=== design 1 ===
### Routing congestion map, design 1

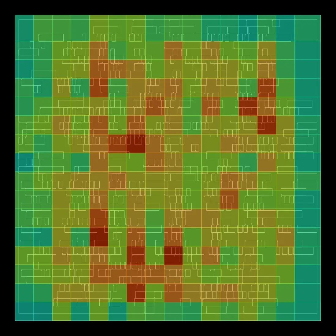

**src/rtl/lfsr_pkg.sv**
```systemverilog
// Shared constants and state encoding for the LFSR stream checker.
// Expected per-period counts are derived from the LFSR width.
package lfsr_pkg;

  localparam int unsigned LFSR_N = 13;
  localparam int unsigned CNT_W  = 16;
  localparam int unsigned RUN_W  = 8;

  function automatic int unsigned exp_period(input int unsigned n);
    return (32'd1 << n) - 32'd1;
  endfunction

  function automatic int unsigned exp_ones(input int unsigned n);
    return 32'd1 << (n - 1);
  endfunction

  function automatic int unsigned exp_zeros(input int unsigned n);
    return (32'd1 << (n - 1)) - 32'd1;
  endfunction

  localparam int unsigned EXP_PERIOD = exp_period(LFSR_N);
  localparam int unsigned EXP_ONES   = exp_ones(LFSR_N);
  localparam int unsigned EXP_ZEROS  = exp_zeros(LFSR_N);

  typedef enum logic {
    IDLE,
    COLLECT
  } state_e;

endpackage

```
**src/rtl/run_length_tracker.sv**
```systemverilog
// Tracks runs of equal bits within a period: run count and longest 1/0 runs.
// Count/longest outputs are the values including the current sample (for latching on close).
module run_length_tracker
  import lfsr_pkg::*;
#(
  parameter int unsigned CW = CNT_W,
  parameter int unsigned RW = RUN_W
) (
  input  logic          clk,
  input  logic          reset,
  input  logic          bit_in,
  input  logic          sample,
  input  logic          start,
  input  logic          close,
  output logic [RW-1:0] cur_len,
  output logic [CW-1:0] run_cnt,
  output logic [RW-1:0] longest_one_run,
  output logic [RW-1:0] longest_zero_run
);

  logic          cur_val_q, cur_val_d;
  logic [RW-1:0] cur_len_q, cur_len_d;
  logic [CW-1:0] run_cnt_q, run_cnt_d;
  logic [RW-1:0] lo_q, lo_d;
  logic [RW-1:0] lz_q, lz_d;

  function automatic logic [RW-1:0] inc_len(input logic [RW-1:0] v);
    return (v == '1) ? v : v + 1'b1;
  endfunction

  function automatic logic [CW-1:0] inc_cnt(input logic [CW-1:0] v);
    return (v == '1) ? v : v + 1'b1;
  endfunction

  function automatic logic [RW-1:0] max_len(input logic [RW-1:0] a, input logic [RW-1:0] b);
    return (a > b) ? a : b;
  endfunction

  always_comb begin
    cur_val_d = cur_val_q;
    cur_len_d = cur_len_q;
    run_cnt_d = run_cnt_q;
    lo_d      = lo_q;
    lz_d      = lz_q;
    if (sample) begin
      if (start || (bit_in != cur_val_q)) begin
        if (!start) begin
          run_cnt_d = inc_cnt(run_cnt_q);
          if (cur_val_q) lo_d = max_len(lo_q, cur_len_q);
          else           lz_d = max_len(lz_q, cur_len_q);
        end
        cur_val_d = bit_in;
        cur_len_d = RW'(1);
      end else begin
        cur_len_d = inc_len(cur_len_q);
      end
      // Closing sample finishes the run it belongs to, even a freshly opened one.
      if (close) begin
        run_cnt_d = inc_cnt(run_cnt_d);
        if (cur_val_d) lo_d = max_len(lo_d, cur_len_d);
        else           lz_d = max_len(lz_d, cur_len_d);
      end
    end
  end

  always_ff @(posedge clk or negedge reset) begin
    if (!reset) begin
      cur_val_q <= 1'b0;
      cur_len_q <= '0;
      run_cnt_q <= '0;
      lo_q      <= '0;
      lz_q      <= '0;
    end else if (sample && close) begin
      cur_val_q <= 1'b0;
      cur_len_q <= '0;
      run_cnt_q <= '0;
      lo_q      <= '0;
      lz_q      <= '0;
    end else begin
      cur_val_q <= cur_val_d;
      cur_len_q <= cur_len_d;
      run_cnt_q <= run_cnt_d;
      lo_q      <= lo_d;
      lz_q      <= lz_d;
    end
  end

  // cur_len is the open run length before this cycle's sample; zero means no run open yet.
  assign cur_len          = cur_len_q;
  assign run_cnt          = run_cnt_d;
  assign longest_one_run  = lo_d;
  assign longest_zero_run = lz_d;

endmodule

```
**config.mk**
```make
export PLATFORM = sky130hd
export DESIGN_NAME = run_length_tracker
export DESIGN_NICKNAME = d
export VERILOG_FILES = /design/src/rtl/lfsr_pkg.sv /design/src/rtl/run_length_tracker.sv
export SDC_FILE = /design/constraint.sdc
export NUM_CORES = 1
export LEC_CHECK = 0
export ABC_AREA = 1
export CAP_MARGIN = 20
export CELL_PAD_IN_SITES_DETAIL_PLACEMENT = 0
export CELL_PAD_IN_SITES_GLOBAL_PLACEMENT = 2
export CORE_UTILIZATION = 34
export DETAILED_ROUTE_END_ITERATION = 6
export PLACE_DENSITY_LB_ADDON = 0.3
export SKIP_LAST_GASP = 1
export SLEW_MARGIN = 25
export SYNTH_ARGS = -nofsm -noshare
export SYNTH_HDL_FRONTEND = slang
export SYNTH_SLANG_ARGS = --single-unit
```
**constraint.sdc**
```tcl
create_clock -name clk -period 9.12 [get_ports clk]
set_input_delay 2.736 -clock clk [delete_from_list [all_inputs] [get_ports clk]]
set_output_delay 2.736 -clock clk [all_outputs]
set_load 0.1 [all_outputs]
```
=== design 2 ===
`config.mk`:
```
export PLATFORM = sky130hd
export DESIGN_NAME = gshare_predictor
export DESIGN_NICKNAME = d
export VERILOG_FILES = /design/src/rtl/gshare_predictor.sv
export SDC_FILE = /design/constraint.sdc
export NUM_CORES = 2
export LEC_CHECK = 0
export CORE_ASPECT_RATIO = 0.75
export CORE_MARGIN = 1
export CORE_UTILIZATION = 45
export CTS_BUF_LIST = sky130_fd_sc_hd__clkbuf_16
export DETAILED_ROUTE_END_ITERATION = 6
export DONT_BUFFER_PORTS = 1
export PLACE_DENSITY_LB_ADDON = 0.2
export SYNTH_ARGS = -nofsm -noshare
export SYNTH_HDL_FRONTEND = slang
export SYNTH_SLANG_ARGS = --single-unit
```
`constraint.sdc`:
```
create_clock -name clk -period 45.5 [get_ports clk]
set_input_delay 9.1 -clock clk [delete_from_list [all_inputs] [get_ports clk]]
set_output_delay 9.1 -clock clk [all_outputs]
set_load 0.02 [all_outputs]
```
`src/rtl/gshare_predictor.sv`:
```
// gshare_predictor: table of saturating counters indexed by PC, or by PC xor
// global history, with an in-flight index FIFO so each feedback updates the
// entry its prediction read.
// Ports: clk/rst (sync, active-high); i_req_* request, o_req_prediction
// (combinational, 1 = TAKEN); i_fb_* resolved-branch feedback; o_ready is
// high once the table sweep is done; o_overflow is sticky on a dropped push.
`timescale 1ns/1ps
module gshare_predictor #(
   parameter int ADDR_WIDTH = 32,
   parameter int IDX_BITS   = 10,
   parameter int CTR_BITS   = 2,
   parameter int HIST_LEN   = 8,
   parameter int USE_GSHARE = 1,
   parameter int INFLIGHT   = 4
) (
   input  logic                  clk,
   input  logic                  rst,
   input  logic                  i_req_valid,
   input  logic [ADDR_WIDTH-1:0] i_req_pc,
   input  logic [ADDR_WIDTH-1:0] i_req_target,
   output logic                  o_req_prediction,
   output logic                  o_ready,
   input  logic                  i_fb_valid,
   input  logic [ADDR_WIDTH-1:0] i_fb_pc,
   input  logic                  i_fb_prediction,
   input  logic                  i_fb_outcome,
   output logic                  o_overflow
);

   localparam int ENTRIES = 1 << IDX_BITS;
   localparam int PTR_W   = $clog2(INFLIGHT);
   localparam int CNT_W   = PTR_W + 1;

   localparam logic [CTR_BITS-1:0] CTR_MAX  = '1;
   localparam logic [CTR_BITS-1:0] CTR_WEAK =
      {1'b1, {(CTR_BITS-1){1'b0}}};
   localparam logic TAKEN = 1'b1;

   typedef enum logic {INIT, RUN} state_t;

   state_t                state_q, state_d;
   logic [IDX_BITS-1:0]   sweep_q, sweep_d;
   logic [HIST_LEN-1:0]   ghr_q, ghr_d;
   logic [PTR_W-1:0]      rd_ptr_q, rd_ptr_d;
   logic [PTR_W-1:0]      wr_ptr_q, wr_ptr_d;
   logic [CNT_W-1:0]      cnt_q, cnt_d;
   logic                  ready_q;
   logic                  ovf_q, ovf_d;

   logic [CTR_BITS-1:0]   table_q [ENTRIES];
   logic [IDX_BITS-1:0]   fifo_q  [INFLIGHT];

   logic                  tbl_we;
   logic [IDX_BITS-1:0]   tbl_waddr;
   logic [CTR_BITS-1:0]   tbl_wdata;
   logic                  fifo_we;
   logic                  pop;
   logic                  mispred;
   logic                  push_try;
   logic                  full;
   logic [IDX_BITS-1:0]   upd_idx;
   logic [CTR_BITS-1:0]   ctr;
   logic [IDX_BITS-1:0]   req_idx;
   logic [IDX_BITS-1:0]   fb_idx;

   function automatic logic [IDX_BITS-1:0] idx_of(
      input logic [ADDR_WIDTH-1:0] pc,
      input logic [HIST_LEN-1:0]   hist
   );
      logic [IDX_BITS-1:0] p;
      logic [IDX_BITS-1:0] h;
      p = pc[IDX_BITS+1:2];
      h = IDX_BITS'(hist);
      return (USE_GSHARE != 0) ? (p ^ h) : p;
   endfunction

   assign req_idx = idx_of(i_req_pc, ghr_q);
   assign fb_idx  = idx_of(i_fb_pc, ghr_q);

   // Reads the pre-update table, so a same-cycle feedback is not visible.
   assign o_req_prediction =
      (state_q == RUN) && table_q[req_idx][CTR_BITS-1];
   assign o_ready    = ready_q;
   assign o_overflow = ovf_q;

   always_comb begin
      state_d   = state_q;
      sweep_d   = sweep_q;
      ghr_d     = ghr_q;
      rd_ptr_d  = rd_ptr_q;
      wr_ptr_d  = wr_ptr_q;
      cnt_d     = cnt_q;
      ovf_d     = ovf_q;
      tbl_we    = 1'b0;
      tbl_waddr = sweep_q;
      tbl_wdata = CTR_WEAK;
      fifo_we   = 1'b0;
      pop       = 1'b0;
      mispred   = 1'b0;
      push_try  = 1'b0;
      full      = 1'b0;
      upd_idx   = fb_idx;
      ctr       = '0;

      if (state_q == INIT) begin
         tbl_we  = 1'b1;
         sweep_d = sweep_q + IDX_BITS'(1);
         if (sweep_q == IDX_BITS'(ENTRIES - 1))
            state_d = RUN;
      end else begin
         pop      = i_fb_valid && (cnt_q != '0);
         mispred  = i_fb_valid && (i_fb_prediction != i_fb_outcome);
         push_try = i_req_valid && !mispred;
         full     = (cnt_q == CNT_W'(INFLIGHT));
         // A same-cycle pop frees the slot the push needs.
         fifo_we  = push_try && (!full || pop);
         if (push_try && full && !pop)
            ovf_d = 1'b1;

         if (i_fb_valid) begin
            upd_idx   = pop ? fifo_q[rd_ptr_q] : fb_idx;
            ctr       = table_q[upd_idx];
            tbl_we    = 1'b1;
            tbl_waddr = upd_idx;
            if (i_fb_outcome == TAKEN)
               tbl_wdata = (ctr == CTR_MAX) ? ctr : ctr + CTR_BITS'(1);
            else
               tbl_wdata = (ctr == '0) ? ctr : ctr - CTR_BITS'(1);
            ghr_d = (ghr_q << 1) | HIST_LEN'(i_fb_outcome);
         end

         // Younger entries are wrong-path after a mispredict.
         if (mispred) begin
            rd_ptr_d = wr_ptr_q;
            cnt_d    = '0;
         end else begin
            if (pop)
               rd_ptr_d = rd_ptr_q + PTR_W'(1);
            if (fifo_we)
               wr_ptr_d = wr_ptr_q + PTR_W'(1);
            cnt_d = cnt_q + CNT_W'(fifo_we) - CNT_W'(pop);
         end
      end
   end

   always_ff @(posedge clk) begin
      if (rst) begin
         state_q  <= INIT;
         sweep_q  <= '0;
         ghr_q    <= '0;
         rd_ptr_q <= '0;
         wr_ptr_q <= '0;
         cnt_q    <= '0;
         ready_q  <= 1'b0;
         ovf_q    <= 1'b0;
      end else begin
         state_q  <= state_d;
         sweep_q  <= sweep_d;
         ghr_q    <= ghr_d;
         rd_ptr_q <= rd_ptr_d;
         wr_ptr_q <= wr_ptr_d;
         cnt_q    <= cnt_d;
         ready_q  <= (state_d == RUN);
         ovf_q    <= ovf_d;
      end
   end

   // Storage needs no reset: the INIT sweep rewrites every entry.
   always_ff @(posedge clk) begin
      if (!rst && tbl_we)
         table_q[tbl_waddr] <= tbl_wdata;
      if (!rst && fifo_we)
         fifo_q[wr_ptr_q] <= req_idx;
   end

   logic unused_ok;
   assign unused_ok = ^{i_req_target, i_req_pc, i_fb_pc};

endmodule

```
=== design 3 ===
File: src/rtl/morse_pkg.sv
// Shared Morse encoding constants: pattern/length widths, FSM states,
// timing thresholds in units, and the accumulated-symbol payload.
package morse_pkg;

  localparam int unsigned PATTERN_W      = 5;
  localparam int unsigned LEN_W          = 3;
  localparam int unsigned UNIT_W         = 3;
  localparam int unsigned MAX_LEN        = 5;

  localparam int unsigned DASH_UNITS     = 2;
  localparam int unsigned CHAR_GAP_UNITS = 2;
  localparam int unsigned WORD_GAP_UNITS = 5;

  localparam logic [7:0] ASCII_SPACE = 8'h20;

  localparam logic [1:0] ST_IDLE  = 2'd0;
  localparam logic [1:0] ST_MARK  = 2'd1;
  localparam logic [1:0] ST_SPACE = 2'd2;
  localparam logic [1:0] ST_GAP   = 2'd3;

  // Newest element in pattern bit 0; 1 = dash, 0 = dot.
  typedef struct packed {
    logic [PATTERN_W-1:0] pattern;
    logic [LEN_W-1:0]     len;
  } morse_sym_t;

endpackage

File: src/rtl/morse_to_ascii.sv
// Combinational Morse pattern/length to ASCII lookup for A-Z and 0-9.
// Any pattern/length pair outside that set drives valid low.
module morse_to_ascii
  import morse_pkg::*;
(
  input  logic [PATTERN_W-1:0] pattern,
  input  logic [LEN_W-1:0]     len,
  output logic [7:0]           ascii,
  output logic                 valid
);

  always_comb begin
    ascii = 8'h00;
    valid = 1'b1;
    case ({len, pattern})
      {3'd1, 5'b00000}: ascii = "E";
      {3'd1, 5'b00001}: ascii = "T";
      {3'd2, 5'b00000}: ascii = "I";
      {3'd2, 5'b00001}: ascii = "A";
      {3'd2, 5'b00010}: ascii = "N";
      {3'd2, 5'b00011}: ascii = "M";
      {3'd3, 5'b00000}: ascii = "S";
      {3'd3, 5'b00001}: ascii = "U";
      {3'd3, 5'b00010}: ascii = "R";
      {3'd3, 5'b00011}: ascii = "W";
      {3'd3, 5'b00100}: ascii = "D";
      {3'd3, 5'b00101}: ascii = "K";
      {3'd3, 5'b00110}: ascii = "G";
      {3'd3, 5'b00111}: ascii = "O";
      {3'd4, 5'b00000}: ascii = "H";
      {3'd4, 5'b00001}: ascii = "V";
      {3'd4, 5'b00010}: ascii = "F";
      {3'd4, 5'b00100}: ascii = "L";
      {3'd4, 5'b00110}: ascii = "P";
      {3'd4, 5'b00111}: ascii = "J";
      {3'd4, 5'b01000}: ascii = "B";
      {3'd4, 5'b01001}: ascii = "X";
      {3'd4, 5'b01010}: ascii = "C";
      {3'd4, 5'b01011}: ascii = "Y";
      {3'd4, 5'b01100}: ascii = "Z";
      {3'd4, 5'b01101}: ascii = "Q";
      {3'd5, 5'b11111}: ascii = "0";
      {3'd5, 5'b01111}: ascii = "1";
      {3'd5, 5'b00111}: ascii = "2";
      {3'd5, 5'b00011}: ascii = "3";
      {3'd5, 5'b00001}: ascii = "4";
      {3'd5, 5'b00000}: ascii = "5";
      {3'd5, 5'b10000}: ascii = "6";
      {3'd5, 5'b11000}: ascii = "7";
      {3'd5, 5'b11100}: ascii = "8";
      {3'd5, 5'b11110}: ascii = "9";
      default:          valid = 1'b0;
    endcase
  end

endmodule

File: src/rtl/morse_key_decoder.sv
// Hand-keyed Morse receiver: synchronize and debounce the key, time marks and
// spaces in units, and emit one ASCII byte (or error) per character plus word spaces.
module morse_key_decoder
  import morse_pkg::*;
#(
  parameter int unsigned CLKS_PER_UNIT = 1_500_000,
  parameter int unsigned DEBOUNCE_CLKS = 250_000
) (
  input  logic       i_Clock,
  input  logic       i_Rst_L,
  input  logic       i_Key,
  output logic       o_Key,
  output logic       o_Char_DV,
  output logic [7:0] o_Char,
  output logic       o_Err
);

  localparam int unsigned TICK_W = (CLKS_PER_UNIT > 1) ? $clog2(CLKS_PER_UNIT) : 1;
  localparam int unsigned DB_W   = (DEBOUNCE_CLKS > 0) ? $clog2(DEBOUNCE_CLKS + 1) : 1;

  logic              key_meta, key_sync, key_db_d1;
  logic [DB_W-1:0]   db_cnt;
  logic [TICK_W-1:0] tick_cnt;
  logic [UNIT_W-1:0] unit_cnt;
  logic              key_rise, key_fall, is_dash;

  logic [1:0]        state, state_d;
  morse_sym_t        sym, sym_d;
  logic              ovf, ovf_d;
  logic [7:0]        char_d;
  logic              char_dv_d, err_d;
  logic [7:0]        lut_ascii;
  logic              lut_valid;

  // Two-flop synchronizer and stability debounce; o_Key is the debounced level.
  always_ff @(posedge i_Clock or negedge i_Rst_L) begin
    if (!i_Rst_L) begin
      key_meta  <= 1'b0;
      key_sync  <= 1'b0;
      o_Key     <= 1'b0;
      key_db_d1 <= 1'b0;
      db_cnt    <= '0;
    end else begin
      key_meta  <= i_Key;
      key_sync  <= key_meta;
      key_db_d1 <= o_Key;
      if (key_sync != o_Key) begin
        if (db_cnt == DB_W'(DEBOUNCE_CLKS)) begin
          o_Key  <= key_sync;
          db_cnt <= '0;
        end else begin
          db_cnt <= db_cnt + DB_W'(1);
        end
      end else begin
        db_cnt <= '0;
      end
    end
  end

  assign key_rise = o_Key & ~key_db_d1;
  assign key_fall = ~o_Key & key_db_d1;
  assign is_dash  = (unit_cnt >= UNIT_W'(DASH_UNITS));

  // Unit timer restarts on every debounced edge; unit count saturates.
  always_ff @(posedge i_Clock or negedge i_Rst_L) begin
    if (!i_Rst_L) begin
      tick_cnt <= '0;
      unit_cnt <= '0;
    end else if (key_rise || key_fall) begin
      tick_cnt <= '0;
      unit_cnt <= '0;
    end else if (tick_cnt == TICK_W'(CLKS_PER_UNIT - 1)) begin
      tick_cnt <= '0;
      if (unit_cnt != '1) unit_cnt <= unit_cnt + UNIT_W'(1);
    end else begin
      tick_cnt <= tick_cnt + TICK_W'(1);
    end
  end

  morse_to_ascii u_lut (
    .pattern (sym.pattern),
    .len     (sym.len),
    .ascii   (lut_ascii),
    .valid   (lut_valid)
  );

  always_ff @(posedge i_Clock or negedge i_Rst_L) begin
    if (!i_Rst_L) begin
      state     <= ST_IDLE;
      sym       <= '0;
      ovf       <= 1'b0;
      o_Char    <= 8'h00;
      o_Char_DV <= 1'b0;
      o_Err     <= 1'b0;
    end else begin
      state     <= state_d;
      sym       <= sym_d;
      ovf       <= ovf_d;
      o_Char    <= char_d;
      o_Char_DV <= char_dv_d;
      o_Err     <= err_d;
    end
  end

  always_comb begin
    state_d   = state;
    sym_d     = sym;
    ovf_d     = ovf;
    char_d    = o_Char;
    char_dv_d = 1'b0;
    err_d     = 1'b0;
    case (state)
      ST_IDLE: begin
        if (key_rise) begin
          state_d = ST_MARK;
          sym_d   = '0;
          ovf_d   = 1'b0;
        end
      end
      ST_MARK: begin
        if (key_fall) begin
          if (sym.len == LEN_W'(MAX_LEN)) begin
            ovf_d = 1'b1;
          end else begin
            sym_d.pattern = {sym.pattern[PATTERN_W-2:0], is_dash};
            sym_d.len     = sym.len + LEN_W'(1);
          end
          state_d = ST_SPACE;
        end
      end
      ST_SPACE: begin
        if (unit_cnt >= UNIT_W'(CHAR_GAP_UNITS)) begin
          if (ovf || !lut_valid) begin
            err_d = 1'b1;
          end else begin
            char_d    = lut_ascii;
            char_dv_d = 1'b1;
          end
          // A press landing on the char-end cycle starts the next character.
          if (key_rise) begin
            state_d = ST_MARK;
            sym_d   = '0;
            ovf_d   = 1'b0;
          end else begin
            state_d = ST_GAP;
          end
        end else if (key_rise) begin
          state_d = ST_MARK;
        end
      end
      ST_GAP: begin
        if (key_rise) begin
          state_d = ST_MARK;
          sym_d   = '0;
          ovf_d   = 1'b0;
        end else if (unit_cnt >= UNIT_W'(WORD_GAP_UNITS)) begin
          char_d    = ASCII_SPACE;
          char_dv_d = 1'b1;
          state_d   = ST_IDLE;
        end
      end
      default: state_d = ST_IDLE;
    endcase
  end

endmodule
File: config.mk
export PLATFORM = sky130hd
export DESIGN_NAME = morse_key_decoder
export DESIGN_NICKNAME = d
export VERILOG_FILES = /design/src/rtl/morse_pkg.sv /design/src/rtl/morse_to_ascii.sv /design/src/rtl/morse_key_decoder.sv
export SDC_FILE = /design/constraint.sdc
export NUM_CORES = 1
export LEC_CHECK = 0
export ABC_CLOCK_PERIOD_IN_PS = 4200
export CAP_MARGIN = 5
export CELL_PAD_IN_SITES_DETAIL_PLACEMENT = 1
export CELL_PAD_IN_SITES_GLOBAL_PLACEMENT = 1
export CORE_AREA = 4 4 134 72
export CTS_CLUSTER_DIAMETER = 100
export DETAILED_ROUTE_END_ITERATION = 8
export DIE_AREA = 0 0 138 76
export PLACE_DENSITY_LB_ADDON = 0.15
export SLEW_MARGIN = 0
export SYNTH_ARGS = -nofsm -noshare
export SYNTH_HDL_FRONTEND = slang
export SYNTH_SLANG_ARGS = --single-unit
File: constraint.sdc
create_clock -name i_Clock -period 4.2 [get_ports i_Clock]
set_clock_uncertainty 0.15 [all_clocks]
set_input_delay 1.26 -clock i_Clock [delete_from_list [all_inputs] [get_ports i_Clock]]
set_output_delay 1.26 -clock i_Clock [all_outputs]
set_load 0.01 [all_outputs]
=== design 4 ===
<file path="config.mk">
export PLATFORM = sky130hd
export DESIGN_NAME = burst_beat_packer_flat
export DESIGN_NICKNAME = d
export VERILOG_FILES = /design/src/rtl/burst_beat_packer_if.sv /design/src/rtl/burst_beat_packer.sv /design/src/flat_wrapper.sv
export SDC_FILE = /design/constraint.sdc
export NUM_CORES = 1
export LEC_CHECK = 0
export ABC_AREA = 1
export ABC_CLOCK_PERIOD_IN_PS = 2360
export CORE_UTILIZATION = 35
export DETAILED_ROUTE_END_ITERATION = 12
export PLACE_DENSITY_LB_ADDON = 0.3
export SLEW_MARGIN = 10
export SYNTH_ARGS = -nofsm -noshare
export SYNTH_HDL_FRONTEND = slang
export SYNTH_SLANG_ARGS = --single-unit
</file>
<file path="constraint.sdc">
create_clock -name clk -period 2.36 [get_ports clk]
set_input_delay 0.354 -clock clk [delete_from_list [all_inputs] [get_ports clk]]
set_output_delay 0.354 -clock clk [all_outputs]
set_load 0.01 [all_outputs]
</file>
<file path="src/rtl/burst_beat_packer_if.sv">
// Beat-in / packed-word-out bundle between the narrow slice, the packer and the wide datapath.
// slave is the packer's view; master is the surrounding logic driving beats and accepting words.
interface burst_beat_packer_if #(
    parameter int WIDTH = 8,
    parameter int RATIO = 4
);
    localparam int CW = $clog2(RATIO + 1);

    logic                     src_vaild;
    logic [WIDTH-1:0]         src_data_in;
    logic                     src_ready;
    logic                     dst_vaild;
    logic [WIDTH*RATIO-1:0]   dst_data_out;
    logic [CW-1:0]            dst_cnt;
    logic                     dst_ready;
    logic                     idle;

    modport slave (
        input  src_vaild, src_data_in, dst_ready,
        output src_ready, dst_vaild, dst_data_out, dst_cnt, idle
    );

    modport master (
        output src_vaild, src_data_in, dst_ready,
        input  src_ready, dst_vaild, dst_data_out, dst_cnt, idle
    );
endinterface

</file>
<file path="src/rtl/burst_beat_packer.sv">
// Packs RATIO WIDTH-bit beats (beat 0 = LSB) into one registered wide word; optional PACK_FLUSH_EN flushes partial words.
// Latency: word valid the cycle after its completing beat is accepted; 1 beat/cycle sustained, no bubble.
// Backpressure: only the completing beat stalls, and only while the held word is not being drained.
module burst_beat_packer #(
    parameter int WIDTH    = 8,
    parameter int RATIO    = 4,
    parameter int IDLE_CYC = 8
) (
    input  logic                 clk,
    input  logic                 s_rst_n,
    burst_beat_packer_if.slave   bus
);
    localparam int CW  = $clog2(RATIO + 1);
    localparam int ICW = $clog2(IDLE_CYC + 1);
    localparam int PW  = WIDTH * (RATIO - 1);

    // Control state is carried by bcnt and the output valid; PACK and HOLD may overlap.
    typedef enum logic [1:0] {
        ST_EMPTY     = 2'b00,
        ST_HOLD      = 2'b01,
        ST_PACK      = 2'b10,
        ST_PACK_HOLD = 2'b11
    } state_t;

    logic [CW-1:0]          bcnt_q,  bcnt_nxt;
    logic [PW-1:0]          pack_q,  pack_nxt;
    logic                   vld_q,   vld_nxt;
    logic [WIDTH*RATIO-1:0] data_q,  data_nxt;
    logic [CW-1:0]          cnt_q,   cnt_nxt;
    logic [ICW-1:0]         icnt_q,  icnt_nxt;
    logic                   idle_q,  idle_nxt;

    state_t state;
    logic   last_beat;
    logic   stall;
    logic   src_rdy;
    logic   accept;
    logic   out_free;
    logic   flush;

    always_comb begin
        state = state_t'({(bcnt_q != '0), vld_q});
    end

    assign last_beat = (bcnt_q == CW'(RATIO - 1));
    assign stall     = (state == ST_PACK_HOLD) && last_beat && !bus.dst_ready;
    assign src_rdy   = s_rst_n & ~stall;
    assign accept    = bus.src_vaild & src_rdy;
    assign out_free  = !vld_q || bus.dst_ready;

`ifdef PACK_FLUSH_EN
    // A beat arriving on the trigger cycle wins; the flush waits for a quiet cycle.
    assign flush = (bcnt_q != '0) && (icnt_q == ICW'(IDLE_CYC)) && !bus.src_vaild && out_free;
`else
    assign flush = 1'b0;
`endif

    always_comb begin
        bcnt_nxt = bcnt_q;
        pack_nxt = pack_q;
        vld_nxt  = vld_q;
        data_nxt = data_q;
        cnt_nxt  = cnt_q;
        icnt_nxt = icnt_q;
        idle_nxt = 1'b0;

        if (vld_q && bus.dst_ready) begin
            vld_nxt = 1'b0;
        end

        if (accept) begin
            if (last_beat) begin
                data_nxt = {bus.src_data_in, pack_q};
                cnt_nxt  = CW'(RATIO);
                vld_nxt  = 1'b1;
                bcnt_nxt = '0;
                pack_nxt = '0;
            end else begin
                for (int k = 0; k < RATIO - 1; k++) begin
                    if (bcnt_q == CW'(k)) begin
                        pack_nxt[k*WIDTH +: WIDTH] = bus.src_data_in;
                    end
                end
                bcnt_nxt = bcnt_q + CW'(1);
            end
        end else if (flush) begin
            // pack is cleared on every word boundary, so unfilled upper beats are already zero
            data_nxt = {{WIDTH{1'b0}}, pack_q};
            cnt_nxt  = bcnt_q;
            vld_nxt  = 1'b1;
            bcnt_nxt = '0;
            pack_nxt = '0;
        end

        if (bus.src_vaild) begin
            icnt_nxt = '0;
        end else if (icnt_q != ICW'(IDLE_CYC)) begin
            icnt_nxt = icnt_q + ICW'(1);
        end

        // Built from next-state values so idle drops on the same edge that sees src_vaild.
        idle_nxt = (icnt_nxt == ICW'(IDLE_CYC)) && (bcnt_nxt == '0) && !vld_nxt;
    end

    always_ff @(posedge clk or negedge s_rst_n) begin
        if (!s_rst_n) begin
            bcnt_q <= '0;
            pack_q <= '0;
            vld_q  <= 1'b0;
            data_q <= '0;
            cnt_q  <= '0;
            icnt_q <= '0;
            idle_q <= 1'b0;
        end else begin
            bcnt_q <= bcnt_nxt;
            pack_q <= pack_nxt;
            vld_q  <= vld_nxt;
            data_q <= data_nxt;
            cnt_q  <= cnt_nxt;
            icnt_q <= icnt_nxt;
            idle_q <= idle_nxt;
        end
    end

    assign bus.src_ready    = src_rdy;
    assign bus.dst_vaild    = vld_q;
    assign bus.dst_data_out = data_q;
    assign bus.dst_cnt      = cnt_q;
    assign bus.idle         = idle_q;
endmodule
</file>
<file path="src/flat_wrapper.sv">
// flat-port wrapper written by rule: the top's interface ports become plain ports
module burst_beat_packer_flat 
#(
    parameter int WIDTH    = 8,
    parameter int RATIO    = 4,
    parameter int IDLE_CYC = 8
)
  (clk, s_rst_n, bus_src_vaild, bus_src_data_in, bus_dst_ready, bus_src_ready, bus_dst_vaild, bus_dst_data_out, bus_dst_cnt, bus_idle);
  burst_beat_packer_if #(.WIDTH(WIDTH), .RATIO(RATIO)) bus_i ();
  input  logic clk;
  input  logic s_rst_n;
  input wire logic [$bits(bus_i.src_vaild)-1:0] bus_src_vaild;
  input wire logic [$bits(bus_i.src_data_in)-1:0] bus_src_data_in;
  input wire logic [$bits(bus_i.dst_ready)-1:0] bus_dst_ready;
  output wire logic [$bits(bus_i.src_ready)-1:0] bus_src_ready;
  output wire logic [$bits(bus_i.dst_vaild)-1:0] bus_dst_vaild;
  output wire logic [$bits(bus_i.dst_data_out)-1:0] bus_dst_data_out;
  output wire logic [$bits(bus_i.dst_cnt)-1:0] bus_dst_cnt;
  output wire logic [$bits(bus_i.idle)-1:0] bus_idle;
  assign bus_i.src_vaild = bus_src_vaild;
  assign bus_i.src_data_in = bus_src_data_in;
  assign bus_i.dst_ready = bus_dst_ready;
  assign bus_src_ready = bus_i.src_ready;
  assign bus_dst_vaild = bus_i.dst_vaild;
  assign bus_dst_data_out = bus_i.dst_data_out;
  assign bus_dst_cnt = bus_i.dst_cnt;
  assign bus_idle = bus_i.idle;
  burst_beat_packer #(.WIDTH(WIDTH), .RATIO(RATIO), .IDLE_CYC(IDLE_CYC)) u_core (.clk(clk), .s_rst_n(s_rst_n), .bus(bus_i));
endmodule
</file>
### Metal 1, design 3

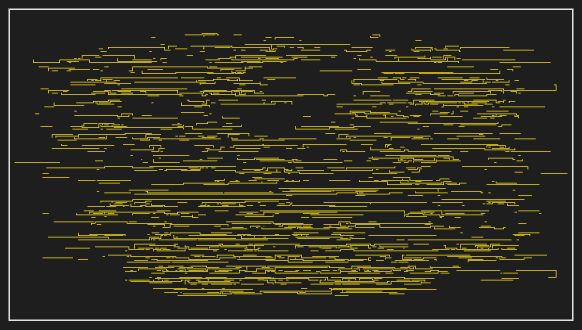
share of all routed wire = 54%
wire length on this layer = 5140 um
nets with wire on the layer = 404
via count: 3072
GR Util met1: 0.3119
Total Wirelength: 9484 um

==> Slide: Implementation Results, design 3 <==
Run Summary

Run status
  • Outcome: finished, final reports clean

Yosys
  • Syn Nets: 437
  • Top cell area share: 0.4433
  • Ys Warns: 0

Cells and area
  • Comb_multi_in: 324
  • Clk cell area share: 0.07543
  • Number of clock buffers in the layout: 11

Placement
  • Place WS: 1489 ps

STA
  • Hold Vio Cnt, Final: 0

Power
  • Sequential share of power: 0.438
  • Pwr Total: ~1.5 mW
  • VDD IR max: 216.0 uV
  • Switching fraction of total power: 0.1976

Die
  • Die Area: 0.01049 mm2

Routing
  • Met3 wire length: 732 um

Setup path
  • Slowest cell on crit path: clkdlybuf4s50_1
-- design 3: kinds of logic (layout without fill, tap and decap cells) --
family                   count (synthesis)  after routing  share of synthesized area
AND/OR/NAND/NOR                        210            210                     0.2794
flip-flops                              66             66                     0.4432
AND-OR/OR-AND                           65             65                     0.1142
XOR/XNOR                                36             36                    0.08462
buffers and inverters                   34             46                    0.03862
adder cells (fa/ha/maj)                 10             10                    0.03358
multiplexers                             2              2                   0.005373
other                                    1              1                   0.001006
-- design 3: worst paths after layout --
check	startpoint	endpoint	slack, ps	depth (start not counted)
worst max register to register	sym[5]$_DFFE_PN0P_	o_Char[3]$_DFFE_PN0P_	1450	6
max in group asynchronous	i_Rst_L	db_cnt[10]$_DFF_PN0_	2540	2
worst max-delay path	o_Key$_DFFE_PN0P_	o_Key	1440	1
worst min-delay path	key_meta$_DFF_PN0_	key_sync$_DFF_PN0_	210	0
min in group asynchronous	i_Rst_L	o_Char[6]$_DFFE_PN0P_	570	1
worst min register to register	key_meta$_DFF_PN0_	key_sync$_DFF_PN0_	210	0
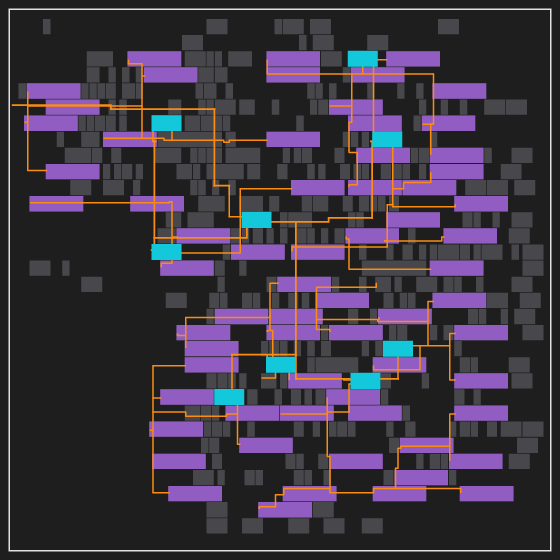
*Clock network drawn from the DEF, design 4*
clock-net drivers -> cyan  # count 9
clock wires -> orange  # length 830 um
flip-flops -> purple  # count 66
routed clock nets = 10
power of the clock network: 1.04 mW
Insertion Delay late pin: 340 ps

### Sequential cells colored by netlist name, design 4

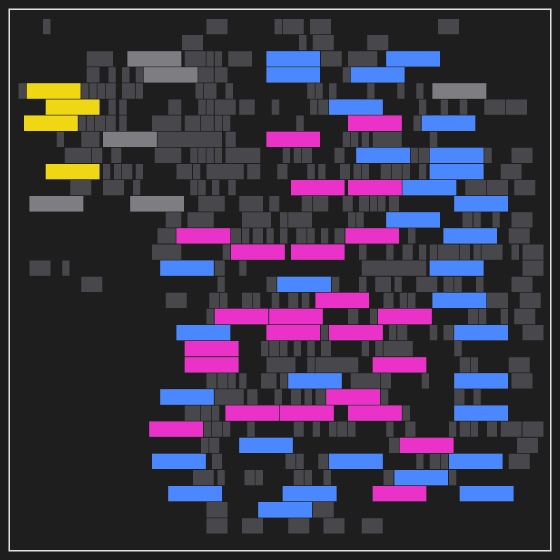
`u_core.pack_q` -> magenta  # flops 24
`u_core.bus.dst_data_out` -> blue  # flops 32
`u_core.icnt_q` -> yellow  # flops 4, where upper left
FF/Latch Area: 0.001652 mm2
final core utilization: 0.4637
Seq/total area: 0.4609

==> Slide: Implementation Results, design 4 <==
Run Summary

Global route
  • GRT Residual Overflow: 0
  • Initial antenna violation count: 0
  • Global route hottest layer: met2
  • Grt met2 use: 0.2279

Clock tree
  • Hold_buf cts: 1
  • CTS tree: yes
  • CTS resizes: 0
  • CTS Buf Count: 9
  • Clk root buf: clkbuf_8
  • CTS Buffer Depth: 2

Run status
  • Outcome: finished, final reports clean

Setup path
  • CP Launch Type: primary input
  • R2R cell count: 10
  • Worst EP arrival: 1890 ps
  • Worst Setup End Kind: output pin
  • CP Launch Point: s_rst_n
  • Reg2reg setup slack: approximately 460 ps
  • Slowest cell on crit path: clkdlybuf4s50_1

Yosys
  • Ys Warns: 0
  • Top cell area share: 0.5930
  • Ys async rst share: 1.000
  • Leading post-synthesis cells by instance count: nand2_1, dfrtp_1, inv_1
  • Yosys Chip Area: 0.002785 mm2
  • Syn Inst Count: 303
  • Post-Synth Simple-Gate Area: 0.2031
  • Mux cell area share after synthesis: 0

STA
  • Fmax: around 440 MHz
  • Max Transition Viols Final: 0
  • Final Skew: 10.47 ps
  • Crit path time final: 2249 ps
  • Final worst slack: between 100 and 150 ps

Run
  • Number of OpenROAD warnings: 29
  • # Max-Cap Violations: 0

Cells and area
  • Number of flip-flops in the largest register: 32
  • Fraction of layout cells with a size suffix above 1: 0.08011
  • Post-Layout Cell Count: 464

Power
  • Combinational share of power: 0.358
  • VDD IR max: 433.0 uV
  • P per Cell Area: ~1200 mW/mm2

Routing
  • Via/cell ratio: between 4 and 5
  • DR pass1 iterations: 4

Die
  • IO Pins: about 50

Placement
  • Placed instance area: 0.003354 mm2
  • Dpl cells: 447
  • Placer Congestion: 0.8578
[design 4: final cells by class]
| type | count | area, um2 |
|---|---|---|
| fill | 743 | 4144 |
| inverter | 44 | 167.7 |
| clock buffer | 10 | 127.6 |
| timing repair buffer | 54 | 533.0 |
| sequential | 66 | 1652 |
| tap | 102 | 127.6 |
| multi-input combinational | 182 | 884.6 |
| clock inverter | 6 | 91.34 |
[design 4: critical path: cells and delay by family]
family	cells	cell delay (ps)
AND-OR/OR-AND	1	210
buffers and inverters	3	1330
[design 4: placed cells by master, fill, tap and decap left out]
master,count
dfrtp_1,66
conb_1,2
clkinvlp_4,3
dlygate4sd3_1,1
bufinv_16,2
buf_4,5
nand3_1,18
nand4_1,4
a31oi_1,2
o21ai_1,10
nor3_4,1
nor2_1,22
inv_4,1
nor2_4,1
a21oi_1,9
clkbuf_8,9
a21boi_0,1
ha_1,5
clkdlybuf4s50_1,46
buf_2,1
xnor2_1,1
nand2_4,2
inv_1,43
nand3_4,1
clkbuf_1,1
nor3_1,1
nand3_2,1
nand2_1,76
o21ai_0,25
buf_12,1
clkinv_4,1
### Wires at chosen ports, followed through buffers, design 1

Bar = 20 um.
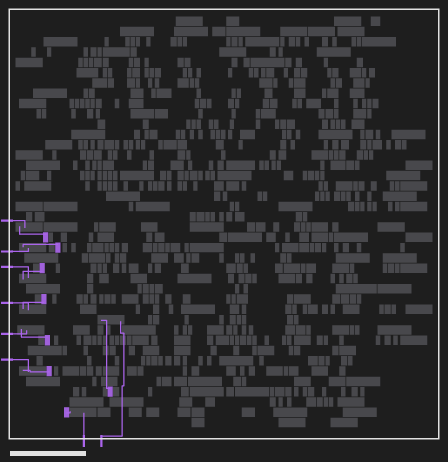
`longest_zero_run` -> purple  # bits 8, direction output, edge 6 left, 2 bottom, end cells 8, buffers 8, wire 151 um
IO Pins: 46
port bufs: 45

### Clock network drawn from the DEF, design 1

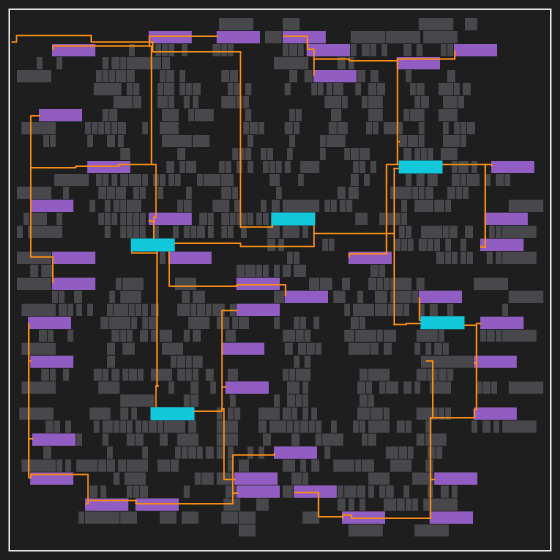
flip-flops -> purple  # count 41
clock wires -> orange  # length 829 um
clock-net drivers -> cyan  # count 5
routed clock nets = 6
power share of the clock group: 0.176
power of the clock network: 0.208 mW
Final Skew: 7.353 ps
Insertion Delay late pin: 290 ps

## Picture notes: 'Routing congestion map' of design 1
final core utilization: 0.4427
All-Layer GR Usage: 0.2054
GR Util met1: 0.3041
grt met2 use: 0.3157

==> Slide: Implementation Results, design 1 <==
Run Summary

Setup path
  • Worst EP arrival: 6200 ps
  • WP data required: 6380 ps

STA
  • Fin crit share: 0.9799
  • Crit path time final: 8937 ps
  • Final worst slack: 182.9 ps
  • Hold Vio Cnt, Final: 0

Cells and area
  • Number of clock buffers in the layout: 5
  • Seq/total area: 0.1929
  • Comb_multi_in: 515
  • Filler cells: 1224
  • Top logic cells by instance count in the layout: nand2_1, inv_1, nand3_1

Routing
  • DR top layer: met4
  • DR WL met2: ~5300 um
  • Via count: between 4000 and 5000
  • Final ANT Viol Nets: 0
  • # DRC: 0
  • Met1 WL: 6352 um
  • Starting DRT DRC Count: 231

Global route
  • First-pass GRT wire length: ~21000 um

Clock tree
  • CTS sink cnt: around 40
  • Reg clk slew, reported paths: 60 ps
  • Hold_buf cts: 0
  • Clk root buf: clkbuf_16

Min path
  • WHS Endpoint: lo_q[0]$_DFF_PN0_

Yosys
  • Top cell area share: 0.2443
  • Syn Inst Count: 659
  • Leading post-synthesis cells by instance count: nand2_1, inv_1, nand3_1
  • Distinct cell type count after synthesis: 37

Die
  • Row count: 40
  • Die Wd: 113.1 um

Run status
  • Outcome: finished, final reports clean

Power
  • Biggest consumer: combinational cells
==> design 1: cells by family after synthesis <==
logic type / after synthesis / share of synthesized area
and+or+nand+nor: 382 / 0.4154
buffers and inverters: 103 / 0.09386
AOI/OAI and AO/OA: 90 / 0.1237
DFF: 41 / 0.2443
adders and majority gates: 35 / 0.1043
xor gates and xnor gates: 8 / 0.01848
==> design 1: per-stage QoR <==
| stage | utilization | hold WS (ps) | instances |
|---|---|---|---|
| after CTS | 0.4425 | 579.1 | 852 |
| after global routing | 0.4427 | 607.5 | 852 |
| after global placement | 0.4292 | 544.1 | 845 |
| after floorplan | - | 532.4 | 659 |
| final | 0.4427 | 570.0 | 852 |
| after detailed placement | 0.4292 | 564.6 | 845 |
==> design 1: worst max-delay path: stages <==
cell             delay, ps
clkdlybuf4s50_1        470
inv_2                  140
nand2_1                100
a21oi_1                130
buf_4                  170
inv_1                   70
a211oi_1               330
inv_1                  180
ha_1                   310
nand2_1                 50
inv_1                   60
nand3_1                 70
nor3_1                 150
a31oi_1                 60
nand3b_1               270
buf_4                  230
o211ai_1               300
nand2_1                160
buf_12                 200
### Sequential cells colored by netlist name, design 2

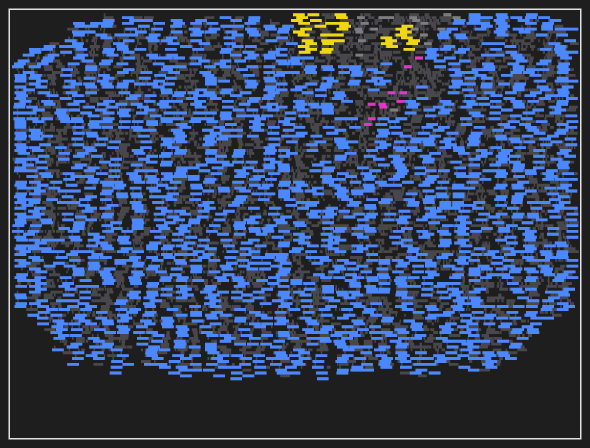
`fifo_q` -> yellow  # flops 40, where top center
`table_q` -> blue  # flops 2048, where all over the die
`sweep_q` -> magenta  # flops 10
Seq/total area: 0.5980
seq pwr: 2.11 mW

==> Slide: Implementation Results, design 2 <==
Run Summary

Cells and area
  • Fraction of layout cells with a size suffix above 1: 0.1452
  • Top logic cells by instance count in the layout: edfxtp_1, nor2_1, nand2_1
  • Registers: around 2100
  • Comb_multi_in: between 4000 and 5000
  • Area of the multi-input gates: 0.03099 mm2
  • Number of logic inverters in the finished layout: 15
  • Number of clock buffers in the layout: 209
  • Bufs w/o clock: roughly 170
  • Clk cell area share: 0.06104
  • Final core utilization: 0.4990
  • Filler cells: 17967

STA
  • Setup TNS: 0 ps

Routing
  • Wirelength per Cell: 33.40 um
  • Final ANT Viol Nets: 0
  • Starting DRT DRC Count: 9596
  • Met1 WL: 128700 um

Min path
  • Hold Crit Class: reg2reg
  • WHS Endpoint: ghr_q[7]$_SDFFE_PP0P_

Setup path
  • Worst stage delay on the critical path: 710 ps
  • Worst-path fanout max: 78
  • Slowest cell on crit path: buf_4
  • WP data required: 36400 ps

Clock tree
  • CTS Buffer Depth: 4
  • Clk root buf: clkbuf_16
  • CTS tree: yes
  • Reg clk slew, reported paths: 60 ps
  • Hold_buf cts: 0

Yosys
  • Syn_area_per_cell: 13.88 um2
  • Syn Inst Count: 6949
  • Adder share: 0.001116
  • Area leader, netlist: edfxtp_1
  • Ao+oa area frac: 0.04963
  • Xor/xnor share: 0.002997
  • Yosys stat cell total: between 6000 and 7000

Placement
  • Port bufs: 0
  • Placed instance area: 0.09935 mm2

Global route
  • Largest net degree at the start of global routing: approximately 240
  • Initial antenna violation count: 12
  • First-pass GRT wire length: about 460000 um

Die
  • Die Wd: between 500 and 600 um

Power
  • Pwr Total: about 4 mW

Run status
  • Outcome: finished, final reports clean
-- design 2: worst reg2reg max path, cell delays in order, from the launching register on --
cell	delay (ps)
dfxtp_1	370
o31ai_4	250
buf_4	470
mux2_8	670
buf_4	740
buf_4	730
buf_12	480
buf_4	920
mux2i_1	170
o221ai_1	350
a22oi_1	200
o2111ai_1	230
nor3_1	70
buf_4	190
nor3_1	510
o22ai_1	160
a311oi_1	670
a21oi_1	220
o21ai_4	730
buf_4	780
buf_4	840
buf_4	900
buf_4	850
-- design 2: how the worst max path moves through the flow --
stage,end,slack [ps]
2_1_floorplan,table_q[0][0]$_DFFE_PP_,340
3_3_place_gp,o_req_prediction,20580
3_5_place_dp,o_req_prediction,20540
4_1_cts,o_req_prediction,20530
5_1_grt,o_req_prediction,20300
6_report,o_req_prediction,20640
-- design 2: state kept, by name (all words and copies together), names as in the netlist, named ones only --
signal and count:
table_q 2048, fifo_q 40, sweep_q 10, ghr_q 8
cnt_q 3, rd_ptr_q 2, wr_ptr_q 2, o_overflow 1
o_ready 1
-- design 2: power by group --
part / leakage (nW) / switching, mW / internal [mW]
Combinational: 10.5 / 0.171 / 0.0748
Clock: 3.36 / 0.755 / 0.942
Sequential: 22.2 / 0.000499 / 2.11

=== design 5 ===
### Wires at chosen ports, followed through buffers, design 5

Bar = 20 um.
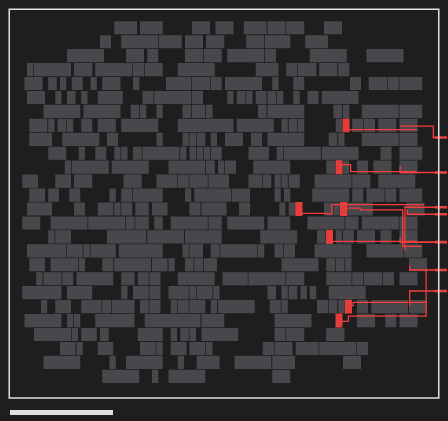

[config.mk]
export PLATFORM = sky130hd
export DESIGN_NAME = matrix_scan_controller_flat
export DESIGN_NICKNAME = d
export VERILOG_FILES = /design/src/rtl/matrix_scan_controller_pkg.sv /design/src/rtl/matrix_scan_controller_if.sv /design/src/rtl/matrix_scan_controller_prescaler.sv /design/src/rtl/matrix_scan_controller.sv /design/src/flat_wrapper.sv
export SDC_FILE = /design/constraint.sdc
export NUM_CORES = 1
export LEC_CHECK = 0
export CAP_MARGIN = 20
export CORE_ASPECT_RATIO = 0.9
export CORE_MARGIN = 2
export CORE_UTILIZATION = 46
export CTS_CLUSTER_SIZE = 16
export DETAILED_ROUTE_END_ITERATION = 12
export GPL_TIMING_DRIVEN = 0
export PLACE_DENSITY_LB_ADDON = 0.08
export SKIP_LAST_GASP = 1
export SLEW_MARGIN = 10
export SYNTH_ARGS = -nofsm -noshare
export SYNTH_HDL_FRONTEND = slang
export SYNTH_SLANG_ARGS = --single-unit
export TNS_END_PERCENT = 50
[constraint.sdc]
create_clock -name clock -period 1.9 [get_ports clock]
set_clock_uncertainty 0.1 [all_clocks]
set_input_delay 0.38 -clock clock [delete_from_list [all_inputs] [get_ports clock]]
set_output_delay 0.38 -clock clock [all_outputs]
set_load 0.05 [all_outputs]
[src/rtl/matrix_scan_controller_pkg.sv]
// Shared types and constants for the 5x7 matrix scan controller.
package matrix_pkg;
  localparam int NUM_GROUPS = 3;
  localparam int NUM_ROWS   = 7;

  typedef logic [NUM_ROWS-1:0] column_t;
  typedef logic [2:0]          ring_t;

  localparam ring_t RING_RESET = 3'b001;

  function automatic ring_t ring_rotate(input ring_t r);
    return {r[1:0], r[2]};
  endfunction
endpackage

[src/rtl/matrix_scan_controller_if.sv]
// Frame-load handshake between an image producer and the scan controller.
interface matrix_scan_controller_if;
  import matrix_pkg::*;

  logic    img_valid;
  logic    img_ready;
  column_t img_col_2;
  column_t img_col_1;
  column_t img_col_0;

  modport master (output img_valid, output img_col_2, output img_col_1, output img_col_0,
                  input img_ready);
  modport slave  (input img_valid, input img_col_2, input img_col_1, input img_col_0,
                  output img_ready);
endinterface

[src/rtl/matrix_scan_controller_prescaler.sv]
// Column-slot prescaler: counts 0..DIVIDER-1 while enabled, ticks on the last count.
module matrix_prescaler #(
  parameter int  DIVIDER = 50000,
  localparam int CNT_W   = (DIVIDER > 1) ? $clog2(DIVIDER) : 1
) (
  input  logic             clock,
  input  logic             reset,
  input  logic             enable,
  output logic [CNT_W-1:0] count,
  output logic             tick
);
  localparam logic [CNT_W-1:0] LAST = CNT_W'(DIVIDER - 1);

  logic [CNT_W-1:0] count_reg;

  always_ff @(posedge clock) begin
    if (reset) begin
      count_reg <= '0;
    end else if (enable) begin
      count_reg <= (count_reg == LAST) ? '0 : count_reg + 1'b1;
    end
  end

  assign count = count_reg;
  assign tick  = enable && (count_reg == LAST);
endmodule

[src/rtl/matrix_scan_controller.sv]
// Column-scan timing and double-buffered image for a 5x7 LED matrix.
// Define MATRIX_SCAN_BLANK_EN to blank ring_counter for BLANK_CYCLES at each slot start.
module matrix_scan_controller
  import matrix_pkg::*;
#(
  parameter int DIVIDER      = 50000,
  parameter int BLANK_CYCLES = 4
) (
  input  logic                      clock,
  input  logic                      reset,
  input  logic                      scan_en,
  matrix_scan_controller_if.slave   img,
  output ring_t                     ring_counter,
  output column_t                   col_2,
  output column_t                   col_1,
  output column_t                   col_0,
  output logic                      frame_start
);
  localparam int CNT_W = (DIVIDER > 1) ? $clog2(DIVIDER) : 1;

  logic [CNT_W-1:0] slot_cnt;
  logic             tick;

  matrix_prescaler #(.DIVIDER(DIVIDER)) u_prescaler (
    .clock  (clock),
    .reset  (reset),
    .enable (scan_en),
    .count  (slot_cnt),
    .tick   (tick)
  );

  ring_t   ring_reg;
  logic    pending_reg;
  logic    frame_start_reg;
  logic    boundary;
  logic    transfer;
  logic    swap;
  column_t img_cols    [NUM_GROUPS];
  column_t active_cols [NUM_GROUPS];

  assign img_cols[0] = img.img_col_0;
  assign img_cols[1] = img.img_col_1;
  assign img_cols[2] = img.img_col_2;

  assign boundary = tick && (ring_reg == 3'b100);
  assign transfer = img.img_valid && !pending_reg;
  // A transfer landing on a boundary cannot swap: pending was still clear.
  assign swap     = boundary && pending_reg;

  always_ff @(posedge clock) begin
    if (reset) begin
      ring_reg        <= RING_RESET;
      pending_reg     <= 1'b0;
      frame_start_reg <= 1'b0;
    end else begin
      frame_start_reg <= boundary;
      if (tick) begin
        ring_reg <= ring_rotate(ring_reg);
      end
      if (transfer) begin
        pending_reg <= 1'b1;
      end else if (swap) begin
        pending_reg <= 1'b0;
      end
    end
  end

  genvar gi;
  generate
    for (gi = 0; gi < NUM_GROUPS; gi++) begin : g_group
      column_t shadow_reg;
      column_t active_reg;

      always_ff @(posedge clock) begin
        if (reset) begin
          shadow_reg <= '0;
          active_reg <= '0;
        end else begin
          if (transfer) begin
            shadow_reg <= img_cols[gi];
          end
          if (swap) begin
            active_reg <= shadow_reg;
          end
        end
      end

      assign active_cols[gi] = active_reg;
    end
  endgenerate

`ifdef MATRIX_SCAN_BLANK_EN
  logic blank;
  assign blank        = slot_cnt < CNT_W'(BLANK_CYCLES);
  assign ring_counter = (scan_en && !blank) ? ring_reg : '0;
`else
  logic            unused_slot_cnt;
  localparam int   unused_blank_cycles = BLANK_CYCLES;
  assign unused_slot_cnt = ^slot_cnt;
  assign ring_counter    = scan_en ? ring_reg : '0;
`endif

  assign img.img_ready = !pending_reg;
  assign col_0         = active_cols[0];
  assign col_1         = active_cols[1];
  assign col_2         = active_cols[2];
  assign frame_start   = frame_start_reg;
endmodule

[src/flat_wrapper.sv]
// flat-port wrapper written by rule: the top's interface ports become plain ports
module matrix_scan_controller_flat import matrix_pkg::*;
#(
  parameter int DIVIDER      = 50000,
  parameter int BLANK_CYCLES = 4
)
  (clock, reset, scan_en, ring_counter, col_2, col_1, col_0, frame_start, img_img_valid, img_img_col_2, img_img_col_1, img_img_col_0, img_img_ready);
  matrix_scan_controller_if img_i ();
  input  logic clock;
  input  logic reset;
  input  logic scan_en;
  output ring_t ring_counter;
  output column_t col_2;
  output column_t col_1;
  output column_t col_0;
  output logic frame_start;
  input wire logic [$bits(img_i.img_valid)-1:0] img_img_valid;
  input wire logic [$bits(img_i.img_col_2)-1:0] img_img_col_2;
  input wire logic [$bits(img_i.img_col_1)-1:0] img_img_col_1;
  input wire logic [$bits(img_i.img_col_0)-1:0] img_img_col_0;
  output wire logic [$bits(img_i.img_ready)-1:0] img_img_ready;
  assign img_i.img_valid = img_img_valid;
  assign img_i.img_col_2 = img_img_col_2;
  assign img_i.img_col_1 = img_img_col_1;
  assign img_i.img_col_0 = img_img_col_0;
  assign img_img_ready = img_i.img_ready;
  matrix_scan_controller #(.DIVIDER(DIVIDER), .BLANK_CYCLES(BLANK_CYCLES)) u_core (.clock(clock), .reset(reset), .scan_en(scan_en), .img(img_i), .ring_counter(ring_counter), .col_2(col_2), .col_1(col_1), .col_0(col_0), .frame_start(frame_start));
endmodule
=== design 6 ===
File: config.mk
export PLATFORM = sky130hd
export DESIGN_NAME = sv_stream_feeder
export DESIGN_NICKNAME = d
export VERILOG_FILES = /design/src/rtl/sv_stream_feeder_pkg.sv /design/src/rtl/sv_stream_feeder_addr_gen.sv /design/src/rtl/sv_stream_feeder.sv
export SDC_FILE = /design/constraint.sdc
export NUM_CORES = 1
export LEC_CHECK = 0
export ABC_CLOCK_PERIOD_IN_PS = 2470
export CORE_MARGIN = 2
export CORE_UTILIZATION = 45
export CTS_CLUSTER_DIAMETER = 200
export DETAILED_ROUTE_END_ITERATION = 6
export GPL_ROUTABILITY_DRIVEN = 0
export GPL_TIMING_DRIVEN = 0
export PLACE_DENSITY = 0.91
export SYNTH_ARGS = -nofsm -noshare
export SYNTH_HDL_FRONTEND = slang
export SYNTH_SLANG_ARGS = --single-unit
File: constraint.sdc
create_clock -name clk -period 2.47 [get_ports clk]
set_clock_uncertainty 0.05 [all_clocks]
set_input_delay 0.494 -clock clk [delete_from_list [all_inputs] [get_ports clk]]
set_output_delay 0.494 -clock clk [all_outputs]
set_load 0.05 [all_outputs]
File: src/rtl/sv_stream_feeder_pkg.sv
// Shared parameters, FSM encoding and address-width helper for the SV stream feeder.
package sv_stream_feeder_pkg;

  localparam int XLEN_PIXEL_DEF    = 8;
  localparam int NUM_OF_PIXELS_DEF = 4;
  localparam int NUM_OF_SV_DEF     = 87;
  localparam int STATS_W           = 16;

  typedef enum logic [1:0] {
    ST_IDLE   = 2'd0,
    ST_PRIME  = 2'd1,
    ST_STREAM = 2'd2,
    ST_DONE   = 2'd3
  } feed_state_t;

  // A single-entry ROM still needs a 1-bit address bus.
  function automatic int aw_min1(input int n);
    return (n <= 2) ? 1 : $clog2(n);
  endfunction

endpackage

File: src/rtl/sv_stream_feeder_addr_gen.sv
// Linear pixel/SV/ROM address counters for the stream feeder; advance on i_en, wrap at frame end.
module sv_stream_feeder_addr_gen
  import sv_stream_feeder_pkg::*;
#(
  parameter int NUM_OF_PIXELS = NUM_OF_PIXELS_DEF,
  parameter int NUM_OF_SV     = NUM_OF_SV_DEF,
  parameter int PX_AW         = 2,
  parameter int AL_AW         = 7,
  parameter int SV_AW         = 9
)(
  input  logic             i_clk,
  input  logic             i_rst,
  input  logic             i_clr,
  input  logic             i_en,
  output logic [PX_AW-1:0] o_pix_idx,
  output logic [AL_AW-1:0] o_sv_idx,
  output logic [SV_AW-1:0] o_lin_addr,
  output logic             o_first_pix,
  output logic             o_last_pix,
  output logic             o_last_sv
);

  localparam logic [PX_AW-1:0] PIX_MAX = PX_AW'(NUM_OF_PIXELS - 1);
  localparam logic [AL_AW-1:0] SV_MAX  = AL_AW'(NUM_OF_SV - 1);

  logic [PX_AW-1:0] r_pix;
  logic [AL_AW-1:0] r_sv;
  logic [SV_AW-1:0] r_lin;
  logic             w_last_pix;
  logic             w_last_sv;

  assign w_last_pix = (r_pix == PIX_MAX);
  assign w_last_sv  = (r_sv == SV_MAX);

  always_ff @(posedge i_clk or posedge i_rst) begin
    if (i_rst) begin
      r_pix <= '0;
      r_sv  <= '0;
      r_lin <= '0;
    end else if (i_clr) begin
      r_pix <= '0;
      r_sv  <= '0;
      r_lin <= '0;
    end else if (i_en) begin
      // Running linear address avoids an sv*NUM_OF_PIXELS multiply.
      if (w_last_pix) begin
        r_pix <= '0;
        r_sv  <= w_last_sv ? '0 : r_sv + AL_AW'(1);
        r_lin <= w_last_sv ? '0 : r_lin + SV_AW'(1);
      end else begin
        r_pix <= r_pix + PX_AW'(1);
        r_lin <= r_lin + SV_AW'(1);
      end
    end
  end

  assign o_pix_idx   = r_pix;
  assign o_sv_idx    = r_sv;
  assign o_lin_addr  = r_lin;
  assign o_first_pix = (r_pix == '0);
  assign o_last_pix  = w_last_pix;
  assign o_last_sv   = w_last_sv;

endmodule

File: src/rtl/sv_stream_feeder.sv
// Streams test/SV pixels and alpha from sync ROMs to the HWF kernel, SV-major, one beat per clk.
// Optional FEEDER_STATS_EN adds a saturating hold-cycle counter output stall_cnt.
module sv_stream_feeder
  import sv_stream_feeder_pkg::*;
#(
  parameter  int XLEN_PIXEL    = XLEN_PIXEL_DEF,
  parameter  int NUM_OF_PIXELS = NUM_OF_PIXELS_DEF,
  parameter  int NUM_OF_SV     = NUM_OF_SV_DEF,
  localparam int SV_AW         = aw_min1(NUM_OF_SV * NUM_OF_PIXELS),
  localparam int PX_AW         = aw_min1(NUM_OF_PIXELS),
  localparam int AL_AW         = aw_min1(NUM_OF_SV)
)(
  input  logic                    clk,
  input  logic                    rst,
  input  logic                    start,
  input  logic                    hold_in,
  output logic                    mem_en,
  output logic [SV_AW-1:0]        sv_addr,
  input  logic [XLEN_PIXEL-1:0]   sv_rdata,
  output logic [PX_AW-1:0]        test_addr,
  input  logic [XLEN_PIXEL-1:0]   test_rdata,
  output logic [AL_AW-1:0]        alpha_addr,
  input  logic [2*XLEN_PIXEL-1:0] alpha_rdata,
  output logic [XLEN_PIXEL-1:0]   x_test,
  output logic [XLEN_PIXEL-1:0]   x_sv,
  output logic [2*XLEN_PIXEL-1:0] Bi,
  output logic                    stall_MEM,
  output logic                    sv_first,
  output logic                    sv_last,
  output logic                    busy,
`ifdef FEEDER_STATS_EN
  output logic [STATS_W-1:0]      stall_cnt,
`endif
  output logic                    done
);

  feed_state_t r_state, w_nxt;

  logic w_busy, w_mem_en, w_clr, w_adv, w_issue, w_done;
  logic w_first_pix, w_last_pix, w_last_sv;
  logic r_issued_all;

  // [0]: ROM data stage, [1]: output register stage
  logic [1:0] r_vld_pipe;
  logic       r_s1_first, r_s1_last, r_s1_final;
  logic       r_out_first, r_out_last, r_out_final;

  logic [XLEN_PIXEL-1:0]   r_x_test, r_x_sv;
  logic [2*XLEN_PIXEL-1:0] r_bi;

  sv_stream_feeder_addr_gen #(
    .NUM_OF_PIXELS (NUM_OF_PIXELS),
    .NUM_OF_SV     (NUM_OF_SV),
    .PX_AW         (PX_AW),
    .AL_AW         (AL_AW),
    .SV_AW         (SV_AW)
  ) u_addr_gen (
    .i_clk       (clk),
    .i_rst       (rst),
    .i_clr       (w_clr),
    .i_en        (w_issue),
    .o_pix_idx   (test_addr),
    .o_sv_idx    (alpha_addr),
    .o_lin_addr  (sv_addr),
    .o_first_pix (w_first_pix),
    .o_last_pix  (w_last_pix),
    .o_last_sv   (w_last_sv)
  );

  always_ff @(posedge clk or posedge rst) begin
    if (rst) r_state <= ST_IDLE;
    else     r_state <= w_nxt;
  end

  always_comb begin
    w_nxt    = r_state;
    w_busy   = 1'b0;
    w_mem_en = 1'b0;
    w_clr    = 1'b0;
    w_adv    = 1'b0;
    w_issue  = 1'b0;
    w_done   = 1'b0;
    unique case (r_state)
      ST_IDLE: begin
        if (start) begin
          w_nxt = ST_PRIME;
          w_clr = 1'b1;
        end
      end
      // PRIME's ROM read of address 0 is discarded; it only sets the pipeline depth.
      ST_PRIME: begin
        w_busy   = 1'b1;
        w_mem_en = ~hold_in;
        w_nxt    = ST_STREAM;
      end
      ST_STREAM: begin
        w_busy   = 1'b1;
        w_mem_en = ~hold_in;
        w_adv    = ~hold_in;
        w_issue  = ~hold_in & ~r_issued_all;
        if (~hold_in && r_vld_pipe[1] && r_out_final) w_nxt = ST_DONE;
      end
      ST_DONE: begin
        w_done = 1'b1;
        w_nxt  = ST_IDLE;
      end
      default: w_nxt = ST_IDLE;
    endcase
  end

  always_ff @(posedge clk or posedge rst) begin
    if (rst) begin
      r_issued_all <= 1'b0;
      r_vld_pipe   <= '0;
      r_s1_first   <= 1'b0;
      r_s1_last    <= 1'b0;
      r_s1_final   <= 1'b0;
      r_out_first  <= 1'b0;
      r_out_last   <= 1'b0;
      r_out_final  <= 1'b0;
      r_x_test     <= '0;
      r_x_sv       <= '0;
      r_bi         <= '0;
    end else begin
      if (w_clr)
        r_issued_all <= 1'b0;
      else if (w_issue && w_last_pix && w_last_sv)
        r_issued_all <= 1'b1;

      // Whole pipe advances in lockstep so a hold can never drop or repeat a beat.
      if (w_adv) begin
        r_vld_pipe  <= {r_vld_pipe[0], w_issue};
        r_s1_first  <= w_first_pix;
        r_s1_last   <= w_last_pix;
        r_s1_final  <= w_last_pix & w_last_sv;
        r_out_first <= r_vld_pipe[0] & r_s1_first;
        r_out_last  <= r_vld_pipe[0] & r_s1_last;
        r_out_final <= r_vld_pipe[0] & r_s1_final;
        if (r_vld_pipe[0]) begin
          r_x_test <= test_rdata;
          r_x_sv   <= sv_rdata;
          r_bi     <= alpha_rdata;
        end
      end
    end
  end

`ifdef FEEDER_STATS_EN
  logic [STATS_W-1:0] r_stall_cnt;

  always_ff @(posedge clk or posedge rst) begin
    if (rst)
      r_stall_cnt <= '0;
    else if (w_clr)
      r_stall_cnt <= '0;
    else if (w_busy && hold_in && (r_stall_cnt != {STATS_W{1'b1}}))
      r_stall_cnt <= r_stall_cnt + STATS_W'(1);
  end

  assign stall_cnt = r_stall_cnt;
`endif

  assign mem_en    = w_mem_en;
  assign busy      = w_busy;
  assign done      = w_done;
  assign stall_MEM = ~r_vld_pipe[1];
  assign sv_first  = r_out_first;
  assign sv_last   = r_out_last;
  assign x_test    = r_x_test;
  assign x_sv      = r_x_sv;
  assign Bi        = r_bi;

endmodule

==> layout pictures side by side <==
Clock network drawn from the DEF.
panel A
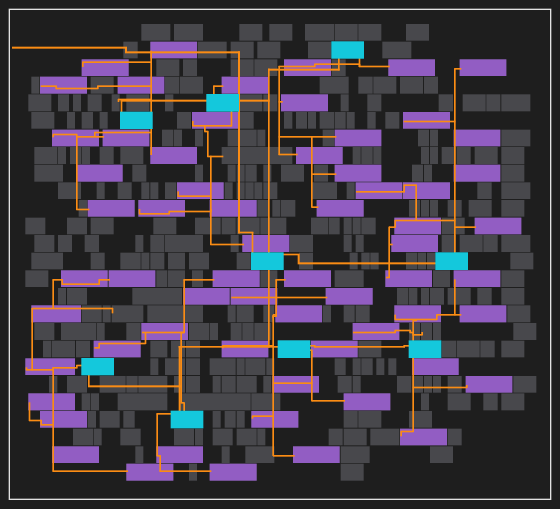
panel B
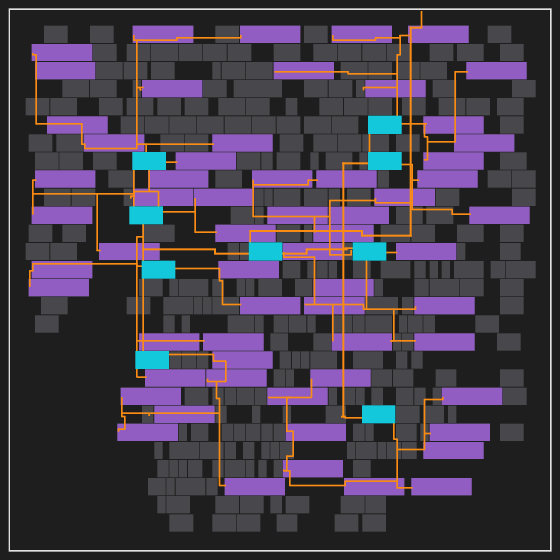
| from | picture |
|---|---|
| design 5 | panel A |
| design 6 | panel B |

### Routing congestion map, design 6

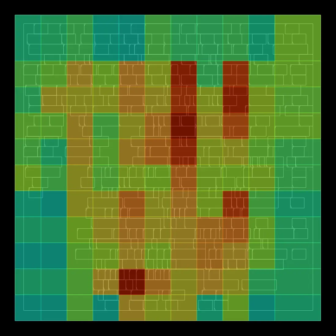
GR Util met1: 0.2383
Wirelength per Cell: 15.76 um
global route hottest layer: met2
grt met2 use: 0.3364
final core utilization: 0.6630

==> Slide: Implementation Results, design 6 <==
Run Summary

STA
  • RSZ-0062 raised after global routing: false

Yosys
  • Ao+oa area frac: 0.07793
  • Syn_area_per_cell: approximately 12 um2
  • Comb area leader: multiplexers

Placement
  • Dpl cells: 393
  • Placed instance area: around 0.0037 mm2

Setup path
  • Worst-path fanout max: 3
  • CP Cell Sequence: inv_1, ha_1, nor2b_1, dlygate4sd2_1
  • Slowest cell on crit path: dlygate4sd2_1

Routing
  • Via count: around 2100
  • DR pass1 iterations: 4

Clock tree
  • Clk root buf: clkbuf_8
  • Insertion Delay late pin: 320 ps

Power
  • Lkg Pwr: 1.674 nW

Run status
  • Outcome: finished, final reports clean
-- design 6: synth_stat cells, types with 4 or more instances --
| library cell | count | area (um2) |
|---|---|---|
| inv_1 | 7 | 26.28 |
| nand3_1 | 7 | 35.03 |
| mux2_2 | 34 | 382.9 |
| nand3b_1 | 4 | 30.03 |
| ha_1 | 9 | 112.6 |
| xnor2_1 | 4 | 35.03 |
| o21ai_0 | 10 | 50.05 |
| a21oi_1 | 13 | 65.06 |
| nand2_1 | 25 | 93.84 |
| nor2_1 | 13 | 48.80 |
| dfrtp_1 | 61 | 1526 |
-- design 6: cell type report --
class	count	area [um2]
fillers	450	1972
flip-flops and latches	61	1526
multi-input cells	151	1091
repair buffers	92	932.1
clock buffers	15	166.4
well taps	75	93.84
plain buffers	7	37.54
inverters	7	26.28
clock inverters	1	5.005
-- design 6: where the power goes --
| part | switching, mW | leakage, nW | internal (mW) |
|---|---|---|---|
| registers | 0.203 | 0.775 | 1.35 |
| clock network | 0.351 | 0.0877 | 0.420 |
| logic | 1.72 | 0.812 | 0.973 |
### Metal 1, design 5

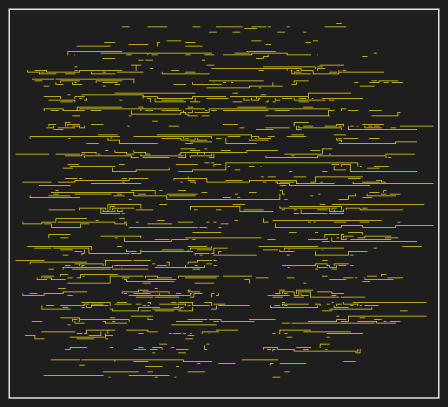
nets with wire on the layer = 343
wire length on this layer = 2630 um
share of all routed wire = 48%
main direction = horizontal
longest straight run = 25.8 um
via count: 2063
Total Wirelength: 5443 um
GR Util met1: 0.2331

### Routing congestion map, design 5

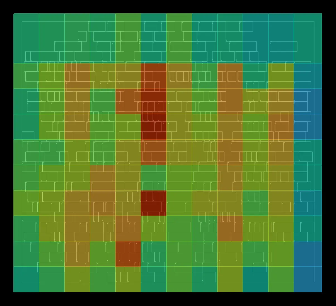
Wirelength per Cell: 12.75 um
All-Layer GR Usage: 0.1845
global route hottest layer: met2
met3 usage: 0.06826

## Picture notes: 'Wires at chosen ports, followed through buffers' of design 5
`img_img_col_2` -> red  # bits 7, direction input, edge right, end cells 7, buffers 7, wire 200 um
IO Pins: 51
port bufs: 49

==> Slide: Implementation Results, design 5 <==
Run Summary

Run status
  • Outcome: complete, but fails checks
  • Failing checks: setup timing

Cells and area
  • Bufs w/o clock: 71
  • Number of clock buffers in the layout: 11
  • Ant. Diodes: 0
  • Clk cell area share: 0.05993
  • FF/Latch Area: 0.001264 mm2

Routing
  • DR pass1 iterations: 4

Setup path
  • Worst Setup End Kind: output pin
  • CP Launch Type: flop
  • CP bufs+invs: 1

Yosys
  • Yosys top cell by instances: dfxtp_1
  • Ys Warns: 0
  • Yosys Chip Area: 0.002616 mm2
  • Xor/xnor share: 0.04352
  • Ys async rst share: 0

Global route
  • GRT Residual Overflow: 0
  • Initial antenna violation count: 0

STA
  • Final worst slack: -42.62 ps
  • Final hold slack: 245.0 ps
  • RSZ-0062 raised after global routing: true
  • Final setup viols: 7

Power
  • Biggest consumer: registers
  • Pwr Total: 2.823 mW

Clock tree
  • Insertion Delay late pin: 340 ps

Placement
  • Placer Congestion: 0.8303

Die
  • Die Area: roughly 0.0063 mm2
## design 5: what timing repair did
| action | CTS | global route |
|---|---|---|
| setup endpoints to repair | 56 | 59 |
| gates cloned | 2 | 0 |
| resized | 15 | 18 |
| buffers inserted | 2 | 2 |
| pin swaps | 2 | 1 |
## design 5: worst paths after layout
check	startpoint	endpoint	slack (ps)	depth (start not counted)
hold / removal	scan_en	u_core.u_prescaler.count[0]$_SDFFE_PP0P_	240	3
setup / recovery	u_core.col_0[1]$_SDFFE_PP0P_	col_0[1]	-40	1
setup reg to reg	u_core.u_prescaler.count[2]$_SDFFE_PP0P_	u_core.u_prescaler.count[15]$_SDFFE_PP0P_	10	4
hold reg to reg	u_core.g_group[2].shadow_reg[5]$_SDFFE_PP0P_	u_core.g_group[2].shadow_reg[5]$_SDFFE_PP0P_	360	2
## design 5: routing by layer
metal,global-route usage,routed length (um),share of wire
met1,0.2331,2634,0.48
met3,0.06826,279,0.051
met4,0.06452,81,0.015
met5,0,0,0
met2,0.2984,2447,0.45

=== design 7 ===
### Sequential cells colored by netlist name, design 7

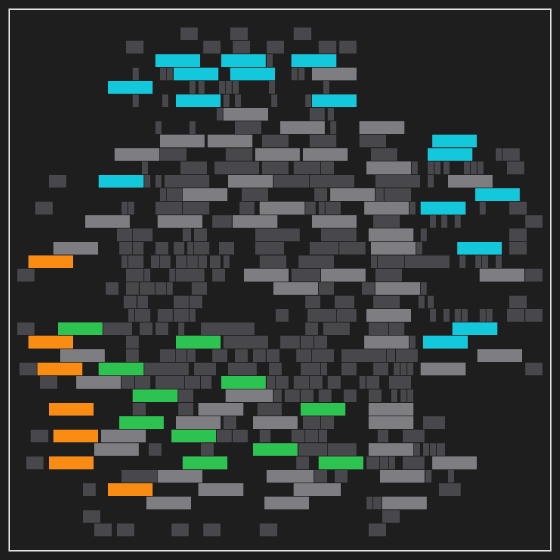

$ cat config.mk
export PLATFORM = sky130hd
export DESIGN_NAME = seg7_display_snoop
export DESIGN_NICKNAME = d
export VERILOG_FILES = /design/src/rtl/seg7_display_snoop.sv
export SDC_FILE = /design/constraint.sdc
export NUM_CORES = 1
export LEC_CHECK = 0
export ABC_AREA = 0
export CORE_UTILIZATION = 30
export DETAILED_ROUTE_END_ITERATION = 8
export PLACE_DENSITY = 0.51
export SYNTH_ARGS = -nofsm -noshare
export SYNTH_HDL_FRONTEND = slang
export SYNTH_SLANG_ARGS = --single-unit
$ cat constraint.sdc
create_clock -name clk -period 1.9 [get_ports clk]
set_input_delay 0.38 -clock clk [delete_from_list [all_inputs] [get_ports clk]]
set_output_delay 0.38 -clock clk [all_outputs]
set_load 0.01 [all_outputs]
$ cat src/rtl/seg7_display_snoop.sv
// -----------------------------------------------------------------------------
// seg7_display_snoop
//
// Reads back a multiplexed, active-low 7-segment display bus and recovers the
// hex value shown on every digit. The segment and anode lines come from the
// display driver's pins and are asynchronous to clk, so both are passed
// through 2-flop synchronizers.
//
// A digit is captured only once its anode/segment pattern has been stable for
// STABLE_CYCLES synchronized samples. This rejects ghosting while the driver
// switches digits.
//
// When every digit has been captured at least once, the collected nibbles are
// published together with a one-cycle frame_valid_o pulse.
//
// Ports:
//   clk            system clock
//   rst_n          asynchronous active-low reset
//   seg_n_i[6:0]   segment lines, active low, bit0=a .. bit6=g (async)
//   an_n_i[N-1:0]  digit anodes, active low, one-hot when valid (async)
//   err_clr_i      synchronous pulse clearing code_err_o and sel_err_o
//   value_o        recovered nibbles, digit i at [4i+3:4i]
//   blank_mask_o   bit i set = digit i was blank in the last frame
//   frame_valid_o  one-cycle pulse when value_o/blank_mask_o update
//   code_err_o     sticky: an unrecognized non-blank pattern was captured
//   sel_err_o      sticky: a stable multi-hot anode pattern was seen
// -----------------------------------------------------------------------------
module seg7_display_snoop #(
    parameter int NUM_DIGITS    = 4,
    parameter int STABLE_CYCLES = 4
) (
    input  logic                    clk,
    input  logic                    rst_n,
    input  logic [6:0]              seg_n_i,
    input  logic [NUM_DIGITS-1:0]   an_n_i,
    input  logic                    err_clr_i,
    output logic [4*NUM_DIGITS-1:0] value_o,
    output logic [NUM_DIGITS-1:0]   blank_mask_o,
    output logic                    frame_valid_o,
    output logic                    code_err_o,
    output logic                    sel_err_o
);

    localparam int CW = $clog2(STABLE_CYCLES) + 1;
    localparam int SW = NUM_DIGITS + 7;

    localparam logic [CW-1:0]         CNT_ZERO = CW'(1'b0);
    localparam logic [CW-1:0]         CNT_ONE  = CW'(1'b1);
    localparam logic [CW-1:0]         CNT_MAX  = CW'(STABLE_CYCLES);
    localparam logic [CW-1:0]         CNT_PRE  = CW'(STABLE_CYCLES - 1);
    localparam logic [NUM_DIGITS-1:0] AN_ONE   = NUM_DIGITS'(1'b1);
    localparam logic [NUM_DIGITS-1:0] AN_ZERO  = NUM_DIGITS'(1'b0);

    // Decode an active-high gfedcba pattern into {known, blank, nibble}.
    // Blank (all segments off) counts as known.
    function automatic logic [5:0] seg_decode(input logic [6:0] pat);
        logic [5:0] res;
        case (pat)
            7'h3F:   res = {1'b1, 1'b0, 4'h0};
            7'h06:   res = {1'b1, 1'b0, 4'h1};
            7'h5B:   res = {1'b1, 1'b0, 4'h2};
            7'h4F:   res = {1'b1, 1'b0, 4'h3};
            7'h66:   res = {1'b1, 1'b0, 4'h4};
            7'h6D:   res = {1'b1, 1'b0, 4'h5};
            7'h7D:   res = {1'b1, 1'b0, 4'h6};
            7'h07:   res = {1'b1, 1'b0, 4'h7};
            7'h7F:   res = {1'b1, 1'b0, 4'h8};
            7'h6F:   res = {1'b1, 1'b0, 4'h9};
            7'h77:   res = {1'b1, 1'b0, 4'hA};
            7'h7C:   res = {1'b1, 1'b0, 4'hB};
            7'h39:   res = {1'b1, 1'b0, 4'hC};
            7'h5E:   res = {1'b1, 1'b0, 4'hD};
            7'h79:   res = {1'b1, 1'b0, 4'hE};
            7'h71:   res = {1'b1, 1'b0, 4'hF};
            7'h00:   res = {1'b1, 1'b1, 4'h0};
            default: res = {1'b0, 1'b0, 4'h0};
        endcase
        return res;
    endfunction

    // True when exactly one bit of v is set.
    function automatic logic is_onehot(input logic [NUM_DIGITS-1:0] v);
        return (v != AN_ZERO) && ((v & (v - AN_ONE)) == AN_ZERO);
    endfunction

    logic [6:0]                     seg_s1_q, seg_s2_q;
    logic [NUM_DIGITS-1:0]          an_s1_q, an_s2_q;
    logic [SW-1:0]                  prev_q;
    logic [CW-1:0]                  hot_cnt_q, hot_cnt_d;
    logic [CW-1:0]                  multi_cnt_q, multi_cnt_d;
    logic [NUM_DIGITS-1:0]          seen_q, seen_d;
    logic [NUM_DIGITS-1:0][3:0]     dig_nib_q, dig_nib_d;
    logic [NUM_DIGITS-1:0]          dig_blank_q, dig_blank_d;
    logic [4*NUM_DIGITS-1:0]        value_q, value_d;
    logic [NUM_DIGITS-1:0]          blank_q, blank_d;
    logic                           fv_q, fv_d;
    logic                           code_err_q, code_err_d;
    logic                           sel_err_q, sel_err_d;

    logic [SW-1:0]                  sample_s;
    logic [NUM_DIGITS-1:0]          an_act_s;
    logic                           same_s;
    logic                           onehot_s;
    logic                           multi_s;
    logic                           capture_s;
    logic                           sel_hit_s;
    logic                           frame_done_s;
    logic [5:0]                     dec_s;

    // Next-state logic: stability counters, capture, frame assembly, sticky errors.
    always_comb begin
        sample_s     = {an_s2_q, seg_s2_q};
        an_act_s     = ~an_s2_q;
        same_s       = (sample_s == prev_q);
        onehot_s     = is_onehot(an_act_s);
        multi_s      = (an_act_s != AN_ZERO) && !onehot_s;
        dec_s        = seg_decode(~seg_s2_q);
        frame_done_s = &seen_q;

        hot_cnt_d    = CNT_ZERO;
        multi_cnt_d  = CNT_ZERO;
        seen_d       = seen_q;
        dig_nib_d    = dig_nib_q;
        dig_blank_d  = dig_blank_q;
        value_d      = value_q;
        blank_d      = blank_q;
        fv_d         = 1'b0;
        code_err_d   = code_err_q;
        sel_err_d    = sel_err_q;

        // One-hot path: count identical samples, saturating at CNT_MAX.
        if (same_s && onehot_s) begin
            if (hot_cnt_q == CNT_MAX) begin
                hot_cnt_d = CNT_MAX;
            end else begin
                hot_cnt_d = hot_cnt_q + CNT_ONE;
            end
        end else if (onehot_s) begin
            hot_cnt_d = CNT_ONE;
        end else begin
            hot_cnt_d = CNT_ZERO;
        end

        // Multi-hot path uses the same rule but only raises sel_err.
        if (same_s && multi_s) begin
            if (multi_cnt_q == CNT_MAX) begin
                multi_cnt_d = CNT_MAX;
            end else begin
                multi_cnt_d = multi_cnt_q + CNT_ONE;
            end
        end else if (multi_s) begin
            multi_cnt_d = CNT_ONE;
        end else begin
            multi_cnt_d = CNT_ZERO;
        end

        // Only the PRE->MAX step captures, so a saturated counter never recaptures.
        capture_s = same_s && onehot_s && (hot_cnt_q == CNT_PRE);
        sel_hit_s = same_s && multi_s && (multi_cnt_q == CNT_PRE);

        // Publish the frame; clear the mask first so a same-cycle capture survives.
        if (frame_done_s) begin
            value_d = dig_nib_q;
            blank_d = dig_blank_q;
            fv_d    = 1'b1;
            seen_d  = AN_ZERO;
        end else begin
            value_d = value_q;
            blank_d = blank_q;
        end

        if (capture_s) begin
            for (int i = 0; i < NUM_DIGITS; i++) begin
                if (an_act_s[i]) begin
                    dig_nib_d[i]   = dec_s[3:0];
                    dig_blank_d[i] = dec_s[4];
                end else begin
                    dig_nib_d[i]   = dig_nib_q[i];
                    dig_blank_d[i] = dig_blank_q[i];
                end
            end
            seen_d = seen_d | an_act_s;
        end else begin
            seen_d = seen_d;
        end

        // A new error event beats a coincident clear.
        if (capture_s && !dec_s[5]) begin
            code_err_d = 1'b1;
        end else if (err_clr_i) begin
            code_err_d = 1'b0;
        end else begin
            code_err_d = code_err_q;
        end

        if (sel_hit_s) begin
            sel_err_d = 1'b1;
        end else if (err_clr_i) begin
            sel_err_d = 1'b0;
        end else begin
            sel_err_d = sel_err_q;
        end
    end

    // State registers, including the 2-flop input synchronizers.
    always_ff @(posedge clk or negedge rst_n) begin
        if (!rst_n) begin
            seg_s1_q    <= 7'h00;
            seg_s2_q    <= 7'h00;
            an_s1_q     <= AN_ZERO;
            an_s2_q     <= AN_ZERO;
            prev_q      <= {SW{1'b0}};
            hot_cnt_q   <= CNT_ZERO;
            multi_cnt_q <= CNT_ZERO;
            seen_q      <= AN_ZERO;
            dig_nib_q   <= {(4*NUM_DIGITS){1'b0}};
            dig_blank_q <= AN_ZERO;
            value_q     <= {(4*NUM_DIGITS){1'b0}};
            blank_q     <= AN_ZERO;
            fv_q        <= 1'b0;
            code_err_q  <= 1'b0;
            sel_err_q   <= 1'b0;
        end else begin
            seg_s1_q    <= seg_n_i;
            seg_s2_q    <= seg_s1_q;
            an_s1_q     <= an_n_i;
            an_s2_q     <= an_s1_q;
            prev_q      <= sample_s;
            hot_cnt_q   <= hot_cnt_d;
            multi_cnt_q <= multi_cnt_d;
            seen_q      <= seen_d;
            dig_nib_q   <= dig_nib_d;
            dig_blank_q <= dig_blank_d;
            value_q     <= value_d;
            blank_q     <= blank_d;
            fv_q        <= fv_d;
            code_err_q  <= code_err_d;
            sel_err_q   <= sel_err_d;
        end
    end

    assign value_o       = value_q;
    assign blank_mask_o  = blank_q;
    assign frame_valid_o = fv_q;
    assign code_err_o    = code_err_q;
    assign sel_err_o     = sel_err_q;

endmodule

=== design 8 ===
[config.mk]
export PLATFORM = sky130hd
export DESIGN_NAME = hue_sequencer
export DESIGN_NICKNAME = d
export VERILOG_FILES = /design/src/rtl/color_pkg.sv /design/src/rtl/hue_to_rgb.sv /design/src/rtl/hue_sequencer.sv
export SDC_FILE = /design/constraint.sdc
export NUM_CORES = 1
export LEC_CHECK = 0
export ABC_AREA = 1
export CAP_MARGIN = 25
export CELL_PAD_IN_SITES_DETAIL_PLACEMENT = 1
export CELL_PAD_IN_SITES_GLOBAL_PLACEMENT = 1
export CORE_MARGIN = 5
export CORE_UTILIZATION = 40
export CTS_BUF_LIST = sky130_fd_sc_hd__clkbuf_8
export DETAILED_ROUTE_END_ITERATION = 10
export PLACE_DENSITY = 0.8
export SLEW_MARGIN = 10
export SYNTH_ARGS = -nofsm -noshare
export SYNTH_HDL_FRONTEND = slang
export SYNTH_HIERARCHICAL = 1
export SYNTH_SLANG_ARGS = --single-unit
[constraint.sdc]
create_clock -name clk -period 2.2 [get_ports clk]
set_input_delay 0.66 -clock clk [delete_from_list [all_inputs] [get_ports clk]]
set_output_delay 0.66 -clock clk [all_outputs]
set_load 0.005 [all_outputs]
[src/rtl/color_pkg.sv]
// Shared hue-wheel constants, sector encoding and the piecewise-linear
// sector-to-RGB mapping used by the hue sequencer.
package color_pkg;

   localparam int HUE_STEPS  = 360;
   localparam int SECTOR_LEN = 60;

   typedef enum logic [2:0] {
      SEC_0 = 3'd0,
      SEC_1 = 3'd1,
      SEC_2 = 3'd2,
      SEC_3 = 3'd3,
      SEC_4 = 3'd4,
      SEC_5 = 3'd5
   } sector_t;

   typedef struct packed {
      logic [15:0] r;
      logic [15:0] g;
      logic [15:0] b;
   } rgb_t;

   // Channel values for one sector; width <= 16, ramps never exceed MAX.
   function automatic rgb_t sector_rgb(input sector_t sector, input logic [5:0] offset,
                                       input int unsigned width);
      logic [15:0] max_s;
      logic [15:0] slope_s;
      logic [15:0] up_s;
      logic [15:0] down_s;
      rgb_t        rgb_s;
      max_s   = 16'((32'd1 << width) - 32'd1);
      slope_s = max_s / 16'(SECTOR_LEN);
      up_s    = 16'(offset) * slope_s;
      down_s  = max_s - up_s;
      case (sector)
         SEC_0:   rgb_s = '{r: max_s,  g: up_s,   b: 16'd0};
         SEC_1:   rgb_s = '{r: down_s, g: max_s,  b: 16'd0};
         SEC_2:   rgb_s = '{r: 16'd0,  g: max_s,  b: up_s};
         SEC_3:   rgb_s = '{r: 16'd0,  g: down_s, b: max_s};
         SEC_4:   rgb_s = '{r: up_s,   g: 16'd0,  b: max_s};
         SEC_5:   rgb_s = '{r: max_s,  g: 16'd0,  b: down_s};
         default: rgb_s = '{r: max_s,  g: 16'd0,  b: 16'd0};
      endcase
      return rgb_s;
   endfunction

endpackage

[src/rtl/hue_to_rgb.sv]
// Two-stage hue-to-RGB pipeline: S1 splits hue into sector/offset,
// S2 registers the sector table result as the pending duty triple.
module hue_to_rgb
   import color_pkg::*;
#(
   parameter int WIDTH = 10
) (
   input  logic             clk,
   input  logic             rst,
   input  logic [8:0]       hue,
   output logic [WIDTH-1:0] pend_red,
   output logic [WIDTH-1:0] pend_green,
   output logic [WIDTH-1:0] pend_blue
);

   sector_t          sector_s;
   logic [5:0]       offset_s;
   sector_t          sector_r;
   logic [5:0]       offset_r;
   rgb_t             rgb_s;
   logic             rgb_unused_s;
   logic [WIDTH-1:0] pend_red_r;
   logic [WIDTH-1:0] pend_green_r;
   logic [WIDTH-1:0] pend_blue_r;

   // Sector = hue/60 and offset = hue mod 60 via a compare chain.
   always_comb begin
      sector_s = SEC_0;
      offset_s = 6'd0;
      if (hue < 9'd60) begin
         sector_s = SEC_0;
         offset_s = 6'(hue);
      end else if (hue < 9'd120) begin
         sector_s = SEC_1;
         offset_s = 6'(hue - 9'd60);
      end else if (hue < 9'd180) begin
         sector_s = SEC_2;
         offset_s = 6'(hue - 9'd120);
      end else if (hue < 9'd240) begin
         sector_s = SEC_3;
         offset_s = 6'(hue - 9'd180);
      end else if (hue < 9'd300) begin
         sector_s = SEC_4;
         offset_s = 6'(hue - 9'd240);
      end else begin
         sector_s = SEC_5;
         offset_s = 6'(hue - 9'd300);
      end
   end

   // S1 register.
   always_ff @(posedge clk or posedge rst) begin
      if (rst) begin
         sector_r <= SEC_0;
         offset_r <= 6'd0;
      end else begin
         sector_r <= sector_s;
         offset_r <= offset_s;
      end
   end

   assign rgb_s        = sector_rgb(sector_r, offset_r, WIDTH);
   assign rgb_unused_s = ^rgb_s;

   // S2 register: pending triple; reset value matches hue 0 (MAX,0,0).
   always_ff @(posedge clk or posedge rst) begin
      if (rst) begin
         pend_red_r   <= {WIDTH{1'b1}};
         pend_green_r <= '0;
         pend_blue_r  <= '0;
      end else begin
         pend_red_r   <= rgb_s.r[WIDTH-1:0];
         pend_green_r <= rgb_s.g[WIDTH-1:0];
         pend_blue_r  <= rgb_s.b[WIDTH-1:0];
      end
   end

   assign pend_red   = pend_red_r;
   assign pend_green = pend_green_r;
   assign pend_blue  = pend_blue_r;

endmodule

[src/rtl/hue_sequencer.sv]
// Colour-wheel source for the RGB PWM channels: prescaled hue counter,
// hue-to-RGB pipeline and period-aligned double-buffered duty outputs.
module hue_sequencer
   import color_pkg::*;
#(
   parameter int WIDTH      = 10,
   parameter int CLK_FREQ   = 12_000_000,
   parameter int STEPS      = 360,
   parameter int STEP_DELAY = CLK_FREQ / STEPS
) (
   input  logic             clk,
   input  logic             rst,
   input  logic             enable,
   input  logic             period_start,
   output logic [WIDTH-1:0] duty_r,
   output logic [WIDTH-1:0] duty_g,
   output logic [WIDTH-1:0] duty_b,
   output logic [8:0]       hue,
   output logic             step_tick,
   output logic             duty_upd
);

   localparam int            PW     = (STEP_DELAY > 2) ? $clog2(STEP_DELAY) : 1;
   localparam logic [PW-1:0] PRE_TC = PW'(STEP_DELAY - 1);

   logic [PW-1:0]    presc_r;
   logic [8:0]       hue_r;
   logic             tick_s;
   logic [WIDTH-1:0] pend_red_s;
   logic [WIDTH-1:0] pend_green_s;
   logic [WIDTH-1:0] pend_blue_s;
   logic [WIDTH-1:0] duty_r_r;
   logic [WIDTH-1:0] duty_g_r;
   logic [WIDTH-1:0] duty_b_r;
   logic             duty_upd_r;

   // A held prescaler at terminal count must not tick, hence the enable term.
   assign tick_s = enable && (presc_r == PRE_TC);

   // Prescaler and hue counter; both freeze while enable is low.
   always_ff @(posedge clk or posedge rst) begin
      if (rst) begin
         presc_r <= '0;
         hue_r   <= 9'd0;
      end else if (tick_s) begin
         presc_r <= '0;
         hue_r   <= (hue_r == 9'(STEPS - 1)) ? 9'd0 : hue_r + 9'd1;
      end else if (enable) begin
         presc_r <= presc_r + PW'(1);
      end else begin
         presc_r <= presc_r;
      end
   end

   hue_to_rgb #(
      .WIDTH(WIDTH)
   ) u_hue_to_rgb (
      .clk        (clk),
      .rst        (rst),
      .hue        (hue_r),
      .pend_red   (pend_red_s),
      .pend_green (pend_green_s),
      .pend_blue  (pend_blue_s)
   );

   // Shadow registers: duties only move on a PWM period boundary.
   always_ff @(posedge clk or posedge rst) begin
      if (rst) begin
         duty_r_r   <= '0;
         duty_g_r   <= '0;
         duty_b_r   <= '0;
         duty_upd_r <= 1'b0;
      end else begin
         duty_upd_r <= period_start;
         if (period_start) begin
            duty_r_r <= pend_red_s;
            duty_g_r <= pend_green_s;
            duty_b_r <= pend_blue_s;
         end
      end
   end

   assign duty_r    = duty_r_r;
   assign duty_g    = duty_g_r;
   assign duty_b    = duty_b_r;
   assign duty_upd  = duty_upd_r;
   assign hue       = hue_r;
   assign step_tick = tick_s;

endmodule

=== design 9 ===
--- src/rtl/clock_alarm_pkg.sv ---
// Shared types, limits and BCD helpers for the clock/alarm controller.
// The ALARM_AUTO_OFF_EN build option is consumed by clock_alarm_ctrl.
package clock_alarm_pkg;

    typedef enum logic [1:0] {
        RUN       = 2'd0,
        SET_TIME  = 2'd1,
        SET_ALARM = 2'd2,
        RINGING   = 2'd3
    } state_t;

    typedef logic [3:0] bcd_t;

    typedef struct packed {
        bcd_t hour_1;
        bcd_t hour_2;
        bcd_t min_1;
        bcd_t min_2;
        bcd_t sec_1;
        bcd_t sec_2;
    } hms_t;

    localparam int HOUR_MAX = 23;
    localparam int MIN_MAX  = 59;

    function automatic logic [7:0] to_bcd8(input int value);
        return {4'(value / 10), 4'(value % 10)};
    endfunction

    // Two-digit BCD increment {tens, ones} that wraps to 00 after max_value.
    function automatic logic [7:0] bcd_inc_wrap(input logic [7:0] value, input int max_value);
        if (value == to_bcd8(max_value)) begin
            return 8'h00;
        end
        if (value[3:0] == 4'd9) begin
            return {value[7:4] + 4'd1, 4'd0};
        end
        return {value[7:4], value[3:0] + 4'd1};
    endfunction

endpackage

--- src/rtl/clock_alarm_ctrl_bcd_time_counter.sv ---
// hh:mm:ss BCD time-of-day counter: advances on tick, synchronous hh:mm load
// clears the seconds. time_next exposes the value the register takes next edge.
module bcd_time_counter
    import clock_alarm_pkg::*;
(
    input  logic clk,
    input  logic rst,
    input  logic tick,
    input  logic load,
    input  logic [3:0] load_hour_1,
    input  logic [3:0] load_hour_2,
    input  logic [3:0] load_min_1,
    input  logic [3:0] load_min_2,
    output hms_t time_q,
    output hms_t time_next
);

    logic [7:0] sec_q;
    logic [7:0] min_q;
    logic [7:0] hour_q;

    assign sec_q  = {time_q.sec_1, time_q.sec_2};
    assign min_q  = {time_q.min_1, time_q.min_2};
    assign hour_q = {time_q.hour_1, time_q.hour_2};

    // A load takes precedence over a coincident tick.
    always_comb begin
        time_next = time_q;
        if (load) begin
            time_next.hour_1 = load_hour_1;
            time_next.hour_2 = load_hour_2;
            time_next.min_1  = load_min_1;
            time_next.min_2  = load_min_2;
            time_next.sec_1  = 4'd0;
            time_next.sec_2  = 4'd0;
        end else if (tick) begin
            {time_next.sec_1, time_next.sec_2} = bcd_inc_wrap(sec_q, MIN_MAX);
            if (sec_q == to_bcd8(MIN_MAX)) begin
                {time_next.min_1, time_next.min_2} = bcd_inc_wrap(min_q, MIN_MAX);
                if (min_q == to_bcd8(MIN_MAX)) begin
                    {time_next.hour_1, time_next.hour_2} = bcd_inc_wrap(hour_q, HOUR_MAX);
                end
            end
        end
    end

    always_ff @(posedge clk or posedge rst) begin
        if (rst) begin
            time_q <= '0;
        end else begin
            time_q <= time_next;
        end
    end

endmodule

--- src/rtl/clock_alarm_ctrl.sv ---
// Mode/timekeeping controller: button FSM, edit and alarm registers, alarm compare,
// registered display and LEDs. Define ALARM_AUTO_OFF_EN for the ringing timeout.
module clock_alarm_ctrl
    import clock_alarm_pkg::*;
#(
    parameter int RING_TIMEOUT_S = 60
)
(
    input  logic       clk_clk,
    input  logic       reset_reset,
    input  logic       tick_1hz,
    input  logic       set_mode_button,
    input  logic       inc_hour_button,
    input  logic       inc_min_button,
    input  logic       confirm_button,
    output logic [3:0] hour_1,
    output logic [3:0] hour_2,
    output logic [3:0] min_1,
    output logic [3:0] min_2,
    output logic [3:0] sec_1,
    output logic [3:0] sec_2,
    output logic [7:0] leds,
    output logic       ring
);

    if (RING_TIMEOUT_S < 1) begin : g_bad_timeout
        $error("RING_TIMEOUT_S must be at least 1");
    end

    state_t     state, state_n;
    logic [3:0] btn_now, btn_prev, press;
    logic       press_set, press_confirm, press_hour, press_min;
    logic [7:0] edit_hour, edit_hour_n, edit_min, edit_min_n;
    logic [7:0] alarm_hour, alarm_hour_n, alarm_min, alarm_min_n;
    logic       alarm_en, alarm_en_n;
    logic       load_time, alarm_match, ring_timeout;
    hms_t       time_q, time_next;

    // Only the highest-priority new press in a cycle is acted on.
    assign btn_now       = {set_mode_button, confirm_button, inc_hour_button, inc_min_button};
    assign press         = btn_now & ~btn_prev;
    assign press_set     = press[3];
    assign press_confirm = press[2] & ~press[3];
    assign press_hour    = press[1] & ~(|press[3:2]);
    assign press_min     = press[0] & ~(|press[3:1]);

    assign alarm_match = (state == RUN) && alarm_en
                      && ({time_q.hour_1, time_q.hour_2} == alarm_hour)
                      && ({time_q.min_1, time_q.min_2} == alarm_min)
                      && ({time_q.sec_1, time_q.sec_2} == 8'h00);

    bcd_time_counter u_time (
        .clk         (clk_clk),
        .rst         (reset_reset),
        .tick        (tick_1hz),
        .load        (load_time),
        .load_hour_1 (edit_hour[7:4]),
        .load_hour_2 (edit_hour[3:0]),
        .load_min_1  (edit_min[7:4]),
        .load_min_2  (edit_min[3:0]),
        .time_q      (time_q),
        .time_next   (time_next)
    );

`ifdef ALARM_AUTO_OFF_EN
    localparam int RING_CNT_W = $clog2(RING_TIMEOUT_S + 2);
    logic [RING_CNT_W-1:0] ring_cnt;

    // Cleared whenever not ringing, so each RINGING entry starts from zero.
    always_ff @(posedge clk_clk or posedge reset_reset) begin
        if (reset_reset) begin
            ring_cnt <= '0;
        end else if (state != RINGING) begin
            ring_cnt <= '0;
        end else if (tick_1hz) begin
            ring_cnt <= ring_cnt + 1'b1;
        end
    end

    assign ring_timeout = (ring_cnt == RING_CNT_W'(RING_TIMEOUT_S));
`else
    assign ring_timeout = 1'b0;
`endif

    always_comb begin
        state_n      = state;
        edit_hour_n  = edit_hour;
        edit_min_n   = edit_min;
        alarm_hour_n = alarm_hour;
        alarm_min_n  = alarm_min;
        alarm_en_n   = alarm_en;
        load_time    = 1'b0;
        unique case (state)
            RUN: begin
                if (alarm_match) begin
                    state_n = RINGING;
                end else if (press_set) begin
                    state_n     = SET_TIME;
                    edit_hour_n = {time_q.hour_1, time_q.hour_2};
                    edit_min_n  = {time_q.min_1, time_q.min_2};
                end else if (press_confirm) begin
                    alarm_en_n = ~alarm_en;
                end
            end
            SET_TIME, SET_ALARM: begin
                if (press_set) begin
                    if (state == SET_TIME) begin
                        state_n     = SET_ALARM;
                        edit_hour_n = alarm_hour;
                        edit_min_n  = alarm_min;
                    end else begin
                        state_n = RUN;
                    end
                end else if (press_confirm) begin
                    state_n = RUN;
                    if (state == SET_TIME) begin
                        load_time = 1'b1;
                    end else begin
                        alarm_hour_n = edit_hour;
                        alarm_min_n  = edit_min;
                        alarm_en_n   = 1'b1;
                    end
                end else if (press_hour) begin
                    edit_hour_n = bcd_inc_wrap(edit_hour, HOUR_MAX);
                end else if (press_min) begin
                    edit_min_n = bcd_inc_wrap(edit_min, MIN_MAX);
                end
            end
            RINGING: begin
                if (press_confirm || ring_timeout) begin
                    state_n = RUN;
                end
            end
            default: state_n = RUN;
        endcase
    end

    always_ff @(posedge clk_clk or posedge reset_reset) begin
        if (reset_reset) begin
            state      <= RUN;
            btn_prev   <= 4'hF;
            edit_hour  <= 8'h00;
            edit_min   <= 8'h00;
            alarm_hour <= 8'h00;
            alarm_min  <= 8'h00;
            alarm_en   <= 1'b0;
        end else begin
            state      <= state_n;
            btn_prev   <= btn_now;
            edit_hour  <= edit_hour_n;
            edit_min   <= edit_min_n;
            alarm_hour <= alarm_hour_n;
            alarm_min  <= alarm_min_n;
            alarm_en   <= alarm_en_n;
        end
    end

    // Outputs are registered from next-state values so they track the state with no extra lag.
    always_ff @(posedge clk_clk or posedge reset_reset) begin
        if (reset_reset) begin
            {hour_1, hour_2, min_1, min_2, sec_1, sec_2} <= '0;
            leds <= 8'h00;
            ring <= 1'b0;
        end else begin
            if (state_n == SET_TIME || state_n == SET_ALARM) begin
                {hour_1, hour_2} <= edit_hour_n;
                {min_1, min_2}   <= edit_min_n;
                {sec_1, sec_2}   <= 8'h00;
            end else begin
                {hour_1, hour_2, min_1, min_2, sec_1, sec_2} <= time_next;
            end
            leds <= {4'b0000, state_n == RINGING, state_n == SET_ALARM,
                     state_n == SET_TIME, alarm_en_n};
            ring <= (state_n == RINGING);
        end
    end

endmodule

--- config.mk ---
export PLATFORM = sky130hd
export DESIGN_NAME = clock_alarm_ctrl
export DESIGN_NICKNAME = d
export VERILOG_FILES = /design/src/rtl/clock_alarm_pkg.sv /design/src/rtl/clock_alarm_ctrl_bcd_time_counter.sv /design/src/rtl/clock_alarm_ctrl.sv
export SDC_FILE = /design/constraint.sdc
export NUM_CORES = 1
export LEC_CHECK = 0
export ABC_AREA = 1
export CAP_MARGIN = 10
export CELL_PAD_IN_SITES_DETAIL_PLACEMENT = 1
export CELL_PAD_IN_SITES_GLOBAL_PLACEMENT = 1
export CORE_UTILIZATION = 45
export DETAILED_ROUTE_END_ITERATION = 8
export DONT_BUFFER_PORTS = 1
export PLACE_DENSITY = 0.75
export SYNTH_ARGS = -nofsm -noshare
export SYNTH_HDL_FRONTEND = slang
export SYNTH_HIERARCHICAL = 1
export SYNTH_SLANG_ARGS = --single-unit
export TNS_END_PERCENT = 10
--- constraint.sdc ---
create_clock -name clk_clk -period 7.1 [get_ports clk_clk]
set_input_delay 1.42 -clock clk_clk [delete_from_list [all_inputs] [get_ports clk_clk]]
set_output_delay 1.42 -clock clk_clk [all_outputs]
set_load 0.005 [all_outputs]
=== design 10 ===
<file path="src/rtl/cpu_pkg.sv">
// Shared types and constants for the fetch front end: IF/ID state encoding,
// bubble and halt instruction words, and the default reset PC.
package cpu_pkg;

   typedef enum logic [1:0] {
      ST_BOOT = 2'd0,
      ST_RUN  = 2'd1,
      ST_HALT = 2'd2
   } state_e;

   localparam logic [31:0] RESET_PC_C   = 32'h0000_0000;
   localparam logic [31:0] NOP_INSTR_C  = 32'h0000_0000;
   localparam logic [31:0] HALT_INSTR_C = 32'h0000_000C;

endpackage

</file>
<file path="src/rtl/sat_counter.sv">
// Saturating up-counter: increments when en is high and sticks at all-ones.
module sat_counter #(
   parameter int unsigned W = 16
) (
   input  logic         clk,
   input  logic         rst_n,
   input  logic         en,
   output logic [W-1:0] cnt
);

   logic [W-1:0] cnt_q;
   logic [W-1:0] cnt_d;

   always_comb begin
      cnt_d = cnt_q;
      if (en && (cnt_q != '1)) begin
         cnt_d = cnt_q + 1'b1;
      end
   end

   always_ff @(posedge clk or negedge rst_n) begin
      if (!rst_n) begin
         cnt_q <= '0;
      end else begin
         cnt_q <= cnt_d;
      end
   end

   assign cnt = cnt_q;

endmodule

</file>
<file path="src/rtl/pipe_if_id.sv">
// Architectural PC and IF/ID pipeline latch with stall, flush, bubble
// insertion, halt detection and fetch/bubble performance counters.
module pipe_if_id
   import cpu_pkg::*;
#(
   parameter logic [31:0] RESET_PC   = RESET_PC_C,
   parameter logic [31:0] NOP_INSTR  = NOP_INSTR_C,
   parameter logic [31:0] HALT_INSTR = HALT_INSTR_C,
   parameter int unsigned CNT_W      = 16
) (
   input  logic             clk,
   input  logic             rst_n,
   input  logic [31:0]      pc_next,
   input  logic [31:0]      pc4_in,
   input  logic [31:0]      instr_in,
   input  logic             stall,
   input  logic             flush,
   output logic [31:0]      pc,
   output logic [31:0]      pc4_out,
   output logic [31:0]      instr_out,
   output logic             valid_out,
   output logic             halted,
   output logic [CNT_W-1:0] fetch_cnt,
   output logic [CNT_W-1:0] bubble_cnt
);

   state_e      state_q, state_d;
   logic [31:0] pc_q, pc_d;
   logic [31:0] pc4_q, pc4_d;
   logic [31:0] instr_q, instr_d;
   logic        valid_q, valid_d;
   logic        halted_q, halted_d;
   logic        fetch_inc;
   logic        bubble_inc;

   always_comb begin
      state_d    = state_q;
      pc_d       = pc_q;
      pc4_d      = pc4_q;
      instr_d    = instr_q;
      valid_d    = valid_q;
      halted_d   = halted_q;
      fetch_inc  = 1'b0;
      bubble_inc = 1'b0;
      case (state_q)
         ST_BOOT: begin
            state_d = ST_RUN;
            instr_d = NOP_INSTR;
            pc4_d   = '0;
            valid_d = 1'b0;
         end
         ST_RUN: begin
            if (flush) begin
               // A halt sitting in the latch is on the wrong path, so flush wins.
               pc_d       = pc_next;
               instr_d    = NOP_INSTR;
               pc4_d      = '0;
               valid_d    = 1'b0;
               bubble_inc = 1'b1;
            end else if (valid_q && (instr_q == HALT_INSTR)) begin
               state_d  = ST_HALT;
               halted_d = 1'b1;
               instr_d  = NOP_INSTR;
               pc4_d    = '0;
               valid_d  = 1'b0;
            end else if (stall) begin
               bubble_inc = 1'b1;
            end else begin
               pc_d      = pc_next;
               instr_d   = instr_in;
               pc4_d     = pc4_in;
               valid_d   = 1'b1;
               fetch_inc = 1'b1;
            end
         end
         ST_HALT: begin
         end
         default: begin
            state_d = ST_HALT;
         end
      endcase
   end

   always_ff @(posedge clk or negedge rst_n) begin
      if (!rst_n) begin
         state_q  <= ST_BOOT;
         pc_q     <= RESET_PC;
         pc4_q    <= '0;
         instr_q  <= NOP_INSTR;
         valid_q  <= 1'b0;
         halted_q <= 1'b0;
      end else begin
         state_q  <= state_d;
         pc_q     <= pc_d;
         pc4_q    <= pc4_d;
         instr_q  <= instr_d;
         valid_q  <= valid_d;
         halted_q <= halted_d;
      end
   end

   sat_counter #(.W(CNT_W)) u_fetch_cnt (
      .clk   (clk),
      .rst_n (rst_n),
      .en    (fetch_inc),
      .cnt   (fetch_cnt)
   );

   sat_counter #(.W(CNT_W)) u_bubble_cnt (
      .clk   (clk),
      .rst_n (rst_n),
      .en    (bubble_inc),
      .cnt   (bubble_cnt)
   );

   assign pc        = pc_q;
   assign pc4_out   = pc4_q;
   assign instr_out = instr_q;
   assign valid_out = valid_q;
   assign halted    = halted_q;

endmodule

</file>
<file path="config.mk">
export PLATFORM = sky130hd
export DESIGN_NAME = pipe_if_id
export DESIGN_NICKNAME = d
export VERILOG_FILES = /design/src/rtl/cpu_pkg.sv /design/src/rtl/sat_counter.sv /design/src/rtl/pipe_if_id.sv
export SDC_FILE = /design/constraint.sdc
export NUM_CORES = 1
export LEC_CHECK = 0
export CORE_MARGIN = 4
export CORE_UTILIZATION = 50
export CTS_BUF_LIST = sky130_fd_sc_hd__clkbuf_8
export DETAILED_ROUTE_END_ITERATION = 6
export GPL_TIMING_DRIVEN = 1
export PLACE_DENSITY = 0.87
export SYNTH_ARGS = -nofsm -noshare
export SYNTH_HDL_FRONTEND = slang
export SYNTH_HIERARCHICAL = 1
export SYNTH_SLANG_ARGS = --single-unit
</file>
<file path="constraint.sdc">
create_clock -name clk -period 4.55 [get_ports clk]
set_input_delay 0.455 -clock clk [delete_from_list [all_inputs] [get_ports clk]]
set_output_delay 0.455 -clock clk [all_outputs]
set_load 0.05 [all_outputs]
</file>
### Metal 1, design 7

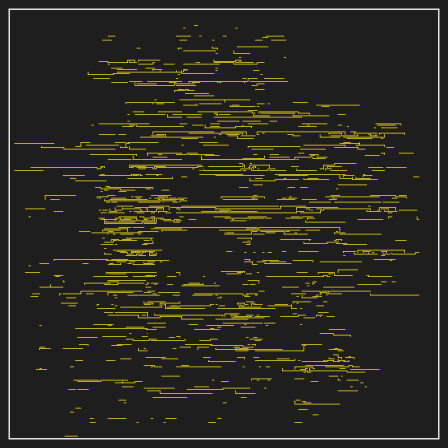
longest straight run = 30.8 um
wire length on this layer = 3430 um
nets with wire on the layer = 346
via count: 2347
GR Util met1: 0.1811
Total Wirelength: 6975 um

### Clock network drawn from the DEF, design 7

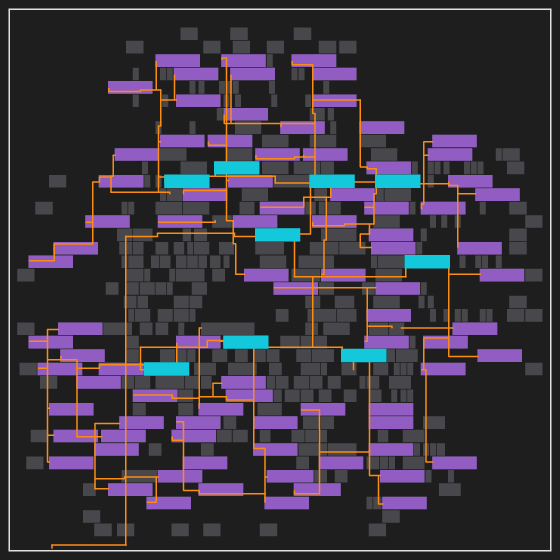
clock wires -> orange  # length 1120 um
flip-flops -> purple  # count 86
clock-net drivers -> cyan  # count 9
flops lie = all over the die
power of the clock network: 1.80 mW
power share of the clock group: 0.454

## Picture notes: 'Sequential cells colored by netlist name' of design 7
`prev_q` -> green  # flops 11
`value_o` -> cyan  # flops 16
`seg_s1_q` -> orange  # flops 7
final core utilization: 0.4328
seq pwr: 1.90 mW

==> Slide: Implementation Results, design 7 <==
Run Summary

Run status
  • Outcome: complete, but fails checks
  • Failing checks: setup timing

STA
  • Final setup viols: 21
  • Max Transition Viols Final: 0
  • Setup TNS: -4407 ps
  • Final worst slack: -227.0 ps
  • Slew headroom: 0.7193

Yosys
  • Seq share, synth: 0.6203
  • Yosys top cell by instances: dfrtp_1
  • Syn Nets: between 300 and 400
  • Ys async rst share: 1.000

Power
  • Internal: 3.036 mW
  • Pwr Total: between 3 and 4 mW
  • Sequential share of power: 0.480

Clock tree
  • Htree depth: 3
  • CTS resizes: 25

Cells and area
  • Layout Nets: 385
  • Number of logic inverters in the finished layout: 11
  • Post-Layout Cell Count: 510

Setup path
  • CP bufs+invs: 1
  • Worst Setup End Kind: flop
  • Slowest cell on crit path: or4b_4
  • Crit path kind: reg2reg

Routing
  • Starting DRT DRC Count: 90

Placement
  • Port bufs: 36

Global route
  • Initial antenna violation count: 0
==> design 7: kinds of logic (layout without fill, tap and decap cells) <==
kind of cell / count (synthesis) / in the layout / share of synthesized area
and+or+nand+nor: 107 / 107 / 0.1551
DFF: 86 / 86 / 0.6203
AOI/OAI and AO/OA: 28 / 28 / 0.06347
buffers and inverters: 24 / 106 / 0.03029
muxes: 22 / 22 / 0.07104
xor gates and xnor gates: 14 / 14 / 0.03534
adders and majority gates: 7 / 7 / 0.02452
==> design 7: final timing paths <==
path,depth (start not counted),end,startpoint,slack [ps]
min reg2reg,0,seg_s2_q[5]$_DFF_PN0_,seg_s1_q[5]$_DFF_PN0_,350
max,6,dig_nib_q[12]$_DFFE_PN0P_,an_s2_q[0]$_DFF_PN0_,-230
max reg2reg,6,dig_nib_q[12]$_DFFE_PN0P_,an_s2_q[0]$_DFF_PN0_,-230
min in group asynchronous,2,seg_s1_q[2]$_DFF_PN0_,rst_n,520
max in group asynchronous,3,an_s2_q[0]$_DFF_PN0_,rst_n,740
min,0,seg_s2_q[5]$_DFF_PN0_,seg_s1_q[5]$_DFF_PN0_,350
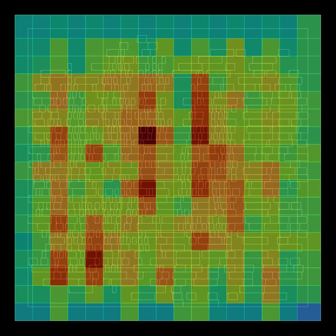
*Routing congestion map, design 8*
final core utilization: 0.4914
global route hottest layer: met2
Wirelength per Cell: 14.96 um

==> Slide: Implementation Results, design 8 <==
Run Summary

STA
  • Crit path time final: 2128 ps
  • Final setup viols: 0
  • Final worst slack: 72.22 ps

Yosys
  • Synth top area cells: dfrtp_1, nand2_1, mux2_2, dfstp_2, inv_1
  • Synth Register Bits: 95
  • Mux cell area share after synthesis: 0.07037
  • Seq share, synth: 0.4978
  • Xor/xnor share: 0.03127
  • Yosys Chip Area: ~0.0048 mm2
  • Area leader, netlist: dfrtp_1
  • Ao+oa area frac: 0.07245

Routing
  • Final ANT Viol Nets: 0
  • DR pass1 iterations: 4

Power
  • Sequential share of power: 0.562
  • Internal: 2.385 mW
  • Combinational share of power: 0.115

Min path
  • Hold Crit Class: reg2reg

Run status
  • Outcome: finished, final reports clean

Placement
  • Place WS: -587.4 ps
  • HPWL after DPL: 8649 um
  • Placer Congestion: 0.8701

Cells and area
  • Most instantiated logic cell after routing: nand2_1
  • Biggest register: presc_r

Setup path
  • R2R Path End: u_hue_to_rgb/pend_green[9]$_DFF_PP0_
  • CP Launch Type: flop
  • WP data required: 1540 ps
  • Worst stage delay on the critical path: approximately 400 ps

Run
  • Number of OpenROAD warnings: 31
  • # Max-Cap Violations: 0

Clock tree
  • CTS tree: yes
[design 8: kinds of logic after synthesis]
| group | after synthesis |
|---|---|
| AND/OR/NAND/NOR | 241 |
| XOR/XNOR | 15 |
| multiplexers | 30 |
| AND-OR/OR-AND | 56 |
| adder cells (fa/ha/maj) | 13 |
| flip-flops | 95 |
| buffers and inverters | 74 |
[design 8: per-layer routing]
| metal | GRT usage | share of wire | up-vias |
|---|---|---|---|
| li1 | - | - | 1842 |
| met1 | 0.1954 | 0.41 | 1874 |
| met2 | 0.3129 | 0.54 | 53 |
| met3 | 0.03723 | 0.029 | 16 |
| met4 | 0.05440 | 0.015 | 0 |
| met5 | 0 | 0 | - |
[design 8: layout make-up]
type	count	area (um2)	area share
Sequential cell	95	2395	0.4092
Clock inverter	7	58.81	0.01005
Inverter	64	242.7	0.04147
Tap cell	147	183.9	0.03142
Multi-Input combinational cell	355	2141	0.3658
Clock buffer	9	123.9	0.02116
Timing Repair Buffer	78	708.2	0.1210
[design 8: timing repair]
item | in CTS | in global routing
buffers inserted | 3 | 3
resized | 14 | 8
setup endpoints to repair | 2 | 6
pin swaps | 3 | 4
### Routing congestion map, design 9

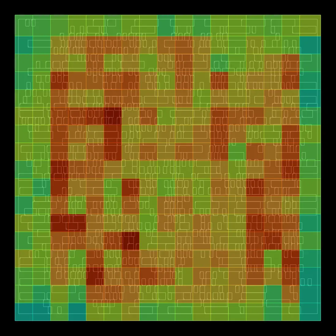
GR Util met1: 0.4018
global route hottest layer: met2
All-Layer GR Usage: 0.2906
grt met2 use: 0.4686

==> Slide: Implementation Results, design 9 <==
Run Summary

Run status
  • Outcome: finished, final reports clean

Yosys
  • Yosys stat cell total: a little under 900
  • Xor/xnor share: 0.005727
  • Distinct cell type count after synthesis: between 40 and 50
  • Area leader, netlist: dfrtp_1
  • Syn Inst Count: 877
  • Synth Register Bits: 90
  • Post-synth top flop: dfrtp_1
  • Mux cell area share after synthesis: 0
  • Number of enable flip-flop cells: 0
  • Seq share, synth: 0.3690

Die
  • Init Core Util: 0.4619
  • Die Area: between 0.01 and 0.015 mm2
  • Die Wd: 118.6 um

Cells and area
  • Number of flip-flops in the largest register: 24
  • Fraction of layout cells with a size suffix above 1: 0.07523
  • Post-Layout Cell Count: between 1000 and 1500
  • Syn-to-layout area delta: 6.095%
  • Top logic cells by instance count in the layout: nand2_1, inv_1, dfrtp_1
  • Design Area, Final: 0.006490 mm2
  • Most instantiated logic cell after routing: nand2_1

Routing
  • Met1 WL: between 9000 and 10000 um
  • DR pass1 iterations: 5
  • # DRC: 0

Clock tree
  • CTS tree: yes
  • Htree depth: 3
  • CTS sink cnt: 90
  • Clk root buf: clkbuf_16

STA
  • Crit path time final: 4173 ps
  • Fmax: ~240 MHz

Setup path
  • CP bufs+invs: 5
  • Cell family with most CP delay: buffers and inverters
  • Crit path kind: in2reg
  • R2R Path End: hour_1[2]$_DFF_PP0_

Power
  • P per Cell Area: 489.8 mW/mm2
  • Lkg Pwr: 3.358 nW

Run
  • # Max-Cap Violations: 0

Min path
  • Hold Path Stages: 2

Placement
  • Placed instance area: 0.006171 mm2
design 9: power breakdown:
part	leakage [nW]	total, mW	internal (mW)	switching, mW
sequential	1.10	1.07	0.758	0.316
clock	0.152	0.527	0.317	0.210
combinational	2.10	1.58	0.513	1.07
total	3.36	3.18	1.59	1.59
design 9: worst max path at each step:
stage,slack [ps],depth (start not counted),start,to
2_1_floorplan,3760,14,set_mode_button,hour_1[2]$_DFF_PP0_
3_3_place_gp,2720,13,set_mode_button,min_2[0]$_DFF_PP0_
3_5_place_dp,2540,13,set_mode_button,hour_1[2]$_DFF_PP0_
4_1_cts,2890,13,set_mode_button,hour_1[2]$_DFF_PP0_
5_1_grt,2600,13,set_mode_button,hour_2[1]$_DFF_PP0_
6_report,2930,13,set_mode_button,hour_1[2]$_DFF_PP0_
design 9: cell type report:
class / count / area [um2]
timing repair buffer: 6 / 45.04
multi-input combinational: 631 / 3191
tap: 176 / 220.2
sequential: 90 / 2257
clock buffer: 11 / 242.7
clock inverter: 4 / 76.32
inverter: 122 / 457.9
fill: 1738 / 6753
### Sequential cells colored by netlist name, design 10

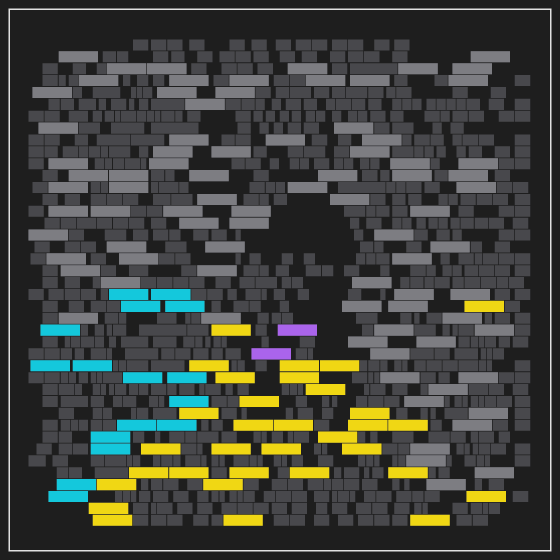
`state_q` -> purple  # flops 2
`u_fetch_cnt/cnt` -> cyan  # flops 16
`pc4_out` -> yellow  # flops 32
FF/Latch Area: 0.003303 mm2
final core utilization: 0.7355
Seq/total area: 0.3502
seq pwr: 1.45 mW

==> Slide: Implementation Results, design 10 <==
Run Summary

Setup path
  • WP data required: ~4900 ps
  • CP Launch Type: flop
  • Most common cell on crit path: a31oi_1
  • R2R cell count: 9

STA
  • Max Transition Viols Final: 0
  • Final worst slack: 1122 ps
  • Fin crit share: 0.7534

Cells and area
  • Ant. Diodes: 0

Die
  • Init Core Util: 0.5210

Yosys
  • Leading post-synthesis cells by instance count: dfrtp_1, nand2_1, o21ai_0
  • Area leader, netlist: dfrtp_1
  • Adder share: 0.003745
  • Syn Nets: 724
  • Synth top area cells: dfrtp_1, a22oi_1, a311o_1, a22o_1, o21ai_0

Power
  • Internal: 2.312 mW

Placement
  • Placer Congestion: 0.9354

Global route
  • First-pass GRT wire length: 32530 um
  • Grt met2 use: 0.4309
  • Global route hottest layer: met2
  • GR Util met1: 0.3473

Run status
  • Outcome: finished, final reports clean
-- design 10: final cells by class --
type                       count  area share
timing repair buffer         239      0.2511
clock inverter                 8     0.01446
inverter                       1   0.0003979
clock buffer                  20     0.02918
sequential                   132      0.3502
multi-input combinational    433      0.3319
tap                          172     0.02281
-- design 10: power groups by stage --
| stage | logic (mW) | registers, mW | clock network [mW] |
|---|---|---|---|
| 2_1_floorplan | 0.270 | 1.82 | 0 |
| 3_3_place_gp | 1.06 | 1.45 | 0 |
| 3_5_place_dp | 1.08 | 1.46 | 0 |
| 4_1_cts | 1.09 | 1.45 | 1.07 |
| 5_1_grt | 1.14 | 1.47 | 1.12 |
| 6_report | 1.08 | 1.45 | 1.05 |
-- design 10: placed cells by master (no fill, tap or decap), types with 5 or more instances in the layout --
master	instances
a21oi_1	7
a22o_1	32
a22oi_1	47
a311o_1	32
a31oi_1	5
a32o_1	17
buf_4	10
clkbuf_8	20
clkdlybuf4s50_1	228
dfrtp_1	132
nand2_1	55
nand2b_1	33
nand3_1	10
nand4_1	17
nor2_1	10
nor4_1	34
o21a_1	8
o21ai_0	48
xnor2_1	10


## Gallery

Sequential cells colored by netlist name.
Plate I
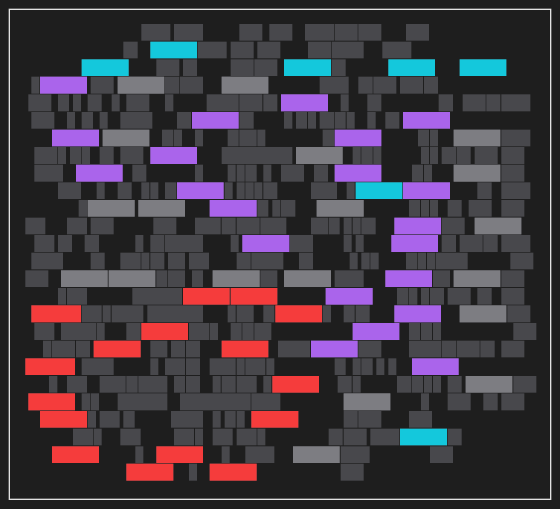
Plate II
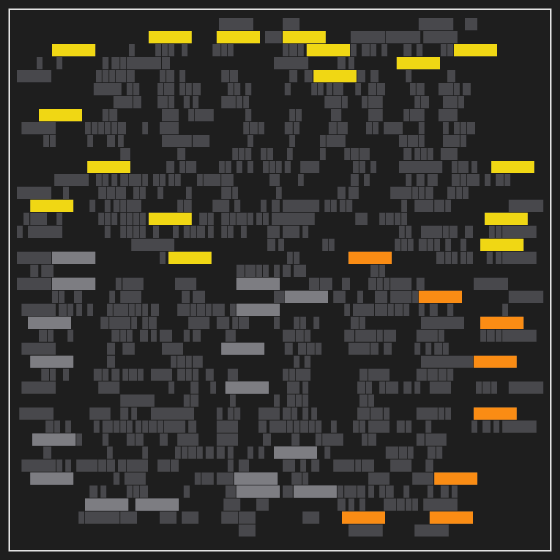
Plate III
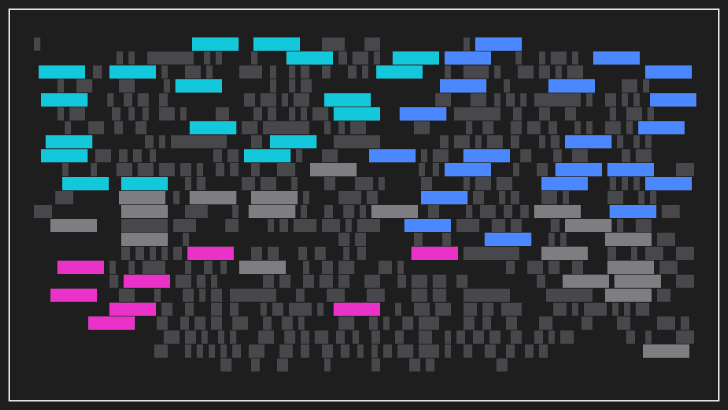
Plate IV
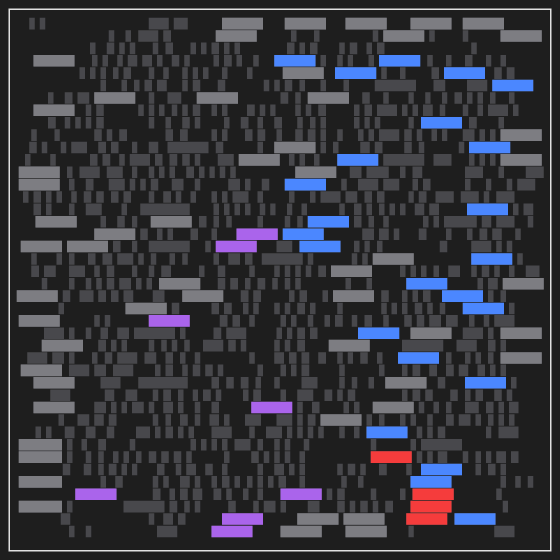
Plate V
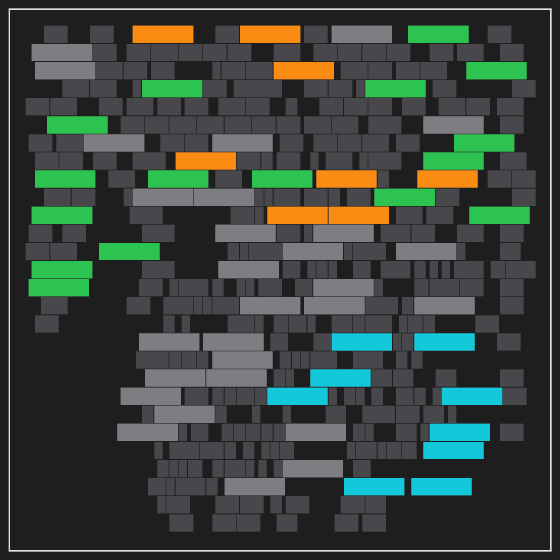
Plate VI
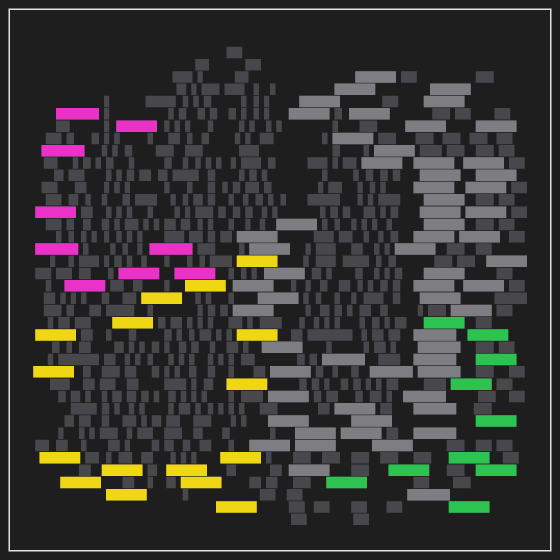
Of these, fewest sequential cells: Plate II
Of these, most cells: Plate IV
| from | picture |
|---|---|
| design 8 | Plate VI |
| design 3 | Plate III |
| design 6 | Plate V |
| design 1 | Plate II |
| design 5 | Plate I |
| design 9 | Plate IV |


==> screenshots <==
Metal 1.
image #1
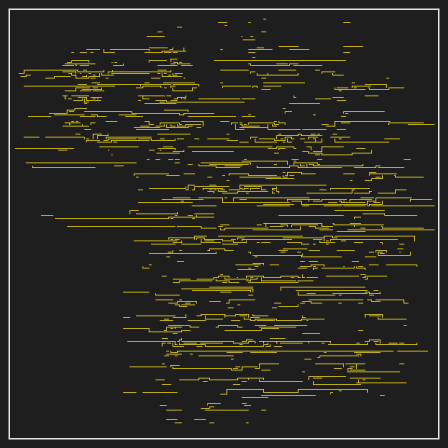
image #2
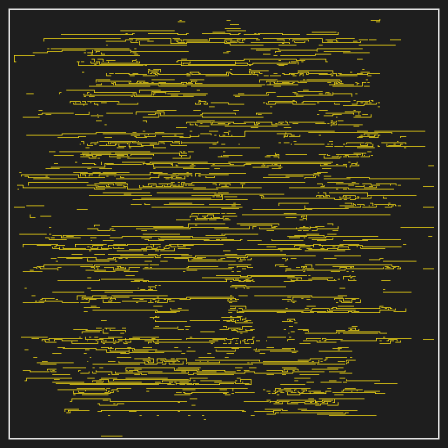
image #3
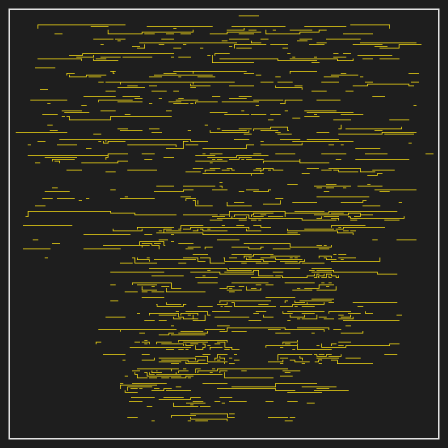
image #4
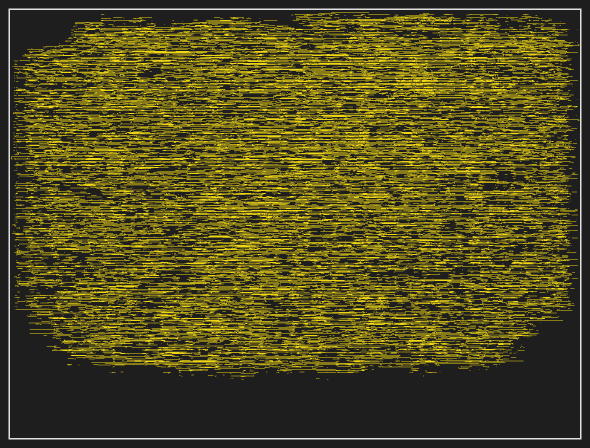
image #5
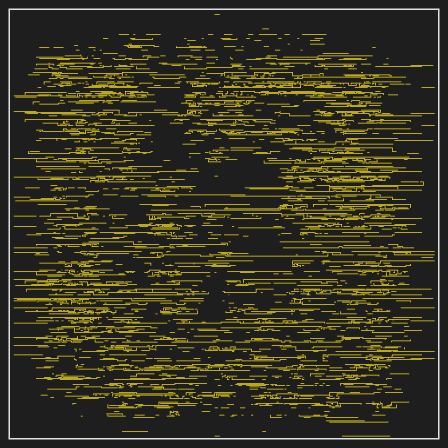
image #6
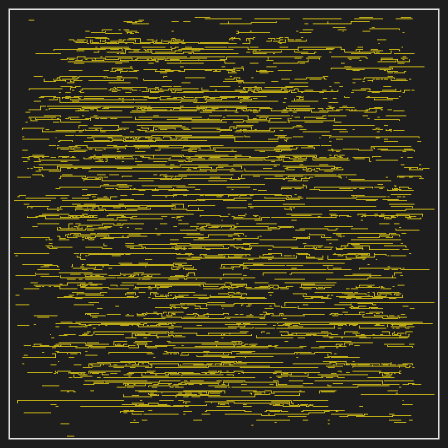
design 2 -> image #4
design 1 -> image #2
design 6 -> image #3
design 4 -> image #1
design 10 -> image #5
design 9 -> image #6

Key to image #3:
main direction = horizontal
share of all routed wire = 40%
nets with wire on the layer = 328
longest straight run = 24.8 um
wire length on this layer = 2590 um

Power is estimated from default activity; no workload was simulated.
